# ---- design 1 ----
Figure 1. Signal wires on met3 (design 1).
The bar under the picture is 100 µm long.
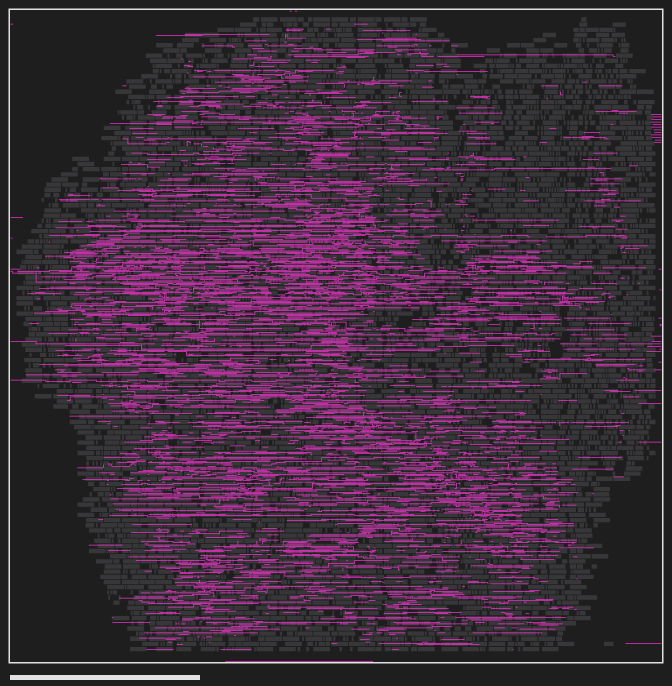
Figure 2. Track usage over the die (design 1).
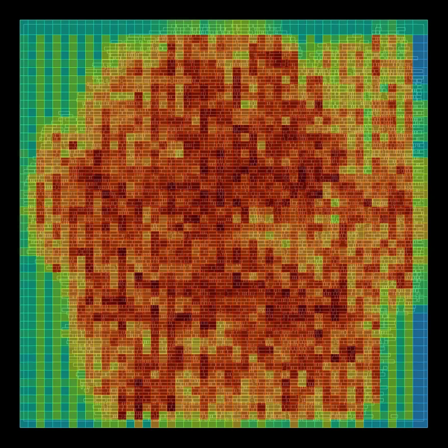
**config.mk**
```make
export PLATFORM = sky130hd
export DESIGN_NAME = fir_sched
export DESIGN_NICKNAME = d
export VERILOG_FILES = /design/src/rtl/fir_sched.sv
export SDC_FILE = /design/constraint.sdc
export NUM_CORES = 2
export LEC_CHECK = 0
export CORE_MARGIN = 3
export CORE_UTILIZATION = 65
export CTS_CLUSTER_DIAMETER = 30
export DETAILED_ROUTE_END_ITERATION = 10
export PLACE_DENSITY = 0.82
export SLEW_MARGIN = 15
export SYNTH_ARGS = -nofsm -noshare
export SYNTH_HDL_FRONTEND = slang
export SYNTH_SLANG_ARGS = --single-unit
```
**constraint.sdc**
```tcl
create_clock -name clk -period 13.2 [get_ports clk]
set_input_delay 1.98 -clock clk [delete_from_list [all_inputs] [get_ports clk]]
set_output_delay 1.98 -clock clk [all_outputs]
set_load 0.02 [all_outputs]
```
**src/rtl/fir_sched.sv**
```systemverilog
// Two-channel round-robin scheduler around one shared pre-add/multiply/accumulate
// unit, running the same 32-tap symmetric Q15 filter on each PCM channel.
module fir_sched #(
  parameter int unsigned COEF_SHIFT = 15,
  parameter bit          SATURATE   = 1'b1
) (
  input  logic               clk,
  input  logic               reset_n,
  input  logic               flush,
  input  logic signed [15:0] ch0_data,
  input  logic               ch0_valid,
  output logic               ch0_ready,
  input  logic signed [15:0] ch1_data,
  input  logic               ch1_valid,
  output logic               ch1_ready,
  output logic signed [15:0] y_out,
  output logic               y_ch,
  output logic               y_valid,
  input  logic               y_ready,
  output logic               busy
);

  localparam int unsigned DW   = 16;
  localparam int unsigned AW   = 5;
  localparam int unsigned TAPS = 32;
  localparam int unsigned HALF = 16;
  localparam int unsigned KW   = 4;
  localparam int unsigned PW   = DW + 1;
  localparam int unsigned MW   = PW + DW;
  localparam int unsigned ACCW = 38;

  localparam logic signed [ACCW-1:0] SAT_MAX = ACCW'(32767);
  localparam logic signed [ACCW-1:0] SAT_MIN = ACCW'(-32768);

  typedef enum logic [1:0] {IDLE, MAC, SCALE, OUT} state_t;

  state_t                 state;
  logic signed [DW-1:0]   dl0 [TAPS];
  logic signed [DW-1:0]   dl1 [TAPS];
  logic [AW-1:0]          wp0;
  logic [AW-1:0]          wp1;
  logic                   last_grant;
  logic                   cur_ch;
  logic [KW-1:0]          k;
  logic signed [ACCW-1:0] acc;

  logic                   idle_c;
  logic                   grant_c;
  logic [AW-1:0]          wp_sel_c;
  logic [AW-1:0]          rd_new_c;
  logic [AW-1:0]          rd_old_c;
  logic signed [DW-1:0]   tap_new_c;
  logic signed [DW-1:0]   tap_old_c;
  logic signed [DW-1:0]   coef_c;
  logic signed [PW-1:0]   pair_c;
  logic signed [MW-1:0]   prod_c;
  logic signed [ACCW-1:0] scaled_c;
  logic signed [DW-1:0]   result_c;

  // Unique half of the symmetric impulse response; tap k and tap 31-k share c[k].
  function automatic logic signed [15:0] coef(input logic [3:0] i);
    case (i)
      4'd0:    coef = 16'sd0;
      4'd1:    coef = -16'sd3;
      4'd2:    coef = 16'sd11;
      4'd3:    coef = -16'sd27;
      4'd4:    coef = 16'sd39;
      4'd5:    coef = -16'sd11;
      4'd6:    coef = -16'sd98;
      4'd7:    coef = 16'sd277;
      4'd8:    coef = -16'sd392;
      4'd9:    coef = 16'sd203;
      4'd10:   coef = 16'sd471;
      4'd11:   coef = -16'sd1475;
      4'd12:   coef = 16'sd2137;
      4'd13:   coef = -16'sd1328;
      4'd14:   coef = -16'sd2638;
      4'd15:   coef = 16'sd19218;
      default: coef = '0;
    endcase
  endfunction

  // Grant, tap fetch for the symmetric pair, pre-add/multiply and output scaling.
  always_comb begin
    idle_c    = (state == IDLE);
    grant_c   = (ch0_valid && ch1_valid) ? ~last_grant : ch1_valid;
    wp_sel_c  = cur_ch ? wp1 : wp0;
    rd_new_c  = wp_sel_c - AW'(k);
    rd_old_c  = wp_sel_c + AW'(k) + AW'(1);
    tap_new_c = cur_ch ? dl1[rd_new_c] : dl0[rd_new_c];
    tap_old_c = cur_ch ? dl1[rd_old_c] : dl0[rd_old_c];
    pair_c    = PW'(tap_new_c) + PW'(tap_old_c);
    coef_c    = coef(k);
    prod_c    = MW'(pair_c) * MW'(coef_c);
    scaled_c  = acc >>> COEF_SHIFT;
    result_c  = scaled_c[DW-1:0];
    if (SATURATE) begin
      if (scaled_c > SAT_MAX) begin
        result_c = 16'sh7fff;
      end else if (scaled_c < SAT_MIN) begin
        result_c = 16'sh8000;
      end
    end
  end

  assign ch0_ready = idle_c & ch0_valid & ~grant_c;
  assign ch1_ready = idle_c & ch1_valid & grant_c;

  // Scheduler FSM, delay lines and registered result.
  always_ff @(posedge clk or negedge reset_n) begin
    if (!reset_n) begin
      state      <= IDLE;
      wp0        <= '0;
      wp1        <= '0;
      last_grant <= 1'b1;
      cur_ch     <= 1'b0;
      k          <= '0;
      acc        <= '0;
      y_out      <= '0;
      y_ch       <= 1'b0;
      y_valid    <= 1'b0;
      busy       <= 1'b0;
      for (int i = 0; i < int'(TAPS); i++) begin
        dl0[i] <= '0;
        dl1[i] <= '0;
      end
    end else if (flush) begin
      state   <= IDLE;
      wp0     <= '0;
      wp1     <= '0;
      k       <= '0;
      acc     <= '0;
      y_valid <= 1'b0;
      busy    <= 1'b0;
      for (int i = 0; i < int'(TAPS); i++) begin
        dl0[i] <= '0;
        dl1[i] <= '0;
      end
    end else begin
      case (state)
        IDLE: begin
          if ((ch0_valid && ch0_ready) || (ch1_valid && ch1_ready)) begin
            cur_ch     <= grant_c;
            last_grant <= grant_c;
            k          <= '0;
            acc        <= '0;
            state      <= MAC;
            busy       <= 1'b1;
            if (grant_c) begin
              dl1[wp1 + AW'(1)] <= ch1_data;
              wp1               <= wp1 + AW'(1);
            end else begin
              dl0[wp0 + AW'(1)] <= ch0_data;
              wp0               <= wp0 + AW'(1);
            end
          end
        end
        MAC: begin
          acc <= acc + ACCW'(prod_c);
          k   <= k + KW'(1);
          if (k == KW'(HALF - 1)) begin
            state <= SCALE;
          end
        end
        SCALE: begin
          y_out   <= result_c;
          y_ch    <= cur_ch;
          y_valid <= 1'b1;
          state   <= OUT;
        end
        OUT: begin
          if (y_ready) begin
            y_valid <= 1'b0;
            busy    <= 1'b0;
            state   <= IDLE;
          end
        end
        default: begin
          state <= IDLE;
          busy  <= 1'b0;
        end
      endcase
    end
  end

endmodule
```
==> impl_metrics.env <==
# yosys + openroad results
export IMPL_ys_ff=1099
export IMPL_clk_path_buf_depth=3
export IMPL_die_area_um2=118000
export IMPL_grt_pass1_vias=62140
export IMPL_p_total_w=0.0163
export IMPL_wl_um=240000
export IMPL_placementRows=123
export IMPL_crit_start="k[0]"
export IMPL_drt_met1_wl_um=78100
export IMPL_tns_ns=0
export IMPL_drv_cap=0
export IMPL_peakVddDrop_mv=0.190
export IMPL_synthTopLogicFamily="multiplexers"
export IMPL_outcome="finished clean"
export IMPL_ys_sh_mux_pct=29.2
## Picture notes: Figure 1
- share of all routed wire: 15%
- wire length on this layer: 35.3 mm
- longest straight run: 138 µm

## Picture notes: Figure 2
GR met3 Demand/Resource: 16.0%
All-Layer GR Usage: 41.6%
M1 GR Usage: 51.0%
GRT Max-Usage Layer: met2
met2 global-route usage: 59.9%

[worst max-delay path: cells and delay by family, from the launching register on]
kind	cells	cell delay, ns
muxes	3	1.44
DFF	1	0.51
and+or+nand+nor	2	0.44
adders and majority gates	10	5.23
buffers and inverters	8	1.10
xor gates and xnor gates	1	0.61
AOI/OAI and AO/OA	14	3.21
[report_power, final]
group | switching [W] | leakage [nW] | internal (W)
combinational | 0.00409 | 17.5 | 0.00275
clock | 0.00215 | 3.78 | 0.00372
sequential | 0.0000989 | 15.3 | 0.00347
total | 0.00635 | 36.6 | 0.00993

# ---- design 2 ----
Figure 3. Metal layers overlaid (design 2).
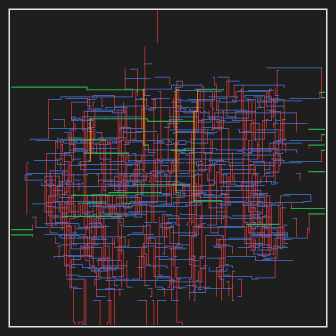
Figure 4. Routed clock nets over the placement (design 2).
The bar under the picture is 20 µm long.
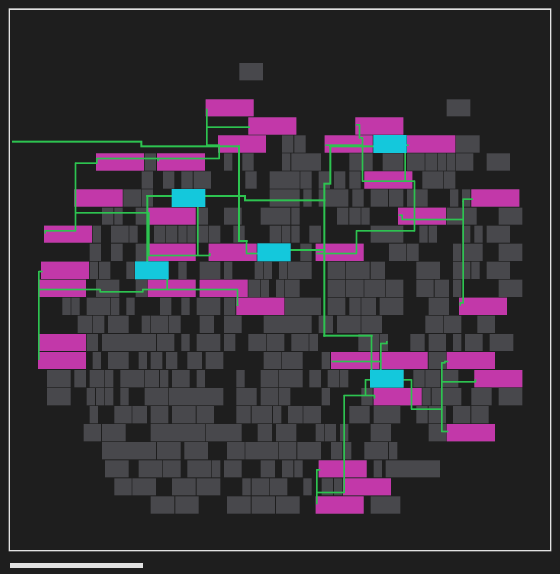
## src/rtl/serial_pattern_tx.sv

```systemverilog
// Serial pattern transmitter: shifts a latched pattern out MSB-first,
// with optional repeats separated by idle gap cycles.
module serial_pattern_tx #(
  parameter int WIDTH = 8,
  parameter int LEN_W = 4,
  parameter int CNT_W = 4,
  parameter int GAP   = 1
) (
  input  logic             clock,
  input  logic             reset,
  input  logic             start,
  input  logic [WIDTH-1:0] pattern,
  input  logic [LEN_W-1:0] len,
  input  logic [CNT_W-1:0] repeats,
  output logic             out,
  output logic             valid,
  output logic             busy,
  output logic             done,
  output logic             err
);

  localparam int GW = (GAP > 1) ? $clog2(GAP) : 1;
  localparam logic [LEN_W-1:0] MAXLEN = LEN_W'(WIDTH);
  localparam logic [GW-1:0] GAP_LAST = GW'((GAP > 0) ? GAP - 1 : 0);

  typedef enum logic [1:0] {
    ST_IDLE,
    ST_SHIFT,
    ST_GAP,
    ST_DONE
  } state_t;

  state_t           state;
  logic [WIDTH-1:0] pat_q;
  logic [WIDTH-1:0] sh;
  logic [LEN_W-1:0] len_q;
  logic [LEN_W-1:0] idx;
  logic [CNT_W-1:0] left;
  logic [GW-1:0]    gcnt;

  logic             legal;
  logic             last_bit;
  logic [WIDTH-1:0] aligned;

  assign legal    = (len != '0) && (len <= MAXLEN);
  assign last_bit = (idx == len_q - LEN_W'(1));
  // Left-align so the first bit to send always sits in the MSB
  assign aligned  = pattern << (MAXLEN - len);

  always_ff @(posedge clock) begin
    if (!reset) begin
      state <= ST_IDLE;
      pat_q <= '0;
      sh    <= '0;
      len_q <= '0;
      idx   <= '0;
      left  <= '0;
      gcnt  <= '0;
      out   <= 1'b0;
      valid <= 1'b0;
      busy  <= 1'b0;
      done  <= 1'b0;
      err   <= 1'b0;
    end else begin
      done <= 1'b0;
      err  <= 1'b0;
      unique case (state)
        ST_IDLE: begin
          out   <= 1'b0;
          valid <= 1'b0;
          busy  <= 1'b0;
          if (start) begin
            if (legal) begin
              pat_q <= aligned;
              sh    <= aligned << 1;
              out   <= aligned[WIDTH-1];
              valid <= 1'b1;
              busy  <= 1'b1;
              len_q <= len;
              left  <= repeats;
              idx   <= '0;
              state <= ST_SHIFT;
            end else begin
              err <= 1'b1;
            end
          end
        end
        ST_SHIFT: begin
          if (!last_bit) begin
            idx <= idx + LEN_W'(1);
            out <= sh[WIDTH-1];
            sh  <= sh << 1;
          end else if (left != '0) begin
            left <= left - CNT_W'(1);
            idx  <= '0;
            if (GAP > 0) begin
              state <= ST_GAP;
              gcnt  <= GAP_LAST;
              out   <= 1'b0;
              valid <= 1'b0;
            end else begin
              out <= pat_q[WIDTH-1];
              sh  <= pat_q << 1;
            end
          end else begin
            state <= ST_DONE;
            out   <= 1'b0;
            valid <= 1'b0;
            done  <= 1'b1;
          end
        end
        ST_GAP: begin
          if (gcnt == '0) begin
            state <= ST_SHIFT;
            out   <= pat_q[WIDTH-1];
            sh    <= pat_q << 1;
            valid <= 1'b1;
          end else begin
            gcnt <= gcnt - GW'(1);
          end
        end
        ST_DONE: begin
          state <= ST_IDLE;
          busy  <= 1'b0;
        end
        default: state <= ST_IDLE;
      endcase
    end
  end

endmodule
```

## config.mk

```make
export PLATFORM = sky130hd
export DESIGN_NAME = serial_pattern_tx
export DESIGN_NICKNAME = d
export VERILOG_FILES = /design/src/rtl/serial_pattern_tx.sv
export SDC_FILE = /design/constraint.sdc
export NUM_CORES = 1
export LEC_CHECK = 0
export CAP_MARGIN = 20
export CORE_MARGIN = 4
export CORE_UTILIZATION = 40
export DETAILED_ROUTE_END_ITERATION = 10
export PLACE_DENSITY = 0.73
export REMOVE_ABC_BUFFERS = 1
export SYNTH_ARGS = -nofsm -noshare
export SYNTH_HDL_FRONTEND = slang
export SYNTH_SLANG_ARGS = --single-unit
```

## constraint.sdc

```tcl
create_clock -name clock -period 2.4 [get_ports clock]
set_input_delay 0.48 -clock clock [delete_from_list [all_inputs] [get_ports clock]]
set_output_delay 0.48 -clock clock [all_outputs]
set_load 0.03 [all_outputs]
```

==> impl_metrics.env <==
# yosys + openroad results
export IMPL_outcome="finished clean"
export IMPL_drive_gt1_share_pct=17.7
export IMPL_cts_repair_resized=0
export IMPL_clock_sinks=34
export IMPL_core_um2=5170
export IMPL_edf_count=0
export IMPL_drt_met1_wl_um=2490
export IMPL_post_drt_wl_per_cell_um=14.3
export IMPL_vias=2080
export IMPL_lay_top_count="nand2_1"
export IMPL_min_delay_start="pat_q[0]"
export IMPL_crit_path_end="sh[2]"
export IMPL_ys_sh_aoi_pct=23.1
export IMPL_synthTopCellsByCount="41 x nand2_1, 34 x dfxtp_1, 22 x a21oi_1"
export IMPL_die_w_um=81.4
export IMPL_portBuffers=23
export IMPL_synthDistinctLibCells=49
export IMPL_topCellsByArea="dfxtp_1 32%, nand2_1 7.1%, ha_1 5.2%, a21oi_1 5.1%, mux2i_1 4.2%"
export IMPL_warnings=29
export IMPL_htree_levels=2
export IMPL_placementRows=26
export IMPL_die_y_um=81.4
export IMPL_cellPowerDensity_nw_per_um2=859
export IMPL_grt_util_met2_pct=31.4
export IMPL_clock_root_buffer="clkbuf_8"
export IMPL_ctsHoldBuffers=0
export IMPL_min_period_over_period_pct=94.9
export IMPL_slew_viol_final=0
export IMPL_synth_stat_cells=263
About Figure 3:
- metal 1: blue (wire length 2490 µm)
- metal 3: green (wire length 218 µm)
- metal 2: red (wire length 2630 µm)
- metal 4: orange (wire length 81.2 µm)

About Figure 4:
- flip-flops: magenta (count 34)
- clock drivers: cyan (count 5)
- clock wires: green (length 451 µm)
- routed clock nets: 6

## critical path: stages
cell	delay (ns)
clkdlybuf4s50_1	0.48
inv_1	0.06
ha_2	0.20
nor2b_4	0.14
buf_4	0.14
a211oi_1	0.34
nor3_1	0.12
a221o_1	0.37
o211a_1	0.12
## power groups by stage
stage / logic [W] / registers [W] / clock network, W
after global routing: 0.00129 / 0.000774 / 0.000473
after CTS: 0.00115 / 0.000758 / 0.000444
after floorplan: 0.000719 / 0.000768 / 0
after global placement: 0.00112 / 0.000765 / 0
after detailed placement: 0.00114 / 0.000769 / 0
final: 0.00116 / 0.000760 / 0.000436

# ---- design 3 ----
Figure 5. Signal wires on met2 (design 3).
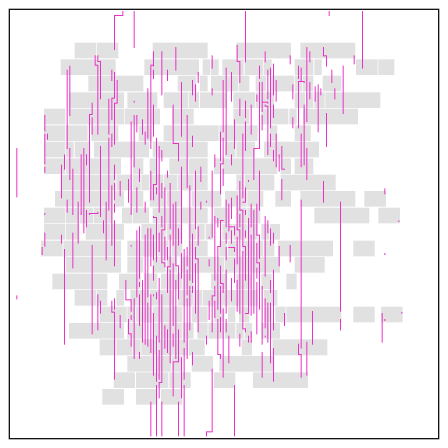
Figure 6. Signal wires on met3 (design 3).
The bar under the picture is 20 µm long.
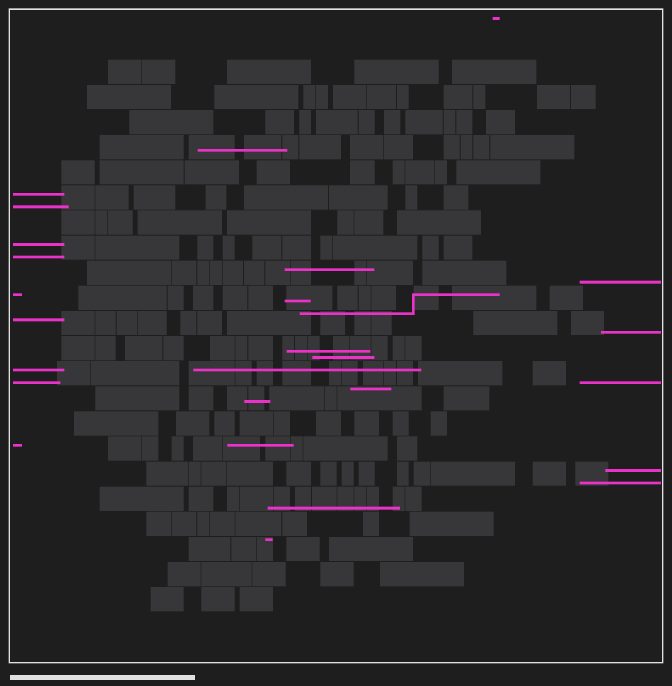
--- config.mk ---
export PLATFORM = sky130hd
export DESIGN_NAME = score_keeper_flat
export DESIGN_NICKNAME = d
export VERILOG_FILES = /design/src/rtl/score_keeper_if.sv /design/src/rtl/score_keeper.sv /design/src/flat_wrapper.sv
export SDC_FILE = /design/constraint.sdc
export NUM_CORES = 1
export LEC_CHECK = 0
export CORE_MARGIN = 5
export CORE_UTILIZATION = 45
export DETAILED_ROUTE_END_ITERATION = 10
export PLACE_DENSITY = 0.8
export SYNTH_ARGS = -nofsm -noshare
export SYNTH_HDL_FRONTEND = slang
export SYNTH_SLANG_ARGS = --single-unit
export TNS_END_PERCENT = 1
--- constraint.sdc ---
create_clock -name frame_clk -period 2.65 [get_ports frame_clk]
set_clock_uncertainty 0.05 [all_clocks]
set_input_delay 0.265 -clock frame_clk [delete_from_list [all_inputs] [get_ports frame_clk]]
set_output_delay 0.265 -clock frame_clk [all_outputs]
set_load 0.05 [all_outputs]
--- src/rtl/score_keeper_if.sv ---
// Frame-rate bus between the ball block, the score keeper and its consumers.
// The master drives BallX/new_game; the slave (score_keeper) returns the game state.
interface score_keeper_if;
    logic [9:0] BallX;
    logic       new_game;
    logic [3:0] Score1;
    logic [3:0] Score2;
    logic       goal_pulse;
    logic       serve_hold;
    logic       game_over;
    logic [1:0] winner;

    modport master (
        output BallX, new_game,
        input  Score1, Score2, goal_pulse, serve_hold, game_over, winner
    );

    modport slave (
        input  BallX, new_game,
        output Score1, Score2, goal_pulse, serve_hold, game_over, winner
    );
endinterface

--- src/rtl/score_keeper.sv ---
// Pong score keeper: spots goals from consecutive BallX samples, keeps both scores,
// holds the serve after each goal and detects the end of the game.
module score_keeper #(
    parameter int CENTER_X    = 320,
    parameter int EDGE_L      = 16,
    parameter int EDGE_R      = 623,
    parameter int WIN_SCORE   = 9,
    parameter int HOLD_FRAMES = 60
) (
    input  logic               frame_clk,
    input  logic               Reset_n,
    score_keeper_if.slave      bus
);
    localparam logic [9:0] LP_CX   = 10'(CENTER_X);
    localparam logic [9:0] LP_EL   = 10'(EDGE_L);
    localparam logic [9:0] LP_ER   = 10'(EDGE_R);
    localparam logic [3:0] LP_WIN  = 4'(WIN_SCORE);
    localparam logic [7:0] LP_HOLD = 8'(HOLD_FRAMES - 1);

    typedef enum logic [1:0] {S_PLAY, S_HOLD, S_OVER} state_t;

    state_t     r_state;
    logic [9:0] r_prev_x;
    logic [7:0] r_hold_cnt;
    logic [3:0] r_score1;
    logic [3:0] r_score2;
    logic       r_goal_pulse;
    logic       r_serve_hold;
    logic       r_game_over;
    logic [1:0] r_winner;

    logic       w_goal_l;
    logic       w_goal_r;
    logic [3:0] w_cur_score;
    logic [3:0] w_new_score;

    // A goal is the ball block recentring the ball right after it sat in an edge zone.
    assign w_goal_l = (r_prev_x <= LP_EL) && (bus.BallX == LP_CX);
    assign w_goal_r = (r_prev_x >= LP_ER) && (bus.BallX == LP_CX);

    // Left-edge exit scores for player 2; saturating increment of the scorer's count.
    assign w_cur_score = w_goal_l ? r_score2 : r_score1;
    assign w_new_score = (w_cur_score >= LP_WIN) ? LP_WIN : w_cur_score + 4'd1;

    always_ff @(posedge frame_clk or negedge Reset_n) begin
        if (!Reset_n) begin
            r_state      <= S_PLAY;
            r_prev_x     <= LP_CX;
            r_hold_cnt   <= 8'd0;
            r_score1     <= 4'd0;
            r_score2     <= 4'd0;
            r_goal_pulse <= 1'b0;
            r_serve_hold <= 1'b0;
            r_game_over  <= 1'b0;
            r_winner     <= 2'b00;
        end else begin
            r_prev_x     <= bus.BallX;
            r_goal_pulse <= 1'b0;
            if (bus.new_game) begin
                r_score1     <= 4'd0;
                r_score2     <= 4'd0;
                r_winner     <= 2'b00;
                r_game_over  <= 1'b0;
                r_serve_hold <= 1'b1;
                r_hold_cnt   <= LP_HOLD;
                r_state      <= S_HOLD;
            end else begin
                case (r_state)
                    S_PLAY: begin
                        if (w_goal_l || w_goal_r) begin
                            r_goal_pulse <= 1'b1;
                            r_serve_hold <= 1'b1;
                            if (w_goal_l) r_score2 <= w_new_score;
                            else          r_score1 <= w_new_score;
                            if (w_new_score == LP_WIN) begin
                                r_state     <= S_OVER;
                                r_game_over <= 1'b1;
                                r_winner    <= w_goal_l ? 2'b10 : 2'b01;
                            end else begin
                                r_state    <= S_HOLD;
                                r_hold_cnt <= LP_HOLD;
                            end
                        end
                    end
                    S_HOLD: begin
                        if (r_hold_cnt == 8'd0) begin
                            r_state      <= S_PLAY;
                            r_serve_hold <= 1'b0;
                        end else begin
                            r_hold_cnt <= r_hold_cnt - 8'd1;
                        end
                    end
                    S_OVER: begin
                        r_serve_hold <= 1'b1;
                        r_game_over  <= 1'b1;
                    end
                    default: begin
                        r_state      <= S_PLAY;
                        r_serve_hold <= 1'b0;
                        r_game_over  <= 1'b0;
                    end
                endcase
            end
        end
    end

    assign bus.Score1     = r_score1;
    assign bus.Score2     = r_score2;
    assign bus.goal_pulse = r_goal_pulse;
    assign bus.serve_hold = r_serve_hold;
    assign bus.game_over  = r_game_over;
    assign bus.winner     = r_winner;
endmodule
--- src/flat_wrapper.sv ---
// flat-port wrapper written by rule: the top's interface ports become plain ports
module score_keeper_flat 
#(
    parameter int CENTER_X    = 320,
    parameter int EDGE_L      = 16,
    parameter int EDGE_R      = 623,
    parameter int WIN_SCORE   = 9,
    parameter int HOLD_FRAMES = 60
)
  (frame_clk, Reset_n, bus_BallX, bus_new_game, bus_Score1, bus_Score2, bus_goal_pulse, bus_serve_hold, bus_game_over, bus_winner);
  score_keeper_if bus_i ();
  input  logic frame_clk;
  input  logic Reset_n;
  input wire logic [$bits(bus_i.BallX)-1:0] bus_BallX;
  input wire logic [$bits(bus_i.new_game)-1:0] bus_new_game;
  output wire logic [$bits(bus_i.Score1)-1:0] bus_Score1;
  output wire logic [$bits(bus_i.Score2)-1:0] bus_Score2;
  output wire logic [$bits(bus_i.goal_pulse)-1:0] bus_goal_pulse;
  output wire logic [$bits(bus_i.serve_hold)-1:0] bus_serve_hold;
  output wire logic [$bits(bus_i.game_over)-1:0] bus_game_over;
  output wire logic [$bits(bus_i.winner)-1:0] bus_winner;
  assign bus_i.BallX = bus_BallX;
  assign bus_i.new_game = bus_new_game;
  assign bus_Score1 = bus_i.Score1;
  assign bus_Score2 = bus_i.Score2;
  assign bus_goal_pulse = bus_i.goal_pulse;
  assign bus_serve_hold = bus_i.serve_hold;
  assign bus_game_over = bus_i.game_over;
  assign bus_winner = bus_i.winner;
  score_keeper #(.CENTER_X(CENTER_X), .EDGE_L(EDGE_L), .EDGE_R(EDGE_R), .WIN_SCORE(WIN_SCORE), .HOLD_FRAMES(HOLD_FRAMES)) u_core (.frame_clk(frame_clk), .Reset_n(Reset_n), .bus(bus_i));
endmodule
==> impl_metrics.env <==
# yosys + openroad results
export IMPL_outcome="finished, violations left"
export IMPL_violations="negative setup slack"
export IMPL_buf_share_pct=17.1
export IMPL_cts_repair_resized=4
export IMPL_placementRows=22
export IMPL_p_comb_share_pct=9.7
export IMPL_rsz0062_at_grt="yes"
export IMPL_top_area_cell="dfrtp_1"
export IMPL_drc=0
export IMPL_setup_viol=1
export IMPL_grt_util_met2_pct=23.6
export IMPL_hold_violations=0
export IMPL_layout_top_cells="31 x dfrtp_1, 25 x clkdlybuf4s50_1, 17 x nor2_1"
export IMPL_largest_class="registers"
export IMPL_dr_max_layer_used="met4"
export IMPL_cp_cell_sequence="clkdlybuf4s50_1 > nor4_2 > nand4_1 > nor2_4 > mux2i_2 > ha_2 > nand2b_4 > o21ai_4 > or3_4 > o21a_1 > a32o_1"
export IMPL_synthTopLogicFamily="simple AND/OR/NAND/NOR gates"
export IMPL_peakVddDrop_mv=0.332
export IMPL_seq_share_pct=38.2
export IMPL_hpwl_um=2500
export IMPL_htree_levels=2
export IMPL_fin_ws_ns=-0.0633
export IMPL_netlist_area_um2=1650
export IMPL_flop_area_um2=828
export IMPL_edf_count=0
export IMPL_top_area_share_pct=46.9
export IMPL_grtUsageMet3_pct=4.69
export IMPL_comb_area_um2=795
export IMPL_seq_power_w=0.000534
About Figure 5:
- longest straight run: 24.5 µm
- main direction: vertical
- wire length on this layer: 1670 µm

About Figure 6:
- main direction: horizontal
- nets with wire on the layer: 21
- share of all routed wire: 5.4%
- longest straight run: 24.4 µm
- wire length on this layer: 188 µm

==> stage by stage <==
step / util, % / setup TNS (ns) / instances / instance area [µm²] / total power, W
global route: 60.2 / -0.419 / 255 / 2170 / 0.00104
CTS: 59.3 / -0.00367 / 254 / 2140 / 0.00100
floorplan: - / 0 / 161 / 1660 / 0.000598
finish: 60.2 / -0.0633 / 255 / 2170 / 0.000996
detailed placement: 55.8 / -2.29 / 243 / 2010 / 0.000639
global placement: 55.8 / -1.78 / 243 / 2010 / 0.000638

# ---- design 4 ----
$ cat config.mk
export PLATFORM = sky130hd
export DESIGN_NAME = op_dispatcher
export DESIGN_NICKNAME = d
export VERILOG_FILES = /design/src/rtl/op_dispatcher.sv
export SDC_FILE = /design/constraint.sdc
export NUM_CORES = 1
export LEC_CHECK = 0
export CAP_MARGIN = 5
export CELL_PAD_IN_SITES_DETAIL_PLACEMENT = 0
export CELL_PAD_IN_SITES_GLOBAL_PLACEMENT = 1
export CORE_ASPECT_RATIO = 0.75
export CORE_MARGIN = 2
export CORE_UTILIZATION = 40
export DETAILED_ROUTE_END_ITERATION = 7
export PLACE_DENSITY_LB_ADDON = 0.1
export SYNTH_ARGS = -nofsm -noshare
export SYNTH_HDL_FRONTEND = slang
export SYNTH_SLANG_ARGS = --single-unit
$ cat constraint.sdc
create_clock -name clk -period 7.7 [get_ports clk]
set_input_delay 1.54 -clock clk [delete_from_list [all_inputs] [get_ports clk]]
set_output_delay 1.54 -clock clk [all_outputs]
set_load 0.1 [all_outputs]
$ cat src/rtl/op_dispatcher.sv
// Command front-end for the four-lane processor array: FIFO-buffered commands are
// issued round-robin to idle lanes, watched by per-lane watchdogs, and returned tagged.
module op_dispatcher #(
  parameter int DEPTH   = 4,
  parameter int TIMEOUT = 255
) (
  input  logic                   clk,
  input  logic                   reset,
  input  logic                   cmd_valid,
  output logic                   cmd_ready,
  input  logic [7:0]             cmd_A,
  input  logic [7:0]             cmd_B,
  input  logic [3:0]             cmd_op,
  input  logic [7:0]             cmd_addr,
  input  logic [3:0]             cmd_tag,
  output logic [3:0][7:0]        A,
  output logic [3:0][7:0]        B,
  output logic [3:0][3:0]        op,
  output logic [3:0][7:0]        address,
  output logic [3:0]             start,
  input  logic [3:0]             done,
  input  logic [3:0][15:0]       result,
  output logic                   rsp_valid,
  input  logic                   rsp_ready,
  output logic [15:0]            rsp_result,
  output logic [3:0]             rsp_tag,
  output logic [1:0]             rsp_lane,
  output logic                   rsp_timeout,
  output logic [$clog2(DEPTH):0] fifo_count
);

  localparam int AW = $clog2(DEPTH);
  localparam int CW = AW + 1;

  typedef struct packed {
    logic [7:0] a;
    logic [7:0] b;
    logic [3:0] op;
    logic [7:0] addr;
    logic [3:0] tag;
  } cmd_t;

  typedef enum logic [1:0] {S_IDLE, S_ISSUE, S_WAIT, S_HOLD} lane_st_t;

  cmd_t            r_mem [DEPTH];
  logic [AW-1:0]   r_wptr;
  logic [AW-1:0]   r_rptr;
  logic [CW-1:0]   r_count;

  lane_st_t        r_st  [4];
  logic [7:0]      r_wd  [4];
  logic [3:0]      r_tag [4];
  logic [15:0]     r_res [4];
  logic            r_to  [4];
  logic [1:0]      r_rr;

  logic            w_push;
  logic            w_empty;
  cmd_t            w_head;
  logic            w_disp;
  logic [1:0]      w_dlane;
  logic [1:0]      w_idx;
  logic            w_hsel;
  logic [1:0]      w_hlane;
  logic            w_rsp_load;
  logic            w_take;

  assign cmd_ready  = (r_count < CW'(DEPTH));
  assign fifo_count = r_count;
  assign w_push     = cmd_valid & cmd_ready;
  assign w_empty    = (r_count == '0);
  assign w_head     = r_mem[r_rptr];
  assign w_rsp_load = ~rsp_valid | rsp_ready;
  assign w_take     = w_rsp_load & w_hsel;

  // First idle lane at or after the round-robin pointer.
  always_comb begin
    w_disp  = 1'b0;
    w_dlane = '0;
    w_idx   = '0;
    for (int k = 0; k < 4; k++) begin
      w_idx = r_rr + 2'(k);
      if (!w_empty && !w_disp && r_st[w_idx] == S_IDLE) begin
        w_disp  = 1'b1;
        w_dlane = w_idx;
      end
    end
  end

  // Lowest-index lane holding a finished result.
  always_comb begin
    w_hsel  = 1'b0;
    w_hlane = '0;
    for (int l = 3; l >= 0; l--) begin
      if (r_st[l] == S_HOLD) begin
        w_hsel  = 1'b1;
        w_hlane = 2'(l);
      end
    end
  end

  always_ff @(posedge clk) begin
    if (w_push) begin
      r_mem[r_wptr] <= '{a: cmd_A, b: cmd_B, op: cmd_op, addr: cmd_addr, tag: cmd_tag};
    end
  end

  always_ff @(posedge clk or negedge reset) begin
    if (!reset) begin
      r_wptr  <= '0;
      r_rptr  <= '0;
      r_count <= '0;
    end else begin
      if (w_push) r_wptr <= r_wptr + 1'b1;
      if (w_disp) r_rptr <= r_rptr + 1'b1;
      if (w_push && !w_disp)      r_count <= r_count + 1'b1;
      else if (!w_push && w_disp) r_count <= r_count - 1'b1;
    end
  end

  // Lane controllers; operand outputs keep their values after the lane finishes.
  always_ff @(posedge clk or negedge reset) begin
    if (!reset) begin
      for (int l = 0; l < 4; l++) begin
        r_st[l]  <= S_IDLE;
        r_wd[l]  <= '0;
        r_tag[l] <= '0;
        r_res[l] <= '0;
        r_to[l]  <= 1'b0;
      end
      start   <= '0;
      A       <= '0;
      B       <= '0;
      op      <= '0;
      address <= '0;
      r_rr    <= '0;
    end else begin
      start <= '0;
      for (int l = 0; l < 4; l++) begin
        case (r_st[l])
          S_IDLE: begin
            if (w_disp && w_dlane == 2'(l)) begin
              r_st[l]    <= S_ISSUE;
              start[l]   <= 1'b1;
              A[l]       <= w_head.a;
              B[l]       <= w_head.b;
              op[l]      <= w_head.op;
              address[l] <= w_head.addr;
              r_tag[l]   <= w_head.tag;
            end
          end
          S_ISSUE: begin
            r_st[l] <= S_WAIT;
            r_wd[l] <= '0;
          end
          S_WAIT: begin
            r_wd[l] <= r_wd[l] + 1'b1;
            if (done[l]) begin
              r_st[l]  <= S_HOLD;
              r_res[l] <= result[l];
              r_to[l]  <= 1'b0;
            end else if (r_wd[l] == 8'(TIMEOUT - 1)) begin
              r_st[l]  <= S_HOLD;
              r_res[l] <= '0;
              r_to[l]  <= 1'b1;
            end
          end
          S_HOLD: begin
            if (w_take && w_hlane == 2'(l)) r_st[l] <= S_IDLE;
          end
          default: r_st[l] <= S_IDLE;
        endcase
      end
      if (w_disp) r_rr <= w_dlane + 2'd1;
    end
  end

  always_ff @(posedge clk or negedge reset) begin
    if (!reset) begin
      rsp_valid   <= 1'b0;
      rsp_result  <= '0;
      rsp_tag     <= '0;
      rsp_lane    <= '0;
      rsp_timeout <= 1'b0;
    end else if (w_rsp_load) begin
      if (w_hsel) begin
        rsp_valid   <= 1'b1;
        rsp_result  <= r_res[w_hlane];
        rsp_tag     <= r_tag[w_hlane];
        rsp_lane    <= w_hlane;
        rsp_timeout <= r_to[w_hlane];
      end else begin
        rsp_valid <= 1'b0;
      end
    end
  end

endmodule

==> impl_metrics.env <==
# yosys + openroad results
export IMPL_stdcell_count=1897
export IMPL_crit_start="fifo_count[2]"
export IMPL_outcome="finished clean"
export IMPL_crit_path_end_kind="output pin"
export IMPL_clk_pin_slew_ns=0.06
export IMPL_largest_register_ffs=128
export IMPL_num_multi_input_gates=552
export IMPL_clock_area_share_pct=6.33
export IMPL_nNetsFinal=1431
export IMPL_synth_stat_cells=1044
export IMPL_yosys_warnings=0
export IMPL_whs_ns=0.494
export IMPL_dp_cells=1818
export IMPL_htree_levels=2
export IMPL_lay_top_count="dfrtp_1"
export IMPL_clk_path_buf_depth=3
export IMPL_grt_util_all_layers_pct=18.0
export IMPL_holdPathEnd="r_tag[0]"
export IMPL_clock_sinks=401
export IMPL_core_um2=42300
export IMPL_wl_um=40200
export IMPL_critPathRequiredTime_ns=6.16
export IMPL_final_cell_area_um2=21500
export IMPL_arrival_ns=2.20
export IMPL_holdPathStages=1
export IMPL_die_y_um=184
export IMPL_period_needed_ns=3.74
-- Yosys cell counts, types with 7 or more instances --
master	instances
a21oi_1	15
buf_12	13
nor2_1	28
clkbuf_1	21
nand4_1	9
nand3_1	16
nor2b_1	8
and2_1	10
buf_2	10
a22o_1	66
nor3_1	7
dfrtp_1	273
mux2_2	14
o21ai_0	37
ha_1	33
nand2_1	25
edfxtp_1	128
inv_1	40
mux2_4	136
mux4_2	51
-- routing by layer --
layer / GRT usage (%) / part of all wire [%]
met5: 0 / 0
met4: 4.22 / 1.5
met3: 3.62 / 4.9
met2: 27.5 / 46
met1: 26.6 / 48
Figure 7. Routed clock nets over the placement (design 4).
The bar under the picture is 50 µm long.
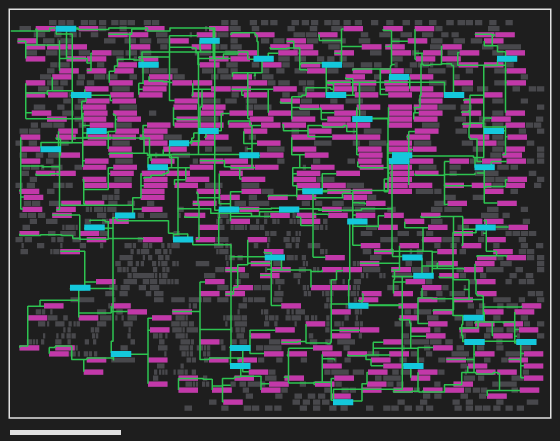
- clock wires: green (length 5330 µm)
- clock drivers: cyan (count 42)
- flip-flops: magenta (count 401)
- routed clock nets: 43
- flops lie: widely spread


# ---- design 5 ----
<file path="src/rtl/cudb_frame_tx.sv">
// -----------------------------------------------------------------------------
// cudb_frame_tx
// Reads one block of FRAME_LEN bytes from the CUDB RAM and sends it as a frame
// over a valid/ready byte link:
//   HDR0, HDR1, ID, payload[0..FRAME_LEN-1], CKS
// Block start address S = {base[8:0], 4'd0}; ID = base[7:0].
// CKS = 8-bit wrap-around sum of ID and all payload bytes.
//
// Ports
//   clk            clock, all state on the rising edge
//   rst_n          asynchronous active-low reset
//   i_start        one-cycle request to send a block (honoured only when idle)
//   im_base_addr   block number, sampled together with i_start
//   o_busy         frame in progress
//   o_done         one-cycle pulse after the checksum byte has been accepted
//   o_cudb_rden    RAM read strobe, one cycle per payload byte
//   om_cudb_addr   RAM read address (holds its last value between reads)
//   im_cudb_rdata  RAM read data, valid RD_LAT cycles after the strobe
//   o_tx_valid     byte available on om_tx_data
//   om_tx_data     transmit byte (0 whenever o_tx_valid is low)
//   i_tx_ready     downstream accepts the byte on this edge
// -----------------------------------------------------------------------------
module cudb_frame_tx #(
    parameter int          FRAME_LEN = 128,
    parameter int          RD_LAT    = 1,
    parameter logic [7:0]  HDR0      = 8'hEB,
    parameter logic [7:0]  HDR1      = 8'h90
) (
    input  logic        clk,
    input  logic        rst_n,
    input  logic        i_start,
    input  logic [9:0]  im_base_addr,
    output logic        o_busy,
    output logic        o_done,
    output logic        o_cudb_rden,
    output logic [12:0] om_cudb_addr,
    input  logic [7:0]  im_cudb_rdata,
    output logic        o_tx_valid,
    output logic [7:0]  om_tx_data,
    input  logic        i_tx_ready
);

    typedef enum logic [3:0] {
        IDLE, SEND_H0, SEND_H1, SEND_ID, RD_REQ, RD_WAIT, SEND_PL, SEND_CKS, DONE
    } state_t;

    state_t      state_reg, state_next;
    logic [12:0] start_addr_reg, start_addr_next;
    logic [7:0]  id_reg, id_next;
    logic [8:0]  cnt_reg, cnt_next;
    logic [8:0]  cnt_inc;
    logic [1:0]  wait_reg, wait_next;
    logic [7:0]  cks_reg, cks_next;
    logic [7:0]  data_reg, data_next;
    logic [12:0] addr_reg, addr_next;
    logic        valid_reg, valid_next;
    logic        rden_reg, rden_next;
    logic        busy_reg, busy_next;
    logic        done_reg, done_next;
    logic        xfer;

    // Block numbers are 9 bits wide in the address map; bit 9 is not used.
    logic unused_base_msb;
    assign unused_base_msb = im_base_addr[9];

    assign xfer    = valid_reg & i_tx_ready;
    assign cnt_inc = cnt_reg + 9'd1;

    always_comb begin
        state_next      = state_reg;
        start_addr_next = start_addr_reg;
        id_next         = id_reg;
        cnt_next        = cnt_reg;
        wait_next       = wait_reg;
        cks_next        = cks_reg;
        data_next       = data_reg;
        addr_next       = addr_reg;

        case (state_reg)
            IDLE: begin
                if (i_start) begin
                    state_next      = SEND_H0;
                    start_addr_next = {im_base_addr[8:0], 4'd0};
                    id_next         = im_base_addr[7:0];
                    cnt_next        = 9'd0;
                    cks_next        = 8'd0;
                    data_next       = HDR0;
                end
            end
            SEND_H0: if (xfer) begin
                state_next = SEND_H1;
                data_next  = HDR1;
            end
            SEND_H1: if (xfer) begin
                state_next = SEND_ID;
                data_next  = id_reg;
            end
            SEND_ID: if (xfer) begin
                state_next = RD_REQ;
                cnt_next   = 9'd0;
                cks_next   = id_reg;          // ID is part of the checksum
                addr_next  = start_addr_reg;  // address of payload[0]
            end
            RD_REQ: begin
                state_next = RD_WAIT;
                wait_next  = 2'd0;
            end
            RD_WAIT: begin
                // The last wait cycle is the one in which read data is valid.
                if (wait_reg == 2'(RD_LAT - 1)) begin
                    state_next = SEND_PL;
                    data_next  = im_cudb_rdata;
                    cks_next   = cks_reg + im_cudb_rdata;
                end else begin
                    wait_next = wait_reg + 2'd1;
                end
            end
            SEND_PL: if (xfer) begin
                if (cnt_reg == 9'(FRAME_LEN - 1)) begin
                    state_next = SEND_CKS;
                    data_next  = cks_reg;
                end else begin
                    state_next = RD_REQ;
                    cnt_next   = cnt_inc;
                    // 13-bit add wraps around the top of the RAM.
                    addr_next  = start_addr_reg + {4'd0, cnt_inc};
                end
            end
            SEND_CKS: if (xfer) state_next = DONE;
            DONE:     state_next = IDLE;
            default:  state_next = IDLE;
        endcase

        // Outputs are registered from the decided next state.
        valid_next = state_next inside {SEND_H0, SEND_H1, SEND_ID, SEND_PL, SEND_CKS};
        rden_next  = (state_next == RD_REQ);
        busy_next  = (state_next != IDLE);
        done_next  = (state_next == DONE);
        if (!valid_next) begin
            data_next = 8'd0;
        end
    end

    always_ff @(posedge clk or negedge rst_n) begin
        if (!rst_n) begin
            state_reg      <= IDLE;
            start_addr_reg <= 13'd0;
            id_reg         <= 8'd0;
            cnt_reg        <= 9'd0;
            wait_reg       <= 2'd0;
            cks_reg        <= 8'd0;
            data_reg       <= 8'd0;
            addr_reg       <= 13'd0;
            valid_reg      <= 1'b0;
            rden_reg       <= 1'b0;
            busy_reg       <= 1'b0;
            done_reg       <= 1'b0;
        end else begin
            state_reg      <= state_next;
            start_addr_reg <= start_addr_next;
            id_reg         <= id_next;
            cnt_reg        <= cnt_next;
            wait_reg       <= wait_next;
            cks_reg        <= cks_next;
            data_reg       <= data_next;
            addr_reg       <= addr_next;
            valid_reg      <= valid_next;
            rden_reg       <= rden_next;
            busy_reg       <= busy_next;
            done_reg       <= done_next;
        end
    end

    assign o_busy       = busy_reg;
    assign o_done       = done_reg;
    assign o_cudb_rden  = rden_reg;
    assign om_cudb_addr = addr_reg;
    assign o_tx_valid   = valid_reg;
    assign om_tx_data   = data_reg;

endmodule
</file>
<file path="config.mk">
export PLATFORM = sky130hd
export DESIGN_NAME = cudb_frame_tx
export DESIGN_NICKNAME = d
export VERILOG_FILES = /design/src/rtl/cudb_frame_tx.sv
export SDC_FILE = /design/constraint.sdc
export NUM_CORES = 1
export LEC_CHECK = 0
export CAP_MARGIN = 20
export CELL_PAD_IN_SITES_DETAIL_PLACEMENT = 0
export CELL_PAD_IN_SITES_GLOBAL_PLACEMENT = 1
export CORE_UTILIZATION = 43
export CTS_CLUSTER_DIAMETER = 30
export DETAILED_ROUTE_END_ITERATION = 16
export GPL_TIMING_DRIVEN = 0
export PLACE_DENSITY = 0.81
export REMOVE_ABC_BUFFERS = 1
export SKIP_LAST_GASP = 1
export SYNTH_ARGS = -nofsm -noshare
export SYNTH_HDL_FRONTEND = slang
export SYNTH_SLANG_ARGS = --single-unit
export TNS_END_PERCENT = 20
</file>
<file path="constraint.sdc">
create_clock -name clk -period 3.3 [get_ports clk]
set_input_delay 0.66 -clock clk [delete_from_list [all_inputs] [get_ports clk]]
set_output_delay 0.66 -clock clk [all_outputs]
set_load 0.01 [all_outputs]
</file>
Figure 8. Signal wires on met2 (design 5).
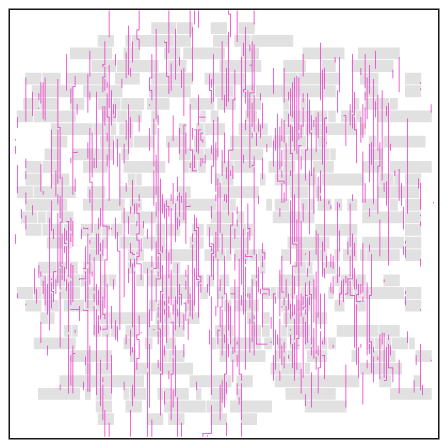
- wire length on this layer: 3950 µm
- main direction: vertical
- share of all routed wire: 47%
- longest straight run: 49.0 µm

==> impl_metrics.env <==
# yosys + openroad results
export IMPL_netlist_area_um2=3510
export IMPL_p_seq_share_pct=33.2
export IMPL_portBuffers=45
export IMPL_seq_share_pct=33.6
export IMPL_cts_buffers=9
export IMPL_cts_tree="yes"
export IMPL_max_freq_ghz=0.340
export IMPL_drt_pass1_iter_count=5
export IMPL_p_comb_share_pct=49.4
export IMPL_fp_util_pct=44.9
export IMPL_grt_pass1_wl_um=14300
export IMPL_hold_violations=0
export IMPL_avgSynthCellArea_um2=9.72
export IMPL_maxSlewHeadroom_pct=25.3
export IMPL_signal_buffers=48
export IMPL_ys_flop_type="dfrtp_1"
export IMPL_grt_overflow=0
export IMPL_p_sw_share_pct=41.6
export IMPL_cts_repair_resized=0
export IMPL_dr_max_layer_used="met4"
export IMPL_crit_buf_inv=0
export IMPL_clkLatencyLatePin_ns=0.34
export IMPL_outcome="finished clean"
export IMPL_critPathRequiredTime_ns=3.52
export IMPL_synthTopCellsByCount="57 x dfrtp_1, 31 x a21oi_1, 30 x nor2_1"
export IMPL_fin_ws_ns=0.363
export IMPL_crit_cells=11
Figure 9. Track usage over the die (design 5).
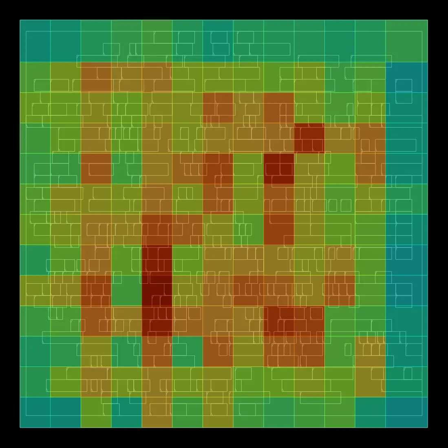
GR met3 Demand/Resource: 4.27%
DR WL/cell: 16.5 µm
M1 GR Usage: 30.4%
All-Layer GR Usage: 21.7%

==> worst register-to-register path, stage by stage, from the launching register on <==
cell and delay [ns]:
dfrtp_1 0.42, ha_1 0.28, nand4_1 0.17, or2_2 0.34, xnor2_1 0.21, ha_1 0.31
a21o_1 0.19, a21oi_1 0.22, nor2b_1 0.09, o2111ai_1 0.22, xnor2_1 0.09, mux2_4 0.26
==> logic make-up after synthesis <==
group | synth area share (%)
simple gates | 15.8
mux | 8.42
buf+inv | 3.67
compound gates | 21.0
flops | 40.7
xor+xnor | 4.24
fa+ha+maj | 6.13

# ---- design 6 ----
--- src/rtl/led_fade_controller.sv ---
// led_fade_controller
// -------------------
// Command-driven brightness sequencer that feeds a PWM generator. A host sends
// commands over a valid/ready handshake. Each command either sets the level at
// once, fades linearly to a target, or breathes continuously between 0 and a
// peak. Each command carries its own step period, and an internal prescaler
// paces the steps from it.
//
// Ports:
//   clk         clock
//   reset       synchronous, active-high reset
//   cmd_valid   command present
//   cmd_ready   controller can accept a command this cycle; low only while fading
//   cmd_mode    0=SET, 1=FADE, 2=BREATHE, 3=reserved (accepted and ignored)
//   cmd_target  target level (FADE/SET) or peak level (BREATHE)
//   cmd_rate    clocks per step minus one
//   brightness  registered level to the PWM generator
//   busy        high whenever the sequencer is not idle
//   done        one-cycle pulse when a SET or FADE completes

module led_fade_controller #(
  parameter int WIDTH      = 16,
  parameter int RATE_WIDTH = 8
) (
  input  logic                  clk,
  input  logic                  reset,
  input  logic                  cmd_valid,
  output logic                  cmd_ready,
  input  logic [1:0]            cmd_mode,
  input  logic [WIDTH-1:0]      cmd_target,
  input  logic [RATE_WIDTH-1:0] cmd_rate,
  output logic [WIDTH-1:0]      brightness,
  output logic                  busy,
  output logic                  done
);

  typedef enum logic [1:0] {
    ST_IDLE         = 2'd0,
    ST_FADE         = 2'd1,
    ST_BREATHE_UP   = 2'd2,
    ST_BREATHE_DOWN = 2'd3
  } state_t;

  localparam logic [1:0] MODE_SET     = 2'd0;
  localparam logic [1:0] MODE_FADE    = 2'd1;
  localparam logic [1:0] MODE_BREATHE = 2'd2;

  localparam logic [WIDTH-1:0]      ZERO_LEVEL = {WIDTH{1'b0}};
  localparam logic [WIDTH-1:0]      ONE_LEVEL  = {{(WIDTH-1){1'b0}}, 1'b1};
  localparam logic [RATE_WIDTH-1:0] ZERO_TICK  = {RATE_WIDTH{1'b0}};
  localparam logic [RATE_WIDTH-1:0] ONE_TICK   = {{(RATE_WIDTH-1){1'b0}}, 1'b1};

  state_t                  state_r;
  logic [WIDTH-1:0]        brightness_r;
  logic [WIDTH-1:0]        target_r;
  logic [RATE_WIDTH-1:0]   rate_r;
  logic [RATE_WIDTH-1:0]   tick_r;
  logic                    done_r;
  logic                    busy_r;
  logic                    cmd_ready_r;

  logic                    accept_s;
  logic                    step_s;
  logic [WIDTH-1:0]        bright_inc_s;
  logic [WIDTH-1:0]        bright_dec_s;

  // Next values produced by the effect that is currently running.
  state_t                  eff_state_s;
  logic [WIDTH-1:0]        eff_bright_s;
  logic [RATE_WIDTH-1:0]   eff_tick_s;
  logic                    eff_done_s;

  // Final next values after a possible new command is folded in.
  state_t                  state_nxt_s;
  logic [WIDTH-1:0]        bright_nxt_s;
  logic [WIDTH-1:0]        target_nxt_s;
  logic [RATE_WIDTH-1:0]   rate_nxt_s;
  logic [RATE_WIDTH-1:0]   tick_nxt_s;
  logic                    done_nxt_s;

  assign accept_s     = cmd_valid && cmd_ready_r;
  assign step_s       = (tick_r == ZERO_TICK);
  assign bright_inc_s = brightness_r + ONE_LEVEL;
  assign bright_dec_s = brightness_r - ONE_LEVEL;

  assign brightness = brightness_r;
  assign busy       = busy_r;
  assign done       = done_r;
  assign cmd_ready  = cmd_ready_r;

  // Advance the running effect by one clock: prescaler countdown and +/-1 steps.
  always_comb begin
    eff_state_s  = state_r;
    eff_bright_s = brightness_r;
    eff_tick_s   = tick_r;
    eff_done_s   = 1'b0;
    case (state_r)
      ST_FADE: begin
        if (step_s) begin
          eff_tick_s = rate_r;
          if (brightness_r < target_r) begin
            eff_bright_s = bright_inc_s;
            if (bright_inc_s == target_r) begin
              eff_done_s  = 1'b1;
              eff_state_s = ST_IDLE;
            end else begin
              eff_state_s = ST_FADE;
            end
          end else if (brightness_r > target_r) begin
            eff_bright_s = bright_dec_s;
            if (bright_dec_s == target_r) begin
              eff_done_s  = 1'b1;
              eff_state_s = ST_IDLE;
            end else begin
              eff_state_s = ST_FADE;
            end
          end else begin
            // Already on target: finish without moving.
            eff_done_s  = 1'b1;
            eff_state_s = ST_IDLE;
          end
        end else begin
          eff_tick_s = tick_r - ONE_TICK;
        end
      end
      ST_BREATHE_UP: begin
        if (step_s) begin
          eff_tick_s = rate_r;
          if (brightness_r < target_r) begin
            eff_bright_s = bright_inc_s;
            // Turn around on the very edge the peak is reached.
            if (bright_inc_s == target_r) begin
              eff_state_s = ST_BREATHE_DOWN;
            end else begin
              eff_state_s = ST_BREATHE_UP;
            end
          end else begin
            eff_state_s = ST_BREATHE_DOWN;
          end
        end else begin
          eff_tick_s = tick_r - ONE_TICK;
        end
      end
      ST_BREATHE_DOWN: begin
        if (step_s) begin
          eff_tick_s = rate_r;
          if (brightness_r != ZERO_LEVEL) begin
            eff_bright_s = bright_dec_s;
            if (bright_dec_s == ZERO_LEVEL) begin
              eff_state_s = ST_BREATHE_UP;
            end else begin
              eff_state_s = ST_BREATHE_DOWN;
            end
          end else begin
            eff_state_s = ST_BREATHE_UP;
          end
        end else begin
          eff_tick_s = tick_r - ONE_TICK;
        end
      end
      default: begin
        // Idle: hold everything.
        eff_state_s = ST_IDLE;
      end
    endcase
  end

  // Fold an accepted command over the running effect; a new command wins.
  always_comb begin
    state_nxt_s  = eff_state_s;
    bright_nxt_s = eff_bright_s;
    tick_nxt_s   = eff_tick_s;
    done_nxt_s   = eff_done_s;
    target_nxt_s = target_r;
    rate_nxt_s   = rate_r;
    if (accept_s) begin
      case (cmd_mode)
        MODE_SET: begin
          state_nxt_s  = ST_IDLE;
          bright_nxt_s = cmd_target;
          tick_nxt_s   = tick_r;
          done_nxt_s   = 1'b1;
        end
        MODE_FADE: begin
          target_nxt_s = cmd_target;
          rate_nxt_s   = cmd_rate;
          tick_nxt_s   = cmd_rate;
          bright_nxt_s = brightness_r;
          if (cmd_target == brightness_r) begin
            state_nxt_s = ST_IDLE;
            done_nxt_s  = 1'b1;
          end else begin
            state_nxt_s = ST_FADE;
            done_nxt_s  = 1'b0;
          end
        end
        MODE_BREATHE: begin
          target_nxt_s = cmd_target;
          rate_nxt_s   = cmd_rate;
          tick_nxt_s   = cmd_rate;
          bright_nxt_s = brightness_r;
          if (cmd_target == ZERO_LEVEL) begin
            // A zero peak degenerates into a fade to 0.
            if (brightness_r == ZERO_LEVEL) begin
              state_nxt_s = ST_IDLE;
              done_nxt_s  = 1'b1;
            end else begin
              state_nxt_s = ST_FADE;
              done_nxt_s  = 1'b0;
            end
          end else if (brightness_r < cmd_target) begin
            state_nxt_s = ST_BREATHE_UP;
            done_nxt_s  = 1'b0;
          end else begin
            state_nxt_s = ST_BREATHE_DOWN;
            done_nxt_s  = 1'b0;
          end
        end
        default: begin
          // Reserved mode: consumed, running effect continues untouched.
          state_nxt_s = eff_state_s;
        end
      endcase
    end else begin
      state_nxt_s = eff_state_s;
    end
  end

  // Sequencer state and all registered outputs.
  always_ff @(posedge clk) begin
    if (reset) begin
      state_r      <= ST_IDLE;
      brightness_r <= ZERO_LEVEL;
      target_r     <= ZERO_LEVEL;
      rate_r       <= ZERO_TICK;
      tick_r       <= ZERO_TICK;
      done_r       <= 1'b0;
      busy_r       <= 1'b0;
      cmd_ready_r  <= 1'b1;
    end else begin
      state_r      <= state_nxt_s;
      brightness_r <= bright_nxt_s;
      target_r     <= target_nxt_s;
      rate_r       <= rate_nxt_s;
      tick_r       <= tick_nxt_s;
      done_r       <= done_nxt_s;
      busy_r       <= (state_nxt_s != ST_IDLE);
      // Breathing may be interrupted; a fade must run to completion.
      cmd_ready_r  <= (state_nxt_s != ST_FADE);
    end
  end

endmodule

--- config.mk ---
export PLATFORM = sky130hd
export DESIGN_NAME = led_fade_controller
export DESIGN_NICKNAME = d
export VERILOG_FILES = /design/src/rtl/led_fade_controller.sv
export SDC_FILE = /design/constraint.sdc
export NUM_CORES = 1
export LEC_CHECK = 0
export ABC_AREA = 1
export CAP_MARGIN = 15
export CORE_ASPECT_RATIO = 0.6
export CORE_MARGIN = 1.5
export CORE_UTILIZATION = 46
export CTS_BUF_LIST = sky130_fd_sc_hd__clkbuf_4
export CTS_CLUSTER_SIZE = 25
export DETAILED_ROUTE_END_ITERATION = 10
export PLACE_DENSITY = 0.67
export REMOVE_ABC_BUFFERS = 1
export SKIP_CTS_REPAIR_TIMING = 1
export SLEW_MARGIN = 20
export SYNTH_ARGS = -nofsm -noshare
export SYNTH_HDL_FRONTEND = slang
export SYNTH_SLANG_ARGS = --single-unit
--- constraint.sdc ---
create_clock -name clk -period 3.9 [get_ports clk]
set_input_delay 0.78 -clock clk [delete_from_list [all_inputs] [get_ports clk]]
set_output_delay 0.78 -clock clk [all_outputs]
set_load 0.005 [all_outputs]
Figure 10. Signal wires on met3 (design 6).
The bar under the picture is 50 µm long.
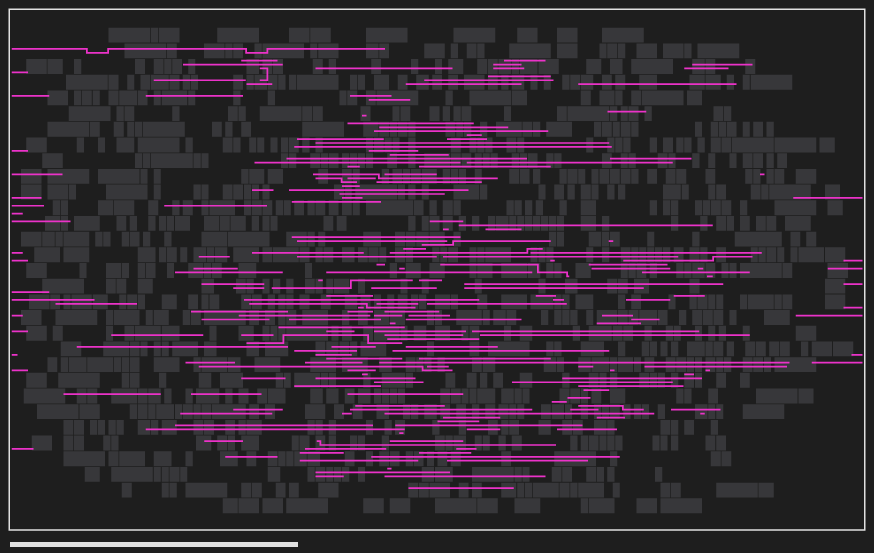
- longest straight run: 70.8 µm
- main direction: horizontal
- share of all routed wire: 14%
- wire length on this layer: 3050 µm

Figure 11. Signal wires on met2 (design 6).
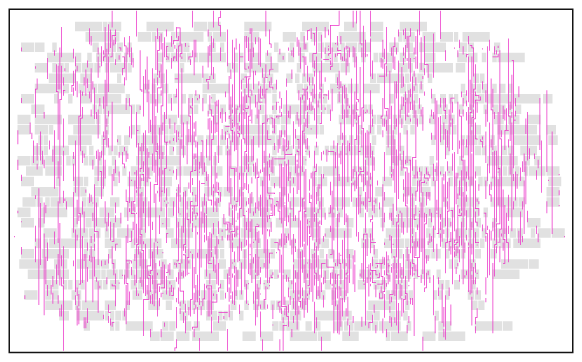
- longest straight run: 49.6 µm
- nets with wire on the layer: 812

Figure 12. Routed clock nets over the placement (design 6).
The bar under the picture is 50 µm long.
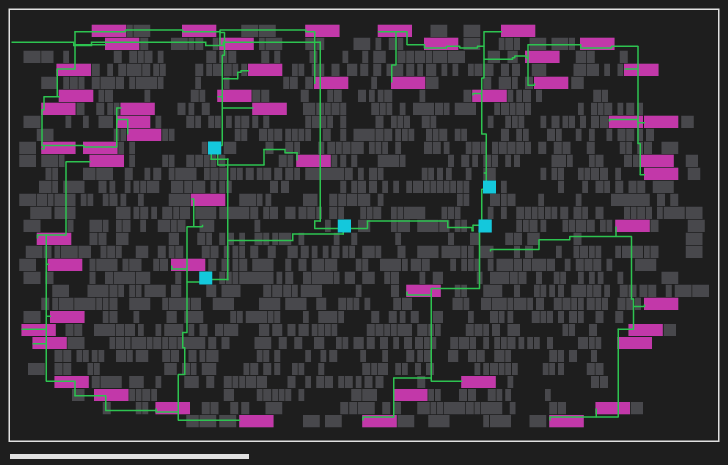
- flip-flops: magenta (count 53)
- clock drivers: cyan (count 5)
- clock wires: green (length 928 µm)
- flops lie: widely spread
- routed clock nets: 6

==> impl_metrics.env <==
# yosys + openroad results
export IMPL_p_int_w=0.00110
export IMPL_crit_buf_inv=2
export IMPL_ys_sh_aoi_pct=19.8
export IMPL_portBuffers=47
export IMPL_nonClockInverterCount=109
export IMPL_clock_root_buffer="clkbuf_4"
export IMPL_clk_path_buf_depth=2
export IMPL_p_total_w=0.00232
export IMPL_fin_ws_ns=0.869
export IMPL_slew_viol_final=0
export IMPL_leakagePower_nw=3.08
export IMPL_ys_sh_simple_pct=39.6
export IMPL_async_flop_share_pct=0
export IMPL_outcome="finished clean"
export IMPL_seq_cells=53
export IMPL_warnings=31
export IMPL_final_cell_area_um2=6530
export IMPL_clk_pin_slew_ns=0.19
export IMPL_cp_common_cell="nand2_1"
export IMPL_drc=0
export IMPL_post_drt_wl_per_cell_um=17.6
export IMPL_wl_um=21100
export IMPL_worst_path_max_delay_cell="dfxtp_1"
export IMPL_xor_share_pct=2.56
==> power by group through the flow <==
stage / Combinational, W / Sequential [W] / Clock (W)
2_1_floorplan: 0.000843 / 0.000664 / 0
3_3_place_gp: 0.00134 / 0.000642 / 0
3_5_place_dp: 0.00133 / 0.000641 / 0
4_1_cts: 0.00134 / 0.000630 / 0.000310
5_1_grt: 0.00154 / 0.000639 / 0.000325
6_report: 0.00140 / 0.000632 / 0.000296
==> per-layer routing <==
layer	vias to the layer above	global-route usage (%)	wire length (µm)
li1	3386	-	-
met1	3127	49.9	9870
met2	404	43.9	7920
met3	32	9.70	3050
met4	0	5.28	308
met5	-	0	0

# ---- design 7 ----
--- config.mk ---
export PLATFORM = sky130hd
export DESIGN_NAME = data_pack
export DESIGN_NICKNAME = d
export VERILOG_FILES = /design/src/rtl/data_pack.sv
export SDC_FILE = /design/constraint.sdc
export NUM_CORES = 2
export LEC_CHECK = 0
export CORE_MARGIN = 4
export CORE_UTILIZATION = 40
export DETAILED_ROUTE_END_ITERATION = 12
export PLACE_DENSITY = 0.59
export SLEW_MARGIN = 5
export SYNTH_ARGS = -nofsm -noshare
export SYNTH_HDL_FRONTEND = slang
export SYNTH_SLANG_ARGS = --single-unit
--- constraint.sdc ---
create_clock -name clk -period 7.25 [get_ports clk]
set_input_delay 0.725 -clock clk [delete_from_list [all_inputs] [get_ports clk]]
set_output_delay 0.725 -clock clk [all_outputs]
set_load 0.02 [all_outputs]
--- src/rtl/data_pack.sv ---
// data_pack: assembles a sop/eop framed byte stream into one packet word
// (priority header, address header, MSB-first payload, zero terminated)
// and writes it into the WRR queue FIFO, one packet buffered at a time.
module data_pack #(
  parameter int unsigned DATA_WIDTH   = 8,
  parameter int unsigned DATAPACK_BIT = 1024,
  parameter int unsigned PRIORITY_BIT = 3,
  parameter int unsigned ADDR_BIT     = 16,
  parameter int unsigned MAX_BYTES    = 125
) (
  input  logic                    clk,
  input  logic                    rst_n,
  input  logic                    i_valid,
  input  logic                    i_sop,
  input  logic                    i_eop,
  input  logic [DATA_WIDTH-1:0]   i_data,
  input  logic [PRIORITY_BIT-1:0] i_prior,
  input  logic [ADDR_BIT-1:0]     i_addr,
  output logic                    i_ready,
  input  logic                    queue_full,
  output logic                    queue_wr,
  output logic [DATAPACK_BIT-1:0] Queue_in,
  output logic                    err_zero,
  output logic                    err_ovf,
  output logic                    err_sop,
  output logic [15:0]             pkt_cnt
);

  localparam int unsigned NUM_BYTES = DATAPACK_BIT / DATA_WIDTH;
  localparam int unsigned POS_W     = $clog2(NUM_BYTES);
  localparam int unsigned CNT_W     = $clog2(MAX_BYTES + 1);
  localparam int unsigned PKT_W     = 16;

  typedef enum logic [1:0] {S_IDLE, S_FILL, S_WRITE} state_t;

  state_t                  state_q, state_d;
  logic [DATAPACK_BIT-1:0] buf_q, buf_d;
  logic [DATAPACK_BIT-1:0] qin_q, qin_d;
  logic [CNT_W-1:0]        cnt_q, cnt_d;
  logic [PKT_W-1:0]        pkt_q, pkt_d;
  logic                    ready_q, ready_d;
  logic                    wr_q, wr_d;
  logic                    ezero_q, ezero_d;
  logic                    eovf_q, eovf_d;
  logic                    esop_q, esop_d;

  logic                    accept;
  logic                    start;
  logic                    store;
  logic [DATA_WIDTH-1:0]   hdr0;
  logic [DATA_WIDTH-1:0]   hdr1;
  logic                    addr_unused;

  // Only the low address nibble travels in the header.
  assign addr_unused = ^i_addr[ADDR_BIT-1:4];

  assign accept = i_valid & ready_q;
  assign hdr0   = DATA_WIDTH'({1'b1, {(DATA_WIDTH-1-PRIORITY_BIT){1'b0}}, i_prior});
  assign hdr1   = DATA_WIDTH'({1'b1, {(DATA_WIDTH-5){1'b0}}, i_addr[3:0]});

  // Overwrite packet byte 'pos' (byte 0 sits in the MSBs).
  function automatic logic [DATAPACK_BIT-1:0] put_byte(
    input logic [DATAPACK_BIT-1:0] w,
    input logic [POS_W-1:0]        pos,
    input logic [DATA_WIDTH-1:0]   b
  );
    logic [DATAPACK_BIT-1:0] r;
    r = w;
    r[DATAPACK_BIT - 1 - 32'(pos) * DATA_WIDTH -: DATA_WIDTH] = b;
    return r;
  endfunction

  // Next-state, packet assembly and registered-output computation.
  always_comb begin
    state_d = state_q;
    buf_d   = buf_q;
    qin_d   = qin_q;
    cnt_d   = cnt_q;
    pkt_d   = pkt_q;
    wr_d    = 1'b0;
    ezero_d = 1'b0;
    eovf_d  = 1'b0;
    esop_d  = 1'b0;
    start   = 1'b0;
    store   = 1'b0;

    case (state_q)
      S_IDLE: begin
        if (accept && i_sop) start = 1'b1;
      end
      S_FILL: begin
        if (accept) begin
          if (i_sop) begin
            start  = 1'b1;
            esop_d = 1'b1;
          end else begin
            store = 1'b1;
          end
        end
      end
      S_WRITE: begin
        if (!queue_full) begin
          wr_d    = 1'b1;
          qin_d   = buf_q;
          pkt_d   = pkt_q + 16'd1;
          state_d = S_IDLE;
        end
      end
      default: state_d = S_IDLE;
    endcase

    // Fresh packet: headers plus the sop byte as payload 0.
    if (start) begin
      buf_d = put_byte(put_byte('0, POS_W'(0), hdr0), POS_W'(1), hdr1);
      cnt_d = '0;
      if (i_data == '0) begin
        ezero_d = 1'b1;
      end else begin
        buf_d = put_byte(buf_d, POS_W'(2), i_data);
        cnt_d = CNT_W'(1);
      end
      state_d = S_FILL;
    end

    // Continuation byte: zeros and overflow bytes are dropped.
    if (store) begin
      if (i_data == '0) begin
        ezero_d = 1'b1;
      end else if (cnt_q == CNT_W'(MAX_BYTES)) begin
        eovf_d = 1'b1;
      end else begin
        buf_d = put_byte(buf_q, POS_W'(cnt_q) + POS_W'(2), i_data);
        cnt_d = cnt_q + 1'b1;
      end
    end

    if ((start || store) && i_eop) state_d = S_WRITE;

    // Ready stays low through the write cycle and the one after it.
    ready_d = (state_q != S_WRITE) && (state_d != S_WRITE);
  end

  // State and output registers with synchronous reset.
  always_ff @(posedge clk) begin
    if (rst_n) begin
      state_q <= S_IDLE;
      buf_q   <= '0;
      qin_q   <= '0;
      cnt_q   <= '0;
      pkt_q   <= '0;
      ready_q <= 1'b0;
      wr_q    <= 1'b0;
      ezero_q <= 1'b0;
      eovf_q  <= 1'b0;
      esop_q  <= 1'b0;
    end else begin
      state_q <= state_d;
      buf_q   <= buf_d;
      qin_q   <= qin_d;
      cnt_q   <= cnt_d;
      pkt_q   <= pkt_d;
      ready_q <= ready_d;
      wr_q    <= wr_d;
      ezero_q <= ezero_d;
      eovf_q  <= eovf_d;
      esop_q  <= esop_d;
    end
  end

  assign i_ready  = ready_q;
  assign queue_wr = wr_q;
  assign Queue_in = qin_q;
  assign err_zero = ezero_q;
  assign err_ovf  = eovf_q;
  assign err_sop  = esop_q;
  assign pkt_cnt  = pkt_q;

endmodule

Figure 13. Signal wires on met2 (design 7).
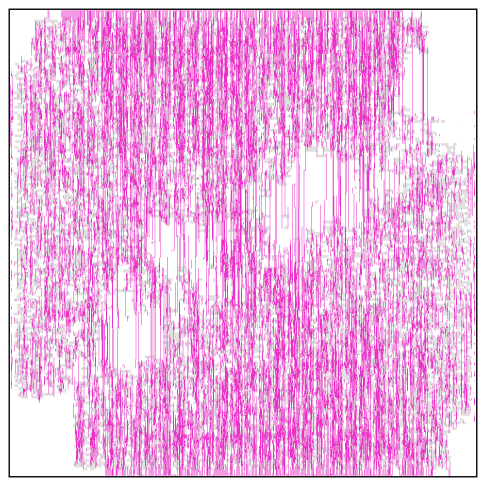
- longest straight run: 211 µm
- share of all routed wire: 46%
- nets with wire on the layer: 7676
- main direction: vertical
- wire length on this layer: 135 mm

==> impl_metrics.env <==
# yosys + openroad results
export IMPL_synth_cells=8547
export IMPL_grt_max_degree=222
export IMPL_cts_tree="yes"
export IMPL_die_w_um=442
export IMPL_ctsHoldBuffers=0
export IMPL_cellPowerDensity_nw_per_um2=246
export IMPL_wl_met3_um=18400
export IMPL_vias_per_cell=5.29
export IMPL_critical_path_top_delay_family="simple AND/OR/NAND/NOR gates"
export IMPL_violations="max-slew violations"
export IMPL_clk_pin_slew_ns=0.07
export IMPL_buf_share_pct=12.3
export IMPL_outcome="finished, violations left"
export IMPL_maxSlewHeadroom_pct=-6.69
export IMPL_fin_skew_ns=0.0582
export IMPL_portBuffers=1065
export IMPL_p_sw_share_pct=22.1
export IMPL_ant_nets=0
export IMPL_rsz0062_at_grt="no"
export IMPL_hpwl_um=202000
export IMPL_drtIter0Drc=5008
export IMPL_period_needed_ns=4.24
export IMPL_slew_viol_final=90
==> flip-flops by register name (all words and copies together) (netlist names), 2 cells and up <==
signal / flops
buf_q: 1024
Queue_in: 1024
cnt_q: 7
pkt_cnt: 16
state_q: 2
==> power groups by stage <==
| stage | registers (W) | logic (W) | clock network, W |
|---|---|---|---|
| final | 0.0114 | 0.000477 | 0.0115 |
| after global routing | 0.0114 | 0.000503 | 0.0121 |
| after CTS | 0.0114 | 0.000475 | 0.0117 |
| after detailed placement | 0.0117 | 0.000474 | 0 |
| after global placement | 0.0117 | 0.000470 | 0 |
| after floorplan | 0.0117 | 0.000284 | 0 |

# ---- design 8 ----
`src/rtl/s3rb_issuer.sv`:
```
// -----------------------------------------------------------------------------
// s3rb_issuer
// Instruction sequencer for the s3rb execution core. A host loads a small
// program memory, then pulses start. Instructions are issued one at a time.
// For each one the sequencer waits for the core's done, captures the result,
// waits for done to drop again, and then moves to the next entry.
//
// Ports
//   clk, rst            clock; synchronous active-high reset
//   start, prog_len     begin a run of prog_len instructions from entry 0
//   prog_we/addr/data   program memory write port (ignored while busy)
//   opcode/operand1/2   registered instruction fields driven to the core
//   core_done/aluout/cb handshake and result from the core
//   res_valid/data/cb   one-cycle result pulse with the captured values
//   res_idx             program index of the captured result
//   busy                run in progress
//   seq_done            one-cycle pulse when a run completes
//   timeout_err         sticky; the core stalled for more than TIMEOUT cycles
// -----------------------------------------------------------------------------
module s3rb_issuer #(
    parameter int AW      = 4,
    parameter int TIMEOUT = 15
) (
    input  logic          clk,
    input  logic          rst,
    input  logic          start,
    input  logic [AW:0]   prog_len,
    input  logic          prog_we,
    input  logic [AW-1:0] prog_addr,
    input  logic [23:0]   prog_data,
    output logic [3:0]    opcode,
    output logic [3:0]    operand1,
    output logic [15:0]   operand2,
    input  logic          core_done,
    input  logic [15:0]   core_aluout,
    input  logic          core_cb,
    output logic          res_valid,
    output logic [15:0]   res_data,
    output logic          res_cb,
    output logic [AW-1:0] res_idx,
    output logic          busy,
    output logic          seq_done,
    output logic          timeout_err
);
    localparam int          DEPTH   = 2 ** AW;
    localparam int          TW      = $clog2(TIMEOUT + 1);
    localparam logic [AW:0] LEN_MAX = {1'b1, {AW{1'b0}}};
    localparam logic [AW:0] LEN_ONE = {{AW{1'b0}}, 1'b1};

    typedef enum logic [2:0] {
        S_IDLE,
        S_ISSUE,
        S_WAIT_DONE,
        S_WAIT_REL,
        S_FINISH,
        S_ERR
    } state_t;

    logic [23:0]   mem [DEPTH];

    state_t        state_q, state_d;
    logic [AW-1:0] pc_q, pc_d;
    logic [AW:0]   len_q, len_d;
    logic [TW-1:0] timer_q, timer_d;
    logic [23:0]   instr_q;
    logic          issue_en;
    logic          res_valid_q, res_valid_d;
    logic [15:0]   res_data_q, res_data_d;
    logic          res_cb_q, res_cb_d;
    logic [AW-1:0] res_idx_q, res_idx_d;
    logic          busy_q, busy_d;
    logic          seq_done_q, seq_done_d;
    logic          err_q, err_d;

    logic          timer_expired;
    logic          last_instr;

    assign timer_expired = (timer_q == TW'(TIMEOUT));
    assign last_instr    = (({1'b0, pc_q} + LEN_ONE) == len_q);

    // Program memory: no reset so it maps onto block RAM.
    always_ff @(posedge clk) begin
        if (prog_we && !busy_q) begin
            mem[prog_addr] <= prog_data;
        end
    end

    always_ff @(posedge clk) begin
        if (rst) begin
            state_q     <= S_IDLE;
            pc_q        <= '0;
            len_q       <= '0;
            timer_q     <= '0;
            instr_q     <= '0;
            res_valid_q <= 1'b0;
            res_data_q  <= '0;
            res_cb_q    <= 1'b0;
            res_idx_q   <= '0;
            busy_q      <= 1'b0;
            seq_done_q  <= 1'b0;
            err_q       <= 1'b0;
        end else begin
            state_q     <= state_d;
            pc_q        <= pc_d;
            len_q       <= len_d;
            timer_q     <= timer_d;
            res_valid_q <= res_valid_d;
            res_data_q  <= res_data_d;
            res_cb_q    <= res_cb_d;
            res_idx_q   <= res_idx_d;
            busy_q      <= busy_d;
            seq_done_q  <= seq_done_d;
            err_q       <= err_d;
            // Registered memory read; the fields then hold until the next issue.
            if (issue_en) begin
                instr_q <= mem[pc_q];
            end
        end
    end

    always_comb begin
        state_d     = state_q;
        pc_d        = pc_q;
        len_d       = len_q;
        timer_d     = timer_q;
        issue_en    = 1'b0;
        res_valid_d = 1'b0;
        res_data_d  = res_data_q;
        res_cb_d    = res_cb_q;
        res_idx_d   = res_idx_q;
        busy_d      = busy_q;
        seq_done_d  = 1'b0;
        err_d       = err_q;

        case (state_q)
            S_IDLE, S_ERR: begin
                if (start) begin
                    err_d = 1'b0;
                    if (prog_len == '0) begin
                        // Empty program: report completion without going busy.
                        seq_done_d = 1'b1;
                        state_d    = S_IDLE;
                    end else begin
                        len_d   = (prog_len > LEN_MAX) ? LEN_MAX : prog_len;
                        pc_d    = '0;
                        busy_d  = 1'b1;
                        state_d = S_ISSUE;
                    end
                end
            end
            S_ISSUE: begin
                issue_en = 1'b1;
                timer_d  = '0;
                state_d  = S_WAIT_DONE;
            end
            S_WAIT_DONE: begin
                if (core_done) begin
                    res_valid_d = 1'b1;
                    res_data_d  = core_aluout;
                    res_cb_d    = core_cb;
                    res_idx_d   = pc_q;
                    timer_d     = '0;
                    state_d     = S_WAIT_REL;
                end else if (timer_expired) begin
                    err_d   = 1'b1;
                    busy_d  = 1'b0;
                    state_d = S_ERR;
                end else begin
                    timer_d = timer_q + TW'(1);
                end
            end
            S_WAIT_REL: begin
                // Wait for done to drop so a level-held done is counted once.
                if (!core_done) begin
                    if (last_instr) begin
                        state_d = S_FINISH;
                    end else begin
                        pc_d    = pc_q + AW'(1);
                        state_d = S_ISSUE;
                    end
                end else if (timer_expired) begin
                    err_d   = 1'b1;
                    busy_d  = 1'b0;
                    state_d = S_ERR;
                end else begin
                    timer_d = timer_q + TW'(1);
                end
            end
            S_FINISH: begin
                seq_done_d = 1'b1;
                busy_d     = 1'b0;
                state_d    = S_IDLE;
            end
            default: begin
                state_d = S_IDLE;
            end
        endcase
    end

    assign opcode      = instr_q[23:20];
    assign operand1    = instr_q[19:16];
    assign operand2    = instr_q[15:0];
    assign res_valid   = res_valid_q;
    assign res_data    = res_data_q;
    assign res_cb      = res_cb_q;
    assign res_idx     = res_idx_q;
    assign busy        = busy_q;
    assign seq_done    = seq_done_q;
    assign timeout_err = err_q;

endmodule

```
`config.mk`:
```
export PLATFORM = sky130hd
export DESIGN_NAME = s3rb_issuer
export DESIGN_NICKNAME = d
export VERILOG_FILES = /design/src/rtl/s3rb_issuer.sv
export SDC_FILE = /design/constraint.sdc
export NUM_CORES = 1
export LEC_CHECK = 0
export ABC_AREA = 1
export CAP_MARGIN = 20
export CORE_ASPECT_RATIO = 1.25
export CORE_UTILIZATION = 35
export CTS_CLUSTER_SIZE = 8
export DETAILED_ROUTE_END_ITERATION = 6
export PLACE_DENSITY_LB_ADDON = 0.3
export SYNTH_ARGS = -nofsm -noshare
export SYNTH_HDL_FRONTEND = slang
export SYNTH_SLANG_ARGS = --single-unit
```
`constraint.sdc`:
```
create_clock -name clk -period 4.4 [get_ports clk]
set_input_delay 0.88 -clock clk [delete_from_list [all_inputs] [get_ports clk]]
set_output_delay 0.88 -clock clk [all_outputs]
set_load 0.05 [all_outputs]
```
Figure 14. Track usage over the die (design 8).
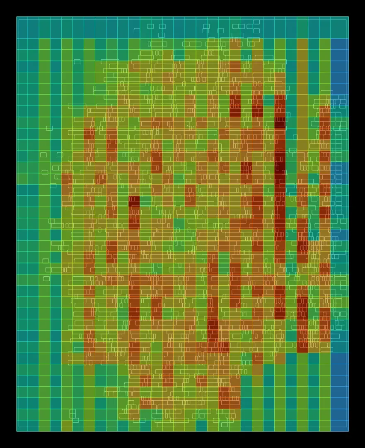
DR WL/cell: 18.8 µm
All-Layer GR Usage: 16.9%
GRT Max-Usage Layer: met2
GR met3 Demand/Resource: 3.21%
M1 GR Usage: 21.5%

==> impl_metrics.env <==
# yosys + openroad results
export IMPL_dp_slack_ns=0.993
export IMPL_fp_util_pct=35.5
export IMPL_flop_area_um2=12800
export IMPL_ys_sh_simple_pct=11.9
export IMPL_dr_max_layer_used="met4"
export IMPL_crit_buf_inv=2
export IMPL_outcome="finished clean"
export IMPL_yosys_stat_chipArea_um2=17900
export IMPL_dp_cells=2186
export IMPL_holdPathEnd="res_idx[1]"
export IMPL_grt_pass1_wl_um=67700
export IMPL_p_sw_w=0.00305
export IMPL_syn_nets=1555
export IMPL_vias_per_cell=5.13
export IMPL_dpl_cell_area_um2=19600
Figure 15. Signal wires on met3 (design 8).
The bar under the picture is 50 µm long.
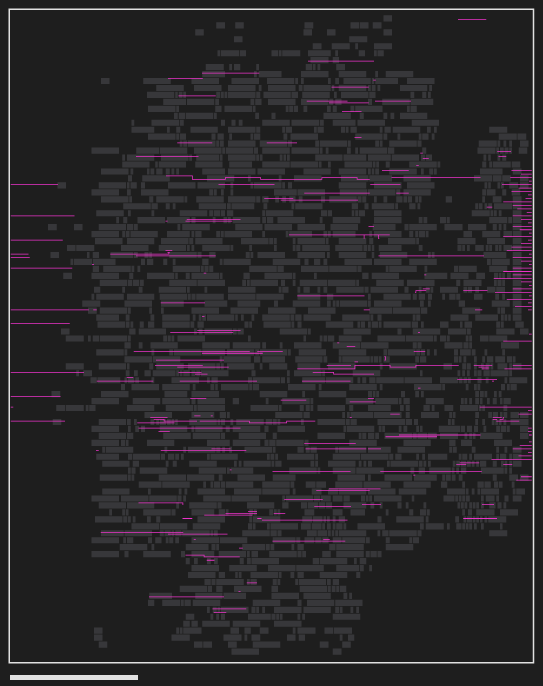
- wire length on this layer: 2400 µm
- longest straight run: 45.1 µm
- nets with wire on the layer: 129
- main direction: horizontal

-- layer usage --
| metal | vias to the layer above | global-route usage, % |
|---|---|---|
| met5 | - | 0 |
| met4 | 0 | 6.38 |
| met3 | 69 | 3.21 |
| met2 | 324 | 28.6 |
| met1 | 5794 | 21.5 |
| li1 | 5613 | - |
-- kinds of logic (layout without fill, tap and decap cells) --
kind of cell / count (synthesis) / in the layout
compound gates: 367 / 367
xor+xnor: 1 / 1
fa+ha+maj: 2 / 2
buf+inv: 154 / 300
flops: 449 / 449
simple gates: 525 / 525

# ---- design 9 ----
Figure 16. Signal wires on met2 (design 9).
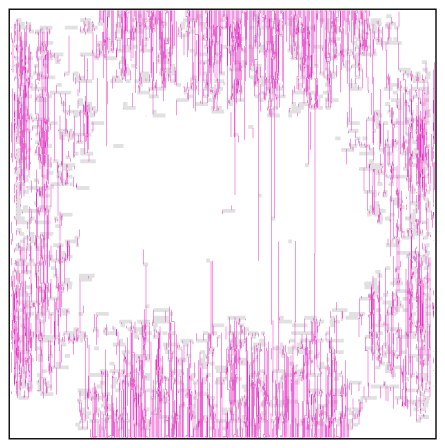
`src/rtl/aes_encryption_mux.sv`:
```
// aes_encryption_mux
// ------------------
// Routes one of four AES round-stage results onto the shared process data bus
// that feeds the encryption state register. Two views of the selected word are
// provided: a purely combinational one for same-cycle forwarding, and a
// registered copy that is loaded only on request and flagged once loaded.
//
// Ports:
//   clk              system clock, rising-edge active
//   rst              asynchronous reset, active-high
//   process_output   stage select: 00 ark, 01 sb, 10 mc, 11 sr
//   ark_out          AddRoundKey result
//   sb_out           SubBytes result
//   mc_out           MixColumns result
//   sr_out           ShiftRows result
//   capture_en       load the currently selected word into the output register
//   process_out_data combinational selected word
//   process_out_q    registered selected word
//   out_valid        process_out_q holds a word captured since reset (sticky)
//   sel_q            select code used at the last capture

module aes_encryption_mux #(
   parameter int DATA_W = 128
) (
   input  logic              clk,
   input  logic              rst,
   input  logic [1:0]        process_output,
   input  logic [DATA_W-1:0] ark_out,
   input  logic [DATA_W-1:0] sb_out,
   input  logic [DATA_W-1:0] mc_out,
   input  logic [DATA_W-1:0] sr_out,
   input  logic              capture_en,
   output logic [DATA_W-1:0] process_out_data,
   output logic [DATA_W-1:0] process_out_q,
   output logic              out_valid,
   output logic [1:0]        sel_q
);

   // Combinational stage select. The encoding is fixed by the controller and
   // deliberately does not follow AES round order. The default assignment
   // keeps the block latch-free even though all four codes are covered.
   always_comb begin
      process_out_data = ark_out;
      case (process_output)
         2'b00:   process_out_data = ark_out;
         2'b01:   process_out_data = sb_out;
         2'b10:   process_out_data = mc_out;
         2'b11:   process_out_data = sr_out;
         default: process_out_data = ark_out;
      endcase
   end

   // Capture register. Reset clears everything immediately and takes priority
   // over capture_en. Without capture_en all registered outputs hold, and
   // out_valid stays set until the next reset.
   always_ff @(posedge clk or posedge rst) begin
      if (rst) begin
         process_out_q <= '0;
         sel_q         <= 2'b00;
         out_valid     <= 1'b0;
      end else if (capture_en) begin
         process_out_q <= process_out_data;
         sel_q         <= process_output;
         out_valid     <= 1'b1;
      end
   end

endmodule

```
`config.mk`:
```
export PLATFORM = sky130hd
export DESIGN_NAME = aes_encryption_mux
export DESIGN_NICKNAME = d
export VERILOG_FILES = /design/src/rtl/aes_encryption_mux.sv
export SDC_FILE = /design/constraint.sdc
export NUM_CORES = 1
export LEC_CHECK = 0
export CAP_MARGIN = 20
export CORE_AREA = 3 3 300 302
export CTS_CLUSTER_DIAMETER = 50
export DETAILED_ROUTE_END_ITERATION = 6
export DIE_AREA = 0 0 303 305
export PLACE_DENSITY = 0.33
export SYNTH_ARGS = -nofsm -noshare
export SYNTH_HDL_FRONTEND = slang
export SYNTH_SLANG_ARGS = --single-unit
```
`constraint.sdc`:
```
create_clock -name clk -period 12 [get_ports clk]
set_input_delay 3.6 -clock clk [delete_from_list [all_inputs] [get_ports clk]]
set_output_delay 3.6 -clock clk [all_outputs]
set_load 0.01 [all_outputs]
```
==> impl_metrics.env <==
# yosys + openroad results
export IMPL_outcome="finished clean"
export IMPL_ctsHoldBuffers=0
export IMPL_leakagePower_nw=7.88
export IMPL_holdPathStages=1
export IMPL_nClkBuffers=19
export IMPL_nWellTaps=1165
export IMPL_clock_sinks=131
export IMPL_avgSynthCellArea_um2=11.5
export IMPL_lay_top_count="clkdlybuf4s50_1"
export IMPL_p_int_w=0.00131
export IMPL_syn_to_final_growth_pct=94.3
export IMPL_seq_cells=131
export IMPL_nNetsFinal=2111
export IMPL_clk_path_buf_depth=2
export IMPL_max_freq_ghz=0.103
export IMPL_p_sw_w=0.000592
export IMPL_fin_ws_ns=2.33
export IMPL_gp_congestion=0.785
export IMPL_min_delay_start="out_valid"
export IMPL_drt_pass1_iter_count=4
export IMPL_grt_pass1_wl_um=85700
export IMPL_die_w_um=303
export IMPL_stdcell_count=2778
export IMPL_fin_util_pct=21.9
export IMPL_die_y_um=305
## Picture notes: Figure 16
- wire length on this layer: 32.6 mm
- share of all routed wire: 53%
- main direction: vertical
- longest straight run: 154 µm

==> synth_stat cells, drive strengths merged <==
cell type	number	area, µm²
bufbuf	2	37.5
dfrtp	131	3280
o21ai	1	5.00
inv	2	7.51
mux2	1	11.3
o221ai	128	1120
buf	70	723
mux2i	384	3840
or2	1	6.26
nand2b	129	807
nand2	1	3.75
clkbuf	14	52.6
==> layer usage <==
layer,vias up,global-route usage [%]
met5,-,0
met4,8,4.32
met3,53,4.81
met2,462,23.7
met1,4971,13.2
li1,4800,-
==> registers in the layout, indices dropped and copies added, names as in the netlist <==
name / flops
sel_q: 2
out_valid: 1
process_out_q: 128

# ---- design 10 ----
**config.mk**
```make
export PLATFORM = sky130hd
export DESIGN_NAME = pe_array_ctrl
export DESIGN_NICKNAME = d
export VERILOG_FILES = /design/src/rtl/pe_array_ctrl.sv
export SDC_FILE = /design/constraint.sdc
export NUM_CORES = 1
export LEC_CHECK = 0
export ABC_AREA = 1
export CORE_ASPECT_RATIO = 1.5
export CORE_UTILIZATION = 28
export CTS_CLUSTER_DIAMETER = 80
export DETAILED_ROUTE_END_ITERATION = 7
export GPL_ROUTABILITY_DRIVEN = 0
export SLEW_MARGIN = 20
export SYNTH_ARGS = -nofsm -noshare
export SYNTH_HDL_FRONTEND = slang
export SYNTH_SLANG_ARGS = --single-unit
```
**constraint.sdc**
```tcl
create_clock -name CLK -period 3.5 [get_ports CLK]
set_clock_uncertainty 0.05 [all_clocks]
set_input_delay 0.875 -clock CLK [delete_from_list [all_inputs] [get_ports CLK]]
set_output_delay 0.875 -clock CLK [all_outputs]
set_load 0.05 [all_outputs]
```
**src/rtl/pe_array_ctrl.sv**
```systemverilog
// pe_array_ctrl: job sequencer for an N x N systolic PE array.
// A job loads N weight rows, streams k_len activation vectors, then drains the
// skewed pipeline, flagging each column-0 result as it leaves the array.
module pe_array_ctrl #(
   parameter int N  = 4,
   parameter int KW = 8,
   localparam int RW = (N > 1) ? $clog2(N) : 1
) (
   input  logic          CLK,
   input  logic          RESET,
   input  logic          start,
   input  logic [KW-1:0] k_len,
   input  logic          w_valid,
   output logic          w_rd,
   output logic [RW-1:0] w_row,
   input  logic          a_valid,
   output logic          a_rd,
   output logic [KW-1:0] a_idx,
   output logic          EN,
   output logic          W_EN,
   output logic          SELECTOR,
   output logic          out_valid,
   output logic [KW-1:0] out_idx,
   output logic          busy,
   output logic          done
);

   typedef enum logic [1:0] {IDLE, LOAD_W, COMPUTE, DONE} state_t;

   // Tick offsets are held in KW+1 bits so the last tick of a maximum-length
   // job (k_len = 2^KW-1 plus the drain) never wraps.
   localparam logic [KW:0]   DRAIN_TICKS = (KW+1)'(2*N - 3);
   localparam logic [KW:0]   FIRST_OUT   = (KW+1)'(N - 1);
   localparam logic [KW:0]   OUT_SPAN    = (KW+1)'(N - 2);
   localparam logic [RW-1:0] LAST_ROW    = RW'(N - 1);

   state_t        state;
   logic [KW-1:0] k_q;
   logic [RW-1:0] row_q;
   logic [KW-1:0] aidx_q;
   logic [KW:0]   t_q;

   logic          feed;
   logic [KW:0]   t_last;
   logic [KW:0]   out_last;

   // Feed phase lasts until every vector has been accepted; after that the
   // array free-runs to flush the skew.
   assign feed     = (state == COMPUTE) && (aidx_q != k_q);
   assign t_last   = {1'b0, k_q} + DRAIN_TICKS;
   assign out_last = {1'b0, k_q} + OUT_SPAN;

   // Shared array control lines: valid-gated during feed/load, no start path.
   always_comb begin
      w_rd      = 1'b0;
      W_EN      = 1'b0;
      a_rd      = 1'b0;
      EN        = 1'b0;
      out_valid = 1'b0;
      if (state == LOAD_W) begin
         w_rd = w_valid;
         W_EN = w_valid;
      end
      if (state == COMPUTE) begin
         a_rd      = feed && a_valid;
         EN        = feed ? a_valid : 1'b1;
         out_valid = EN && (t_q >= FIRST_OUT) && (t_q <= out_last);
      end
   end

   // Register-only decodes; indices read zero outside the phase that owns them.
   assign SELECTOR = (state == LOAD_W);
   assign busy     = (state == LOAD_W) || (state == COMPUTE);
   assign done     = (state == DONE);
   assign w_row    = (state == LOAD_W)  ? row_q  : '0;
   assign a_idx    = (state == COMPUTE) ? aidx_q : '0;
   assign out_idx  = (state == COMPUTE) ? KW'(t_q - FIRST_OUT) : '0;

   // Job FSM and its row / vector / tick counters.
   always_ff @(posedge CLK or negedge RESET) begin
      if (!RESET) begin
         state  <= IDLE;
         k_q    <= '0;
         row_q  <= '0;
         aidx_q <= '0;
         t_q    <= '0;
      end else begin
         case (state)
            IDLE: begin
               if (start && (k_len != '0)) begin
                  k_q    <= k_len;
                  row_q  <= '0;
                  aidx_q <= '0;
                  t_q    <= '0;
                  state  <= LOAD_W;
               end
            end
            LOAD_W: begin
               if (w_valid) begin
                  if (row_q == LAST_ROW) begin
                     row_q <= '0;
                     state <= COMPUTE;
                  end else begin
                     row_q <= row_q + RW'(1);
                  end
               end
            end
            COMPUTE: begin
               if (EN) begin
                  t_q <= t_q + (KW+1)'(1);
                  if (feed) aidx_q <= aidx_q + KW'(1);
                  if (t_q == t_last) state <= DONE;
               end
            end
            DONE:    state <= IDLE;
            default: state <= IDLE;
         endcase
      end
   end

endmodule

```
Figure 17. Signal wires on met2 (design 10).
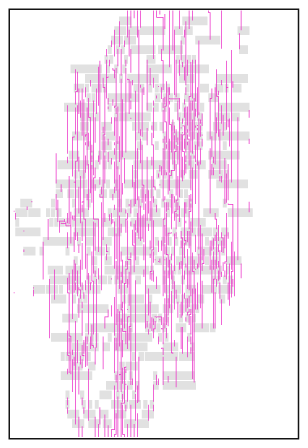
- wire length on this layer: 3950 µm
- share of all routed wire: 56%
- main direction: vertical
- longest straight run: 40.5 µm

==> impl_metrics.env <==
# yosys + openroad results
export IMPL_ys_seq_share_pct=27.3
export IMPL_outcome="finished clean"
export IMPL_cp_start_kind="register"
export IMPL_drv_cap=0
export IMPL_die_y_um=121
export IMPL_power_group_top="combinational logic"
export IMPL_layout_top_cells="117 x nand2_1, 56 x inv_1, 26 x nor2_1"
export IMPL_seq_share_pct=21.7
export IMPL_clock_area_share_pct=4.68
export IMPL_cts_buffers=5
export IMPL_htree_levels=2
export IMPL_leakagePower_nw=1.69
export IMPL_vias_per_cell=4.82
export IMPL_ys_sh_aoi_pct=11.6
export IMPL_grt_overflow=0
export IMPL_signal_buffers=46
export IMPL_die_area_um2=9910
export IMPL_ys_sh_mux_pct=0
export IMPL_clkLatencyLatePin_ns=0.28
export IMPL_hold_violations=0
export IMPL_xor_share_pct=7.57
export IMPL_ios=39
export IMPL_num_multi_input_gates=283
export IMPL_nClkBuffers=7
export IMPL_p_sw_share_pct=50.9
export IMPL_pg_comb_w=0.00164
export IMPL_critical_path_peak_fanout=8
export IMPL_clk_path_buf_depth=2
export IMPL_tns_ns=0
## state kept, by name, summed over array words and instances (netlist names)
register	flops
state	2
k_q	8
row_q	2
t_q	9
aidx_q	8
## logic make-up after synthesis
kind of cell / count (synthesis)
xor+xnor: 23
flops: 29
buf+inv: 76
compound gates: 47
simple gates: 194
fa+ha+maj: 19
## worst max path at each step
stage / startpoint / end / slack, ns
global route: k_q[5] / out_valid / 0.01
detailed placement: k_q[1] / out_valid / 0.41
CTS: k_q[1] / out_valid / 0.11
floorplan: k_q[2] / out_valid / 0.36
global placement: a_valid / out_valid / 0.50
finish: k_q[5] / out_valid / 0.15

# ---- design 11 ----
Figure 18. Metal layers overlaid (design 11).
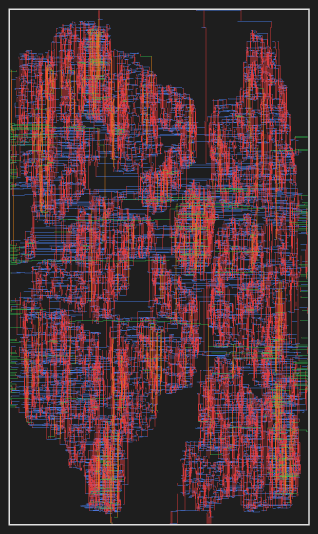
Figure 19. Signal wires on met3 (design 11).
The bar under the picture is 100 µm long.
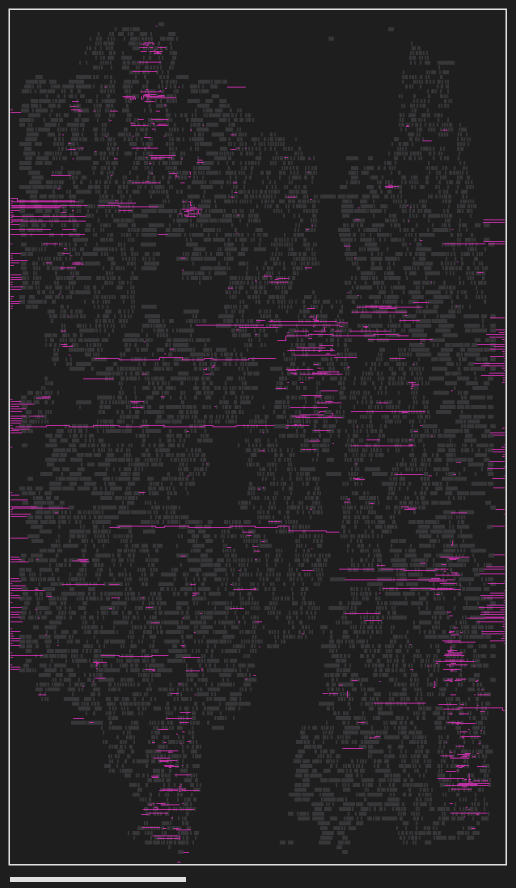
===== src/rtl/siggen_pkg.sv =====
// siggen_pkg: shared types, sine table and scaling for multi_voice_generator.
// The sine table is a 128-entry raised-cosine-shaped unsigned curve.
package siggen_pkg;

    typedef enum logic [1:0] {
        SINE   = 2'd0,
        SQUARE = 2'd1,
        TRI    = 2'd2,
        SAW    = 2'd3
    } wave_t;

    typedef enum logic [1:0] {
        IDLE    = 2'd0,
        RUN     = 2'd1,
        RELEASE = 2'd2
    } voice_state_t;

    localparam int SINE_DEPTH = 128;

    localparam logic [7:0] SINE_TABLE [0:SINE_DEPTH-1] = '{
        8'd0,   8'd0,   8'd1,   8'd1,   8'd2,   8'd3,   8'd5,   8'd7,
        8'd10,  8'd13,  8'd17,  8'd21,  8'd25,  8'd29,  8'd34,  8'd39,
        8'd44,  8'd49,  8'd54,  8'd59,  8'd64,  8'd69,  8'd74,  8'd79,
        8'd84,  8'd89,  8'd94,  8'd99,  8'd104, 8'd110, 8'd116, 8'd122,
        8'd128, 8'd134, 8'd140, 8'd146, 8'd152, 8'd157, 8'd162, 8'd167,
        8'd172, 8'd177, 8'd182, 8'd187, 8'd192, 8'd197, 8'd202, 8'd207,
        8'd212, 8'd217, 8'd222, 8'd227, 8'd231, 8'd235, 8'd239, 8'd243,
        8'd246, 8'd249, 8'd251, 8'd253, 8'd254, 8'd255, 8'd255, 8'd255,
        8'd255, 8'd255, 8'd255, 8'd255, 8'd254, 8'd253, 8'd251, 8'd249,
        8'd246, 8'd243, 8'd239, 8'd235, 8'd231, 8'd227, 8'd222, 8'd217,
        8'd212, 8'd207, 8'd202, 8'd197, 8'd192, 8'd187, 8'd182, 8'd177,
        8'd172, 8'd167, 8'd162, 8'd157, 8'd152, 8'd146, 8'd140, 8'd134,
        8'd128, 8'd122, 8'd116, 8'd110, 8'd104, 8'd99,  8'd94,  8'd89,
        8'd84,  8'd79,  8'd74,  8'd69,  8'd64,  8'd59,  8'd54,  8'd49,
        8'd44,  8'd39,  8'd34,  8'd29,  8'd25,  8'd21,  8'd17,  8'd13,
        8'd10,  8'd7,   8'd5,   8'd3,   8'd2,   8'd1,   8'd1,   8'd0
    };

    // Rounded wave*env/255; the product plus bias tops out at 65152.
    function automatic logic [7:0] scale_sample(
        input logic [7:0] wave,
        input logic [7:0] env
    );
        logic [15:0] prod;
        prod = 16'(wave) * 16'(env) + 16'd127;
        return 8'(prod / 16'd255);
    endfunction

endpackage


===== src/rtl/multi_voice_generator_voice.sv =====
// voice_channel: one voice -- phase accumulator, gate FSM, envelope,
// waveform lookup and scaling. Define AMP_SMOOTH_EN for a ramped envelope.
module voice_channel
    import siggen_pkg::*;
#(
    parameter int SAMPLE_RATE = 32000,
    parameter int TABLE_DEPTH = 128,
    parameter int MAX_FREQ    = 8000,
    parameter int RAMP_DIV    = 100
) (
    input  logic        CLK_32KHz,
    input  logic        reset_n,
    input  logic [13:0] i_freq,
    input  logic [7:0]  i_amp,
    input  logic [1:0]  i_wave,
    input  logic [7:0]  i_offset,
    input  logic        i_gate,
    output logic [7:0]  o_sample,
    output logic        o_active,
    output logic        o_wrap
);
    localparam int IDX_W = (TABLE_DEPTH > 1) ? $clog2(TABLE_DEPTH) : 1;
    localparam int SH_R  = (IDX_W > 7) ? IDX_W - 7 : 0;
    localparam int SH_L  = (IDX_W < 7) ? 7 - IDX_W : 0;
    localparam logic [15:0] SR   = 16'(SAMPLE_RATE);
    localparam logic [15:0] FMAX =
        (MAX_FREQ > 16383) ? 16'd16383 : 16'(MAX_FREQ);

    voice_state_t r_state, w_state_nx;
    logic [15:0]  r_phase, w_phase_nx;
    logic [7:0]   r_env;
    logic         r_gate_q;
    logic [7:0]   r_sample;
    logic         r_wrap, w_wrap_nx;

    logic        w_rise, w_fall, w_wraps;
    logic [15:0] w_f, w_load, w_adv;
    logic [16:0] w_sum;
    logic [31:0] w_idx;
    logic [6:0]  w_n, w_dn;
    logic [8:0]  w_tri_raw;
    logic [7:0]  w_wave, w_target;

    assign w_rise   = i_gate & ~r_gate_q;
    assign w_fall   = ~i_gate & r_gate_q;
    assign w_target = i_gate ? i_amp : 8'd0;

    assign w_f     = (16'(i_freq) > FMAX) ? FMAX : 16'(i_freq);
    assign w_sum   = {1'b0, r_phase} + {1'b0, w_f};
    assign w_wraps = (w_f != 16'd0) && (w_sum >= {1'b0, SR});
    assign w_adv   = w_wraps ? 16'(w_sum - {1'b0, SR}) : w_sum[15:0];
    assign w_load  = 16'((32'(i_offset) * 32'(SAMPLE_RATE / 256))
                         % 32'(SAMPLE_RATE));

    // Table index, normalised to the 7-bit 128-step waveform domain
    assign w_idx = (32'(r_phase) * 32'(TABLE_DEPTH)) / 32'(SAMPLE_RATE);
    assign w_n   = 7'((w_idx >> SH_R) << SH_L);

    // Waveform lookup for the current phase
    always_comb begin
        w_dn      = 7'(8'd128 - {1'b0, w_n});
        w_tri_raw = w_n[6] ? {w_dn, 2'b00} : {1'b0, w_n[5:0], 2'b00};
        w_wave    = 8'd0;
        unique case (wave_t'(i_wave))
            SINE:    w_wave = SINE_TABLE[w_n];
            SQUARE:  w_wave = w_n[6] ? 8'd0 : 8'd255;
            TRI:     w_wave = w_tri_raw[8] ? 8'd255 : w_tri_raw[7:0];
            SAW:     w_wave = {w_n, 1'b0};
            default: w_wave = 8'd0;
        endcase
    end

    // Next state, phase and wrap; a gate rising edge wins from any state
    always_comb begin
        w_state_nx = r_state;
        w_phase_nx = r_phase;
        w_wrap_nx  = 1'b0;
        if (w_rise) begin
            w_state_nx = RUN;
            w_phase_nx = w_load;
        end else begin
            if (r_state != IDLE) begin
                w_phase_nx = w_adv;
                w_wrap_nx  = w_wraps;
            end
            unique case (r_state)
                IDLE:    w_state_nx = IDLE;
                RUN:     if (w_fall) w_state_nx = RELEASE;
                RELEASE: if (r_env == 8'd0) w_state_nx = IDLE;
                default: w_state_nx = IDLE;
            endcase
        end
    end

    // State, phase, gate history and registered outputs
    always_ff @(posedge CLK_32KHz or negedge reset_n) begin
        if (!reset_n) begin
            r_state  <= IDLE;
            r_phase  <= 16'd0;
            r_gate_q <= 1'b0;
            r_wrap   <= 1'b0;
            r_sample <= 8'd0;
        end else begin
            r_state  <= w_state_nx;
            r_phase  <= w_phase_nx;
            r_gate_q <= i_gate;
            r_wrap   <= w_wrap_nx;
            r_sample <= (r_state == IDLE) ? 8'd0
                                          : scale_sample(w_wave, r_env);
        end
    end

`ifdef AMP_SMOOTH_EN
    localparam int RW = (RAMP_DIV > 0) ? $clog2(RAMP_DIV + 1) : 1;
    logic [RW-1:0] r_ramp;
    logic          w_step;

    assign w_step = (r_ramp == RW'(RAMP_DIV));

    // Slew env one LSB toward the gate target every RAMP_DIV+1 clocks
    always_ff @(posedge CLK_32KHz or negedge reset_n) begin
        if (!reset_n) begin
            r_ramp <= '0;
            r_env  <= 8'd0;
        end else if (w_step) begin
            r_ramp <= '0;
            if (r_env < w_target)
                r_env <= r_env + 8'd1;
            else if (r_env > w_target)
                r_env <= r_env - 8'd1;
        end else begin
            r_ramp <= r_ramp + 1'b1;
        end
    end
`else
    // Env jumps straight to the gate target
    always_ff @(posedge CLK_32KHz or negedge reset_n) begin
        if (!reset_n)
            r_env <= 8'd0;
        else
            r_env <= w_target;
    end
`endif

    assign o_sample = r_sample;
    assign o_active = (r_state != IDLE);
    assign o_wrap   = r_wrap;

endmodule


===== src/rtl/multi_voice_generator.sv =====
// multi_voice_generator: NUM_CH tone voices plus a registered average mix.
// Define AMP_SMOOTH_EN to ramp voice envelopes instead of stepping them.
module multi_voice_generator
    import siggen_pkg::*;
#(
    parameter int NUM_CH      = 4,
    parameter int SAMPLE_RATE = 32000,
    parameter int TABLE_DEPTH = SINE_DEPTH,
    parameter int MAX_FREQ    = 8000,
    parameter int RAMP_DIV    = 100
) (
    input  logic                 CLK_32KHz,
    input  logic                 reset_n,
    input  logic [NUM_CH*14-1:0] i_ch_freq,
    input  logic [NUM_CH*8-1:0]  i_ch_amp,
    input  logic [NUM_CH*2-1:0]  i_ch_wave,
    input  logic [NUM_CH*8-1:0]  i_ch_offset,
    input  logic [NUM_CH-1:0]    i_ch_gate,
    output logic [NUM_CH*8-1:0]  o_ch_sample,
    output logic [NUM_CH-1:0]    o_ch_active,
    output logic [NUM_CH-1:0]    o_ch_wrap,
    output logic [7:0]           o_mix_sample
);
    localparam int SHIFT = (NUM_CH > 1) ? $clog2(NUM_CH) : 0;
    localparam int SW    = 8 + SHIFT;

    logic [NUM_CH*8-1:0] w_samples;
    logic [SW-1:0]       w_sum;
    logic [7:0]          r_mix;

    for (genvar g = 0; g < NUM_CH; g++) begin : g_voice
        voice_channel #(
            .SAMPLE_RATE (SAMPLE_RATE),
            .TABLE_DEPTH (TABLE_DEPTH),
            .MAX_FREQ    (MAX_FREQ),
            .RAMP_DIV    (RAMP_DIV)
        ) u_voice (
            .CLK_32KHz (CLK_32KHz),
            .reset_n   (reset_n),
            .i_freq    (i_ch_freq[g*14 +: 14]),
            .i_amp     (i_ch_amp[g*8 +: 8]),
            .i_wave    (i_ch_wave[g*2 +: 2]),
            .i_offset  (i_ch_offset[g*8 +: 8]),
            .i_gate    (i_ch_gate[g]),
            .o_sample  (w_samples[g*8 +: 8]),
            .o_active  (o_ch_active[g]),
            .o_wrap    (o_ch_wrap[g])
        );
    end

    // Unsigned sum of all voice samples
    always_comb begin
        w_sum = '0;
        for (int i = 0; i < NUM_CH; i++)
            w_sum = w_sum + SW'(w_samples[i*8 +: 8]);
    end

    // Average by shifting; NUM_CH is a power of two
    always_ff @(posedge CLK_32KHz or negedge reset_n) begin
        if (!reset_n)
            r_mix <= 8'd0;
        else
            r_mix <= 8'(w_sum >> SHIFT);
    end

    assign o_ch_sample  = w_samples;
    assign o_mix_sample = r_mix;

endmodule

===== config.mk =====
export PLATFORM = sky130hd
export DESIGN_NAME = multi_voice_generator
export DESIGN_NICKNAME = d
export VERILOG_FILES = /design/src/rtl/siggen_pkg.sv /design/src/rtl/multi_voice_generator_voice.sv /design/src/rtl/multi_voice_generator.sv
export SDC_FILE = /design/constraint.sdc
export NUM_CORES = 2
export LEC_CHECK = 0
export ABC_AREA = 1
export CAP_MARGIN = 0
export CORE_ASPECT_RATIO = 1.75
export CORE_MARGIN = 5
export CORE_UTILIZATION = 35
export CTS_CLUSTER_SIZE = 20
export DETAILED_ROUTE_END_ITERATION = 12
export GPL_TIMING_DRIVEN = 1
export PLACE_DENSITY = 0.54
export REMOVE_ABC_BUFFERS = 1
export SLEW_MARGIN = 20
export SYNTH_ARGS = -nofsm -noshare
export SYNTH_HDL_FRONTEND = slang
export SYNTH_SLANG_ARGS = --single-unit

===== constraint.sdc =====
create_clock -name CLK_32KHz -period 39.9 [get_ports CLK_32KHz]
set_input_delay 7.98 -clock CLK_32KHz [delete_from_list [all_inputs] [get_ports CLK_32KHz]]
set_output_delay 7.98 -clock CLK_32KHz [all_outputs]
set_load 0.1 [all_outputs]

==> impl_metrics.env <==
# yosys + openroad results
export IMPL_outcome="finished clean"
export IMPL_clk_path_buf_depth=2
export IMPL_ys_seq_share_pct=8.41
export IMPL_dp_cells=8873
export IMPL_nonClockInverterCount=1296
export IMPL_fin_util_pct=38.3
export IMPL_maxSlewHeadroom_pct=21.8
export IMPL_avgSynthCellArea_um2=6.38
export IMPL_synth_cells=7089
export IMPL_cp_start_kind="primary input"
export IMPL_lay_top_count="nand2_1"
export IMPL_sh_comb_area_pct=72.9
export IMPL_nClkBuffers=18
export IMPL_whs_ns=0.516
export IMPL_synthDistinctLibCells=85
About Figure 18:
- metal 4: orange (wire length 5730 µm)
- metal 1: blue (wire length 52.3 mm)
- metal 3: green (wire length 4640 µm)
- metal 2: red (wire length 74.6 mm)

About Figure 19:
- longest straight run: 56.4 µm
- share of all routed wire: 3.4%
- wire length on this layer: 4640 µm
- main direction: horizontal

[flip-flops by register name, summed over array words and instances (netlist names)]
signal,flops
g_voice.u_voice.r_state,8
g_voice.u_voice.r_env,32
g_voice.u_voice.o_sample,32
g_voice.u_voice.r_gate_q,4
g_voice.u_voice.o_wrap,4
g_voice.u_voice.r_phase,64
o_mix_sample,8
[metal layers]
layer / up-vias / track usage, %
met2: 1031 / 39.5
met5: - / 0
li1: 22993 / -
met1: 21128 / 20.8
met4: 0 / 8.02
met3: 329 / 2.03

# ---- design 12 ----
--- src/rtl/histo_acq_scheduler.sv ---
// Ping-pong frame sequencer for the dToF histogram memory.
// Each frame clears the write bank, steers TDC bin events into per-pixel
// increment requests (events -> pixels -> acquisitions), publishes the
// finished bank to the reader and flips to the other bank.
module histo_acq_scheduler #(
    parameter int NB      = 8,
    parameter int PW      = 8,
    parameter int PIXELS  = 200,
    parameter int ACQ_NUM = 4,
    parameter int EVT_NUM = 2,
    parameter int AW      = 1 + PW + NB
) (
    input  logic          clk,
    input  logic          res,
    input  logic          run,
    input  logic          tdc_valid,
    input  logic [NB-1:0] tdc_bin,
    output logic          tdc_ready,
    output logic          clr_en,
    output logic          inc_en,
    output logic [AW-1:0] ram_addr,
    output logic          frame_valid,
    output logic          frame_bank,
    input  logic          rd_done,
    output logic [15:0]   frame_cnt,
    output logic          busy
);

    localparam int EW = (EVT_NUM > 1) ? $clog2(EVT_NUM) : 1;
    localparam int QW = (ACQ_NUM > 1) ? $clog2(ACQ_NUM) : 1;

    localparam logic [PW-1:0] PIX_LAST = PW'(PIXELS - 1);
    localparam logic [EW-1:0] EVT_LAST = EW'(EVT_NUM - 1);
    localparam logic [QW-1:0] ACQ_LAST = QW'(ACQ_NUM - 1);

    typedef enum logic [1:0] {
        IDLE  = 2'd0,
        CLEAR = 2'd1,
        ACCUM = 2'd2,
        SWAP  = 2'd3
    } state_t;

    state_t        state, state_d;
    logic          wr_bank, wr_bank_d;
    logic [PW-1:0] pix_cnt, pix_d;   // clear sweep pixel and accumulate pixel
    logic [NB-1:0] bin_cnt, bin_d;   // clear sweep bin
    logic [EW-1:0] evt_cnt, evt_d;
    logic [QW-1:0] acq_cnt, acq_d;

    logic          accept;
    logic          swap_done;

    logic          tdc_ready_d, clr_en_d, inc_en_d, busy_d;
    logic [AW-1:0] ram_addr_d;
    logic          frame_valid_d, frame_bank_d;
    logic [15:0]   frame_cnt_d;

    // State register and sequencing counters.
    always_ff @(posedge clk) begin
        // NOTE: sequential state uses non-blocking assignments so every flop
        // samples the pre-edge values of its neighbours, independent of order.
        if (!res) begin
            state   <= IDLE;
            wr_bank <= 1'b0;
            pix_cnt <= '0;
            bin_cnt <= '0;
            evt_cnt <= '0;
            acq_cnt <= '0;
        end else begin
            state   <= state_d;
            wr_bank <= wr_bank_d;
            pix_cnt <= pix_d;
            bin_cnt <= bin_d;
            evt_cnt <= evt_d;
            acq_cnt <= acq_d;
        end
    end

    // Next-state and counter sequencing.
    always_comb begin
        // NOTE: every signal gets a default up front so no path through the
        // case leaves it unassigned, which would otherwise infer a latch.
        state_d   = state;
        wr_bank_d = wr_bank;
        pix_d     = pix_cnt;
        bin_d     = bin_cnt;
        evt_d     = evt_cnt;
        acq_d     = acq_cnt;
        accept    = 1'b0;
        swap_done = 1'b0;

        unique case (state)
            IDLE: begin
                if (run) begin
                    state_d = CLEAR;
                    pix_d   = '0;
                    bin_d   = '0;
                end
            end

            CLEAR: begin
                if (!run) begin
                    // Abort: the partial bank is swept again on the next start.
                    state_d = IDLE;
                    pix_d   = '0;
                    bin_d   = '0;
                end else if (pix_cnt == PIX_LAST && bin_cnt == '1) begin
                    state_d = ACCUM;
                    pix_d   = '0;
                    bin_d   = '0;
                end else if (bin_cnt == '1) begin
                    bin_d = '0;
                    pix_d = pix_cnt + PW'(1);
                end else begin
                    bin_d = bin_cnt + NB'(1);
                end
            end

            ACCUM: begin
                if (!run) begin
                    // Abort drops the event offered in this cycle as well.
                    state_d = IDLE;
                    pix_d   = '0;
                    evt_d   = '0;
                    acq_d   = '0;
                end else if (tdc_valid) begin
                    accept = 1'b1;
                    if (evt_cnt != EVT_LAST) begin
                        evt_d = evt_cnt + EW'(1);
                    end else begin
                        evt_d = '0;
                        if (pix_cnt != PIX_LAST) begin
                            pix_d = pix_cnt + PW'(1);
                        end else begin
                            pix_d = '0;
                            if (acq_cnt != ACQ_LAST) begin
                                acq_d = acq_cnt + QW'(1);
                            end else begin
                                acq_d   = '0;
                                state_d = SWAP;
                            end
                        end
                    end
                end
            end

            SWAP: begin
                // The reader side is free when idle or releasing this cycle.
                if (!frame_valid || rd_done) begin
                    swap_done = 1'b1;
                    wr_bank_d = ~wr_bank;
                    state_d   = run ? CLEAR : IDLE;
                end
            end

            default: state_d = IDLE;
        endcase
    end

    // Next values of the registered outputs, derived from the next state so
    // each output lines up with the cycle its state is current.
    always_comb begin
        tdc_ready_d = (state_d == ACCUM);
        clr_en_d    = (state_d == CLEAR);
        inc_en_d    = accept;
        busy_d      = (state_d != IDLE);

        ram_addr_d = '0;
        if (state_d == CLEAR) begin
            ram_addr_d = {wr_bank_d, pix_d, bin_d};
        end else if (accept) begin
            ram_addr_d = {wr_bank, pix_cnt, tdc_bin};
        end

        // A publish in the same cycle as a release keeps the flag high.
        if (swap_done) begin
            frame_valid_d = 1'b1;
        end else if (rd_done) begin
            frame_valid_d = 1'b0;
        end else begin
            frame_valid_d = frame_valid;
        end
        frame_bank_d = swap_done ? wr_bank : frame_bank;
        frame_cnt_d  = swap_done ? frame_cnt + 16'd1 : frame_cnt;
    end

    // Output registers.
    always_ff @(posedge clk) begin
        if (!res) begin
            tdc_ready   <= 1'b0;
            clr_en      <= 1'b0;
            inc_en      <= 1'b0;
            ram_addr    <= '0;
            frame_valid <= 1'b0;
            frame_bank  <= 1'b0;
            frame_cnt   <= '0;
            busy        <= 1'b0;
        end else begin
            tdc_ready   <= tdc_ready_d;
            clr_en      <= clr_en_d;
            inc_en      <= inc_en_d;
            ram_addr    <= ram_addr_d;
            frame_valid <= frame_valid_d;
            frame_bank  <= frame_bank_d;
            frame_cnt   <= frame_cnt_d;
            busy        <= busy_d;
        end
    end

endmodule

--- config.mk ---
export PLATFORM = sky130hd
export DESIGN_NAME = histo_acq_scheduler
export DESIGN_NICKNAME = d
export VERILOG_FILES = /design/src/rtl/histo_acq_scheduler.sv
export SDC_FILE = /design/constraint.sdc
export NUM_CORES = 1
export LEC_CHECK = 0
export CORE_MARGIN = 1.5
export CORE_UTILIZATION = 45
export CTS_CLUSTER_SIZE = 30
export DETAILED_ROUTE_END_ITERATION = 8
export PLACE_DENSITY = 0.68
export SLEW_MARGIN = 5
export SYNTH_ARGS = -nofsm -noshare
export SYNTH_HDL_FRONTEND = slang
export SYNTH_SLANG_ARGS = --single-unit
export TNS_END_PERCENT = 1
--- constraint.sdc ---
create_clock -name clk -period 5.3 [get_ports clk]
set_input_delay 1.325 -clock clk [delete_from_list [all_inputs] [get_ports clk]]
set_output_delay 1.325 -clock clk [all_outputs]
set_load 0.02 [all_outputs]
Figure 20. Routed clock nets over the placement (design 12).
The bar under the picture is 20 µm long.
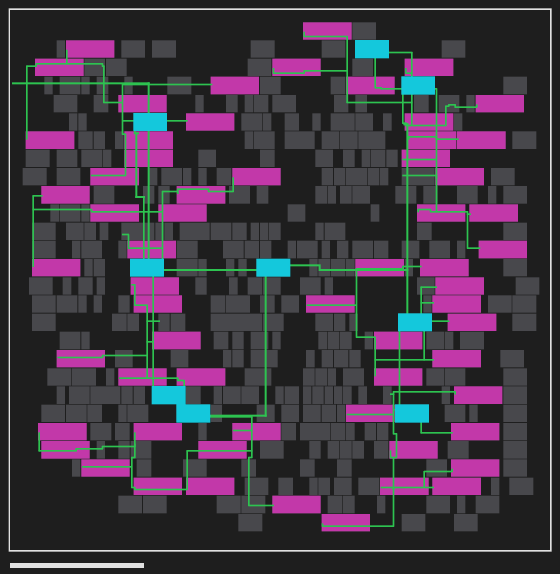
- clock drivers: cyan (count 9)
- clock wires: green (length 774 µm)
- flip-flops: magenta (count 61)
- routed clock nets: 10
- flops lie: widely spread

Figure 21. Signal wires on met2 (design 12).
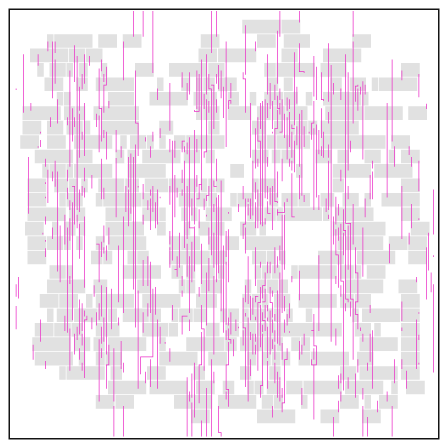
- share of all routed wire: 47%
- nets with wire on the layer: 317
- wire length on this layer: 2820 µm
- main direction: vertical
- longest straight run: 52.0 µm

==> impl_metrics.env <==
# yosys + openroad results
export IMPL_outcome="finished clean"
export IMPL_yosys_stat_chipArea_um2=2710
export IMPL_ios=52
export IMPL_edf_count=0
export IMPL_critical_path_peak_fanout=14
export IMPL_critical_path_top_delay_family="simple AND/OR/NAND/NOR gates"
export IMPL_wl_met2_um=2820
export IMPL_grt_pass1_wl_um=9990
export IMPL_fp_util_pct=46.1
export IMPL_vias=2387
export IMPL_final_cell_area_um2=3430
export IMPL_holdPathStages=2
export IMPL_netlist_area_um2=2710
export IMPL_vias_per_cell=5.43
export IMPL_use_met1_pct=25.1
export IMPL_synth_cells=312
export IMPL_drt_met1_wl_um=2800
export IMPL_p_clk_share_pct=38.9
export IMPL_top_area_cell="dfxtp_1"
export IMPL_warnings=26
export IMPL_ys_sh_mux_pct=1.20
export IMPL_p_sw_w=0.000214
export IMPL_tns_ns=0
export IMPL_topCellsByArea="dfxtp_1 45%, nor2_1 5.3%, nand2_1 5.1%, xor2_1 2.9%, a2bb2oi_1 2.6%"
export IMPL_grt_pass1_vias=2173
export IMPL_stdcell_count=440
export IMPL_slew_viol_final=0
export IMPL_ant_nets=0
export IMPL_dp_cells=426
==> placed cells by master, fill, tap and decap left out, types with 8 or more instances in the layout <==
master and n:
nand3_1 11, clkbuf_8 11, dfxtp_1 61, o21ai_0 14
a21oi_1 11, nand2_1 37, xor2_1 9, a2bb2oi_1 8
clkdlybuf4s50_1 51, nor3_1 8, and2_1 11, nor2_1 38
==> cell type report <==
cell class,instances,area share [%]
multi-input combinational,231,40.8
sequential,61,35.6
timing repair buffer,53,15.3
clock buffer,12,4.53
tap,75,2.74
inverter,6,0.657
clock inverter,2,0.292


==> layout pictures side by side <==
Track usage over the die.
Plate I
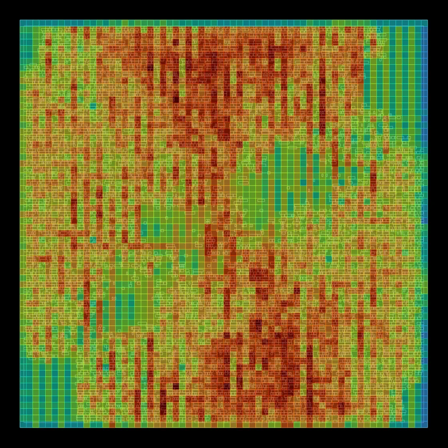
Plate II
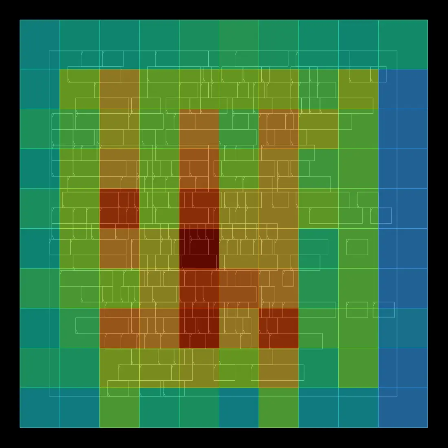
Plate III
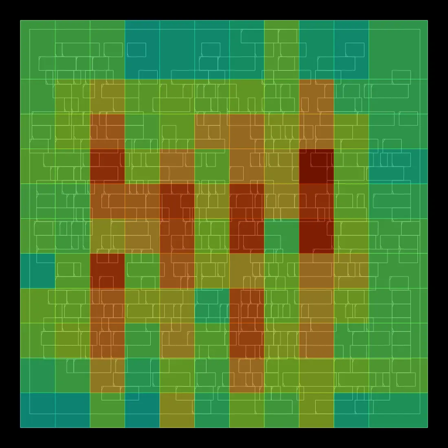
Plate IV
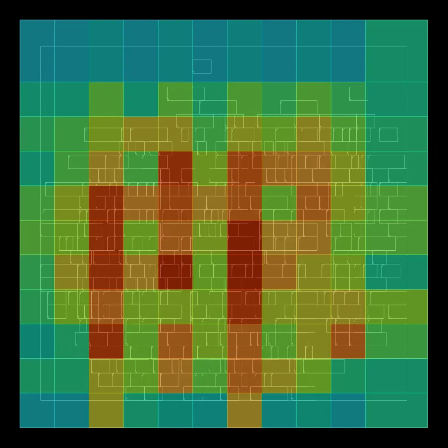
Plate V
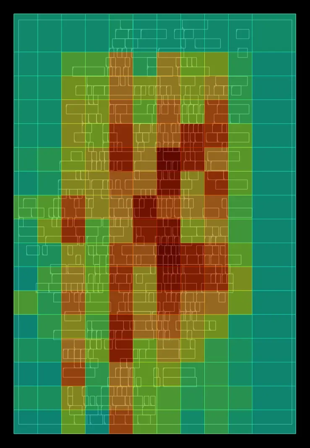
Plate VI
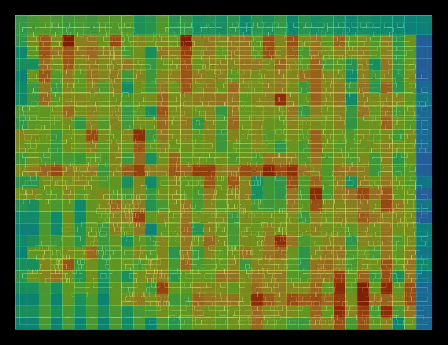
- most wire per cell: Plate I
Plate II comes from design 3.
Plate VI comes from design 4.
Plate I comes from design 7.
Plate V comes from design 10.
Plate III comes from design 12.
Plate IV comes from design 2.


## Gallery

Metal layers overlaid.
image #1
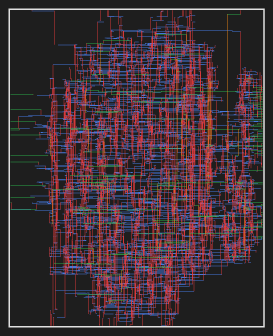
image #2
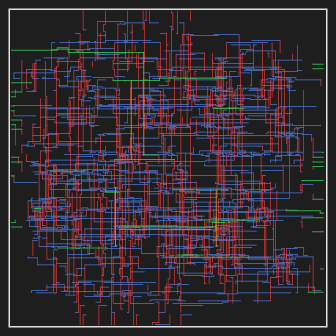
image #3
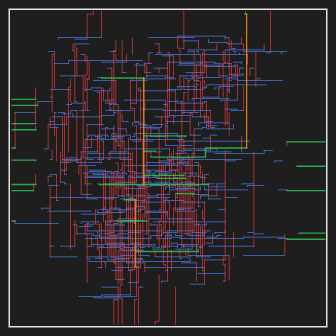
image #4
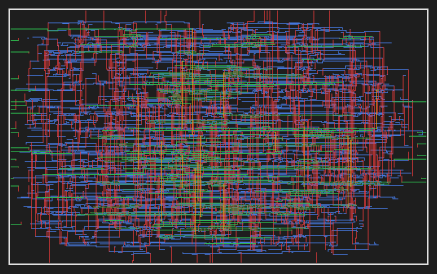
image #5
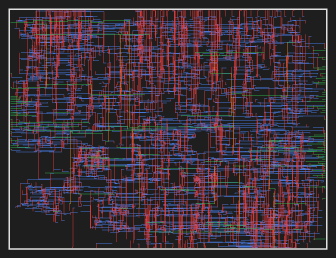
image #6
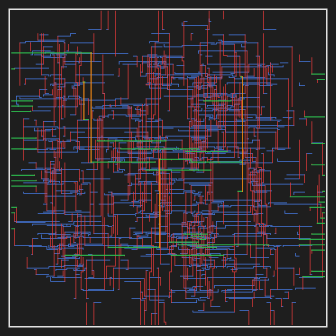
design 8 -> image #1
design 3 -> image #3
design 6 -> image #4
design 12 -> image #6
design 4 -> image #5
design 5 -> image #2
Of these, least wire: image #3

Power is estimated from default activity; no workload was simulated.
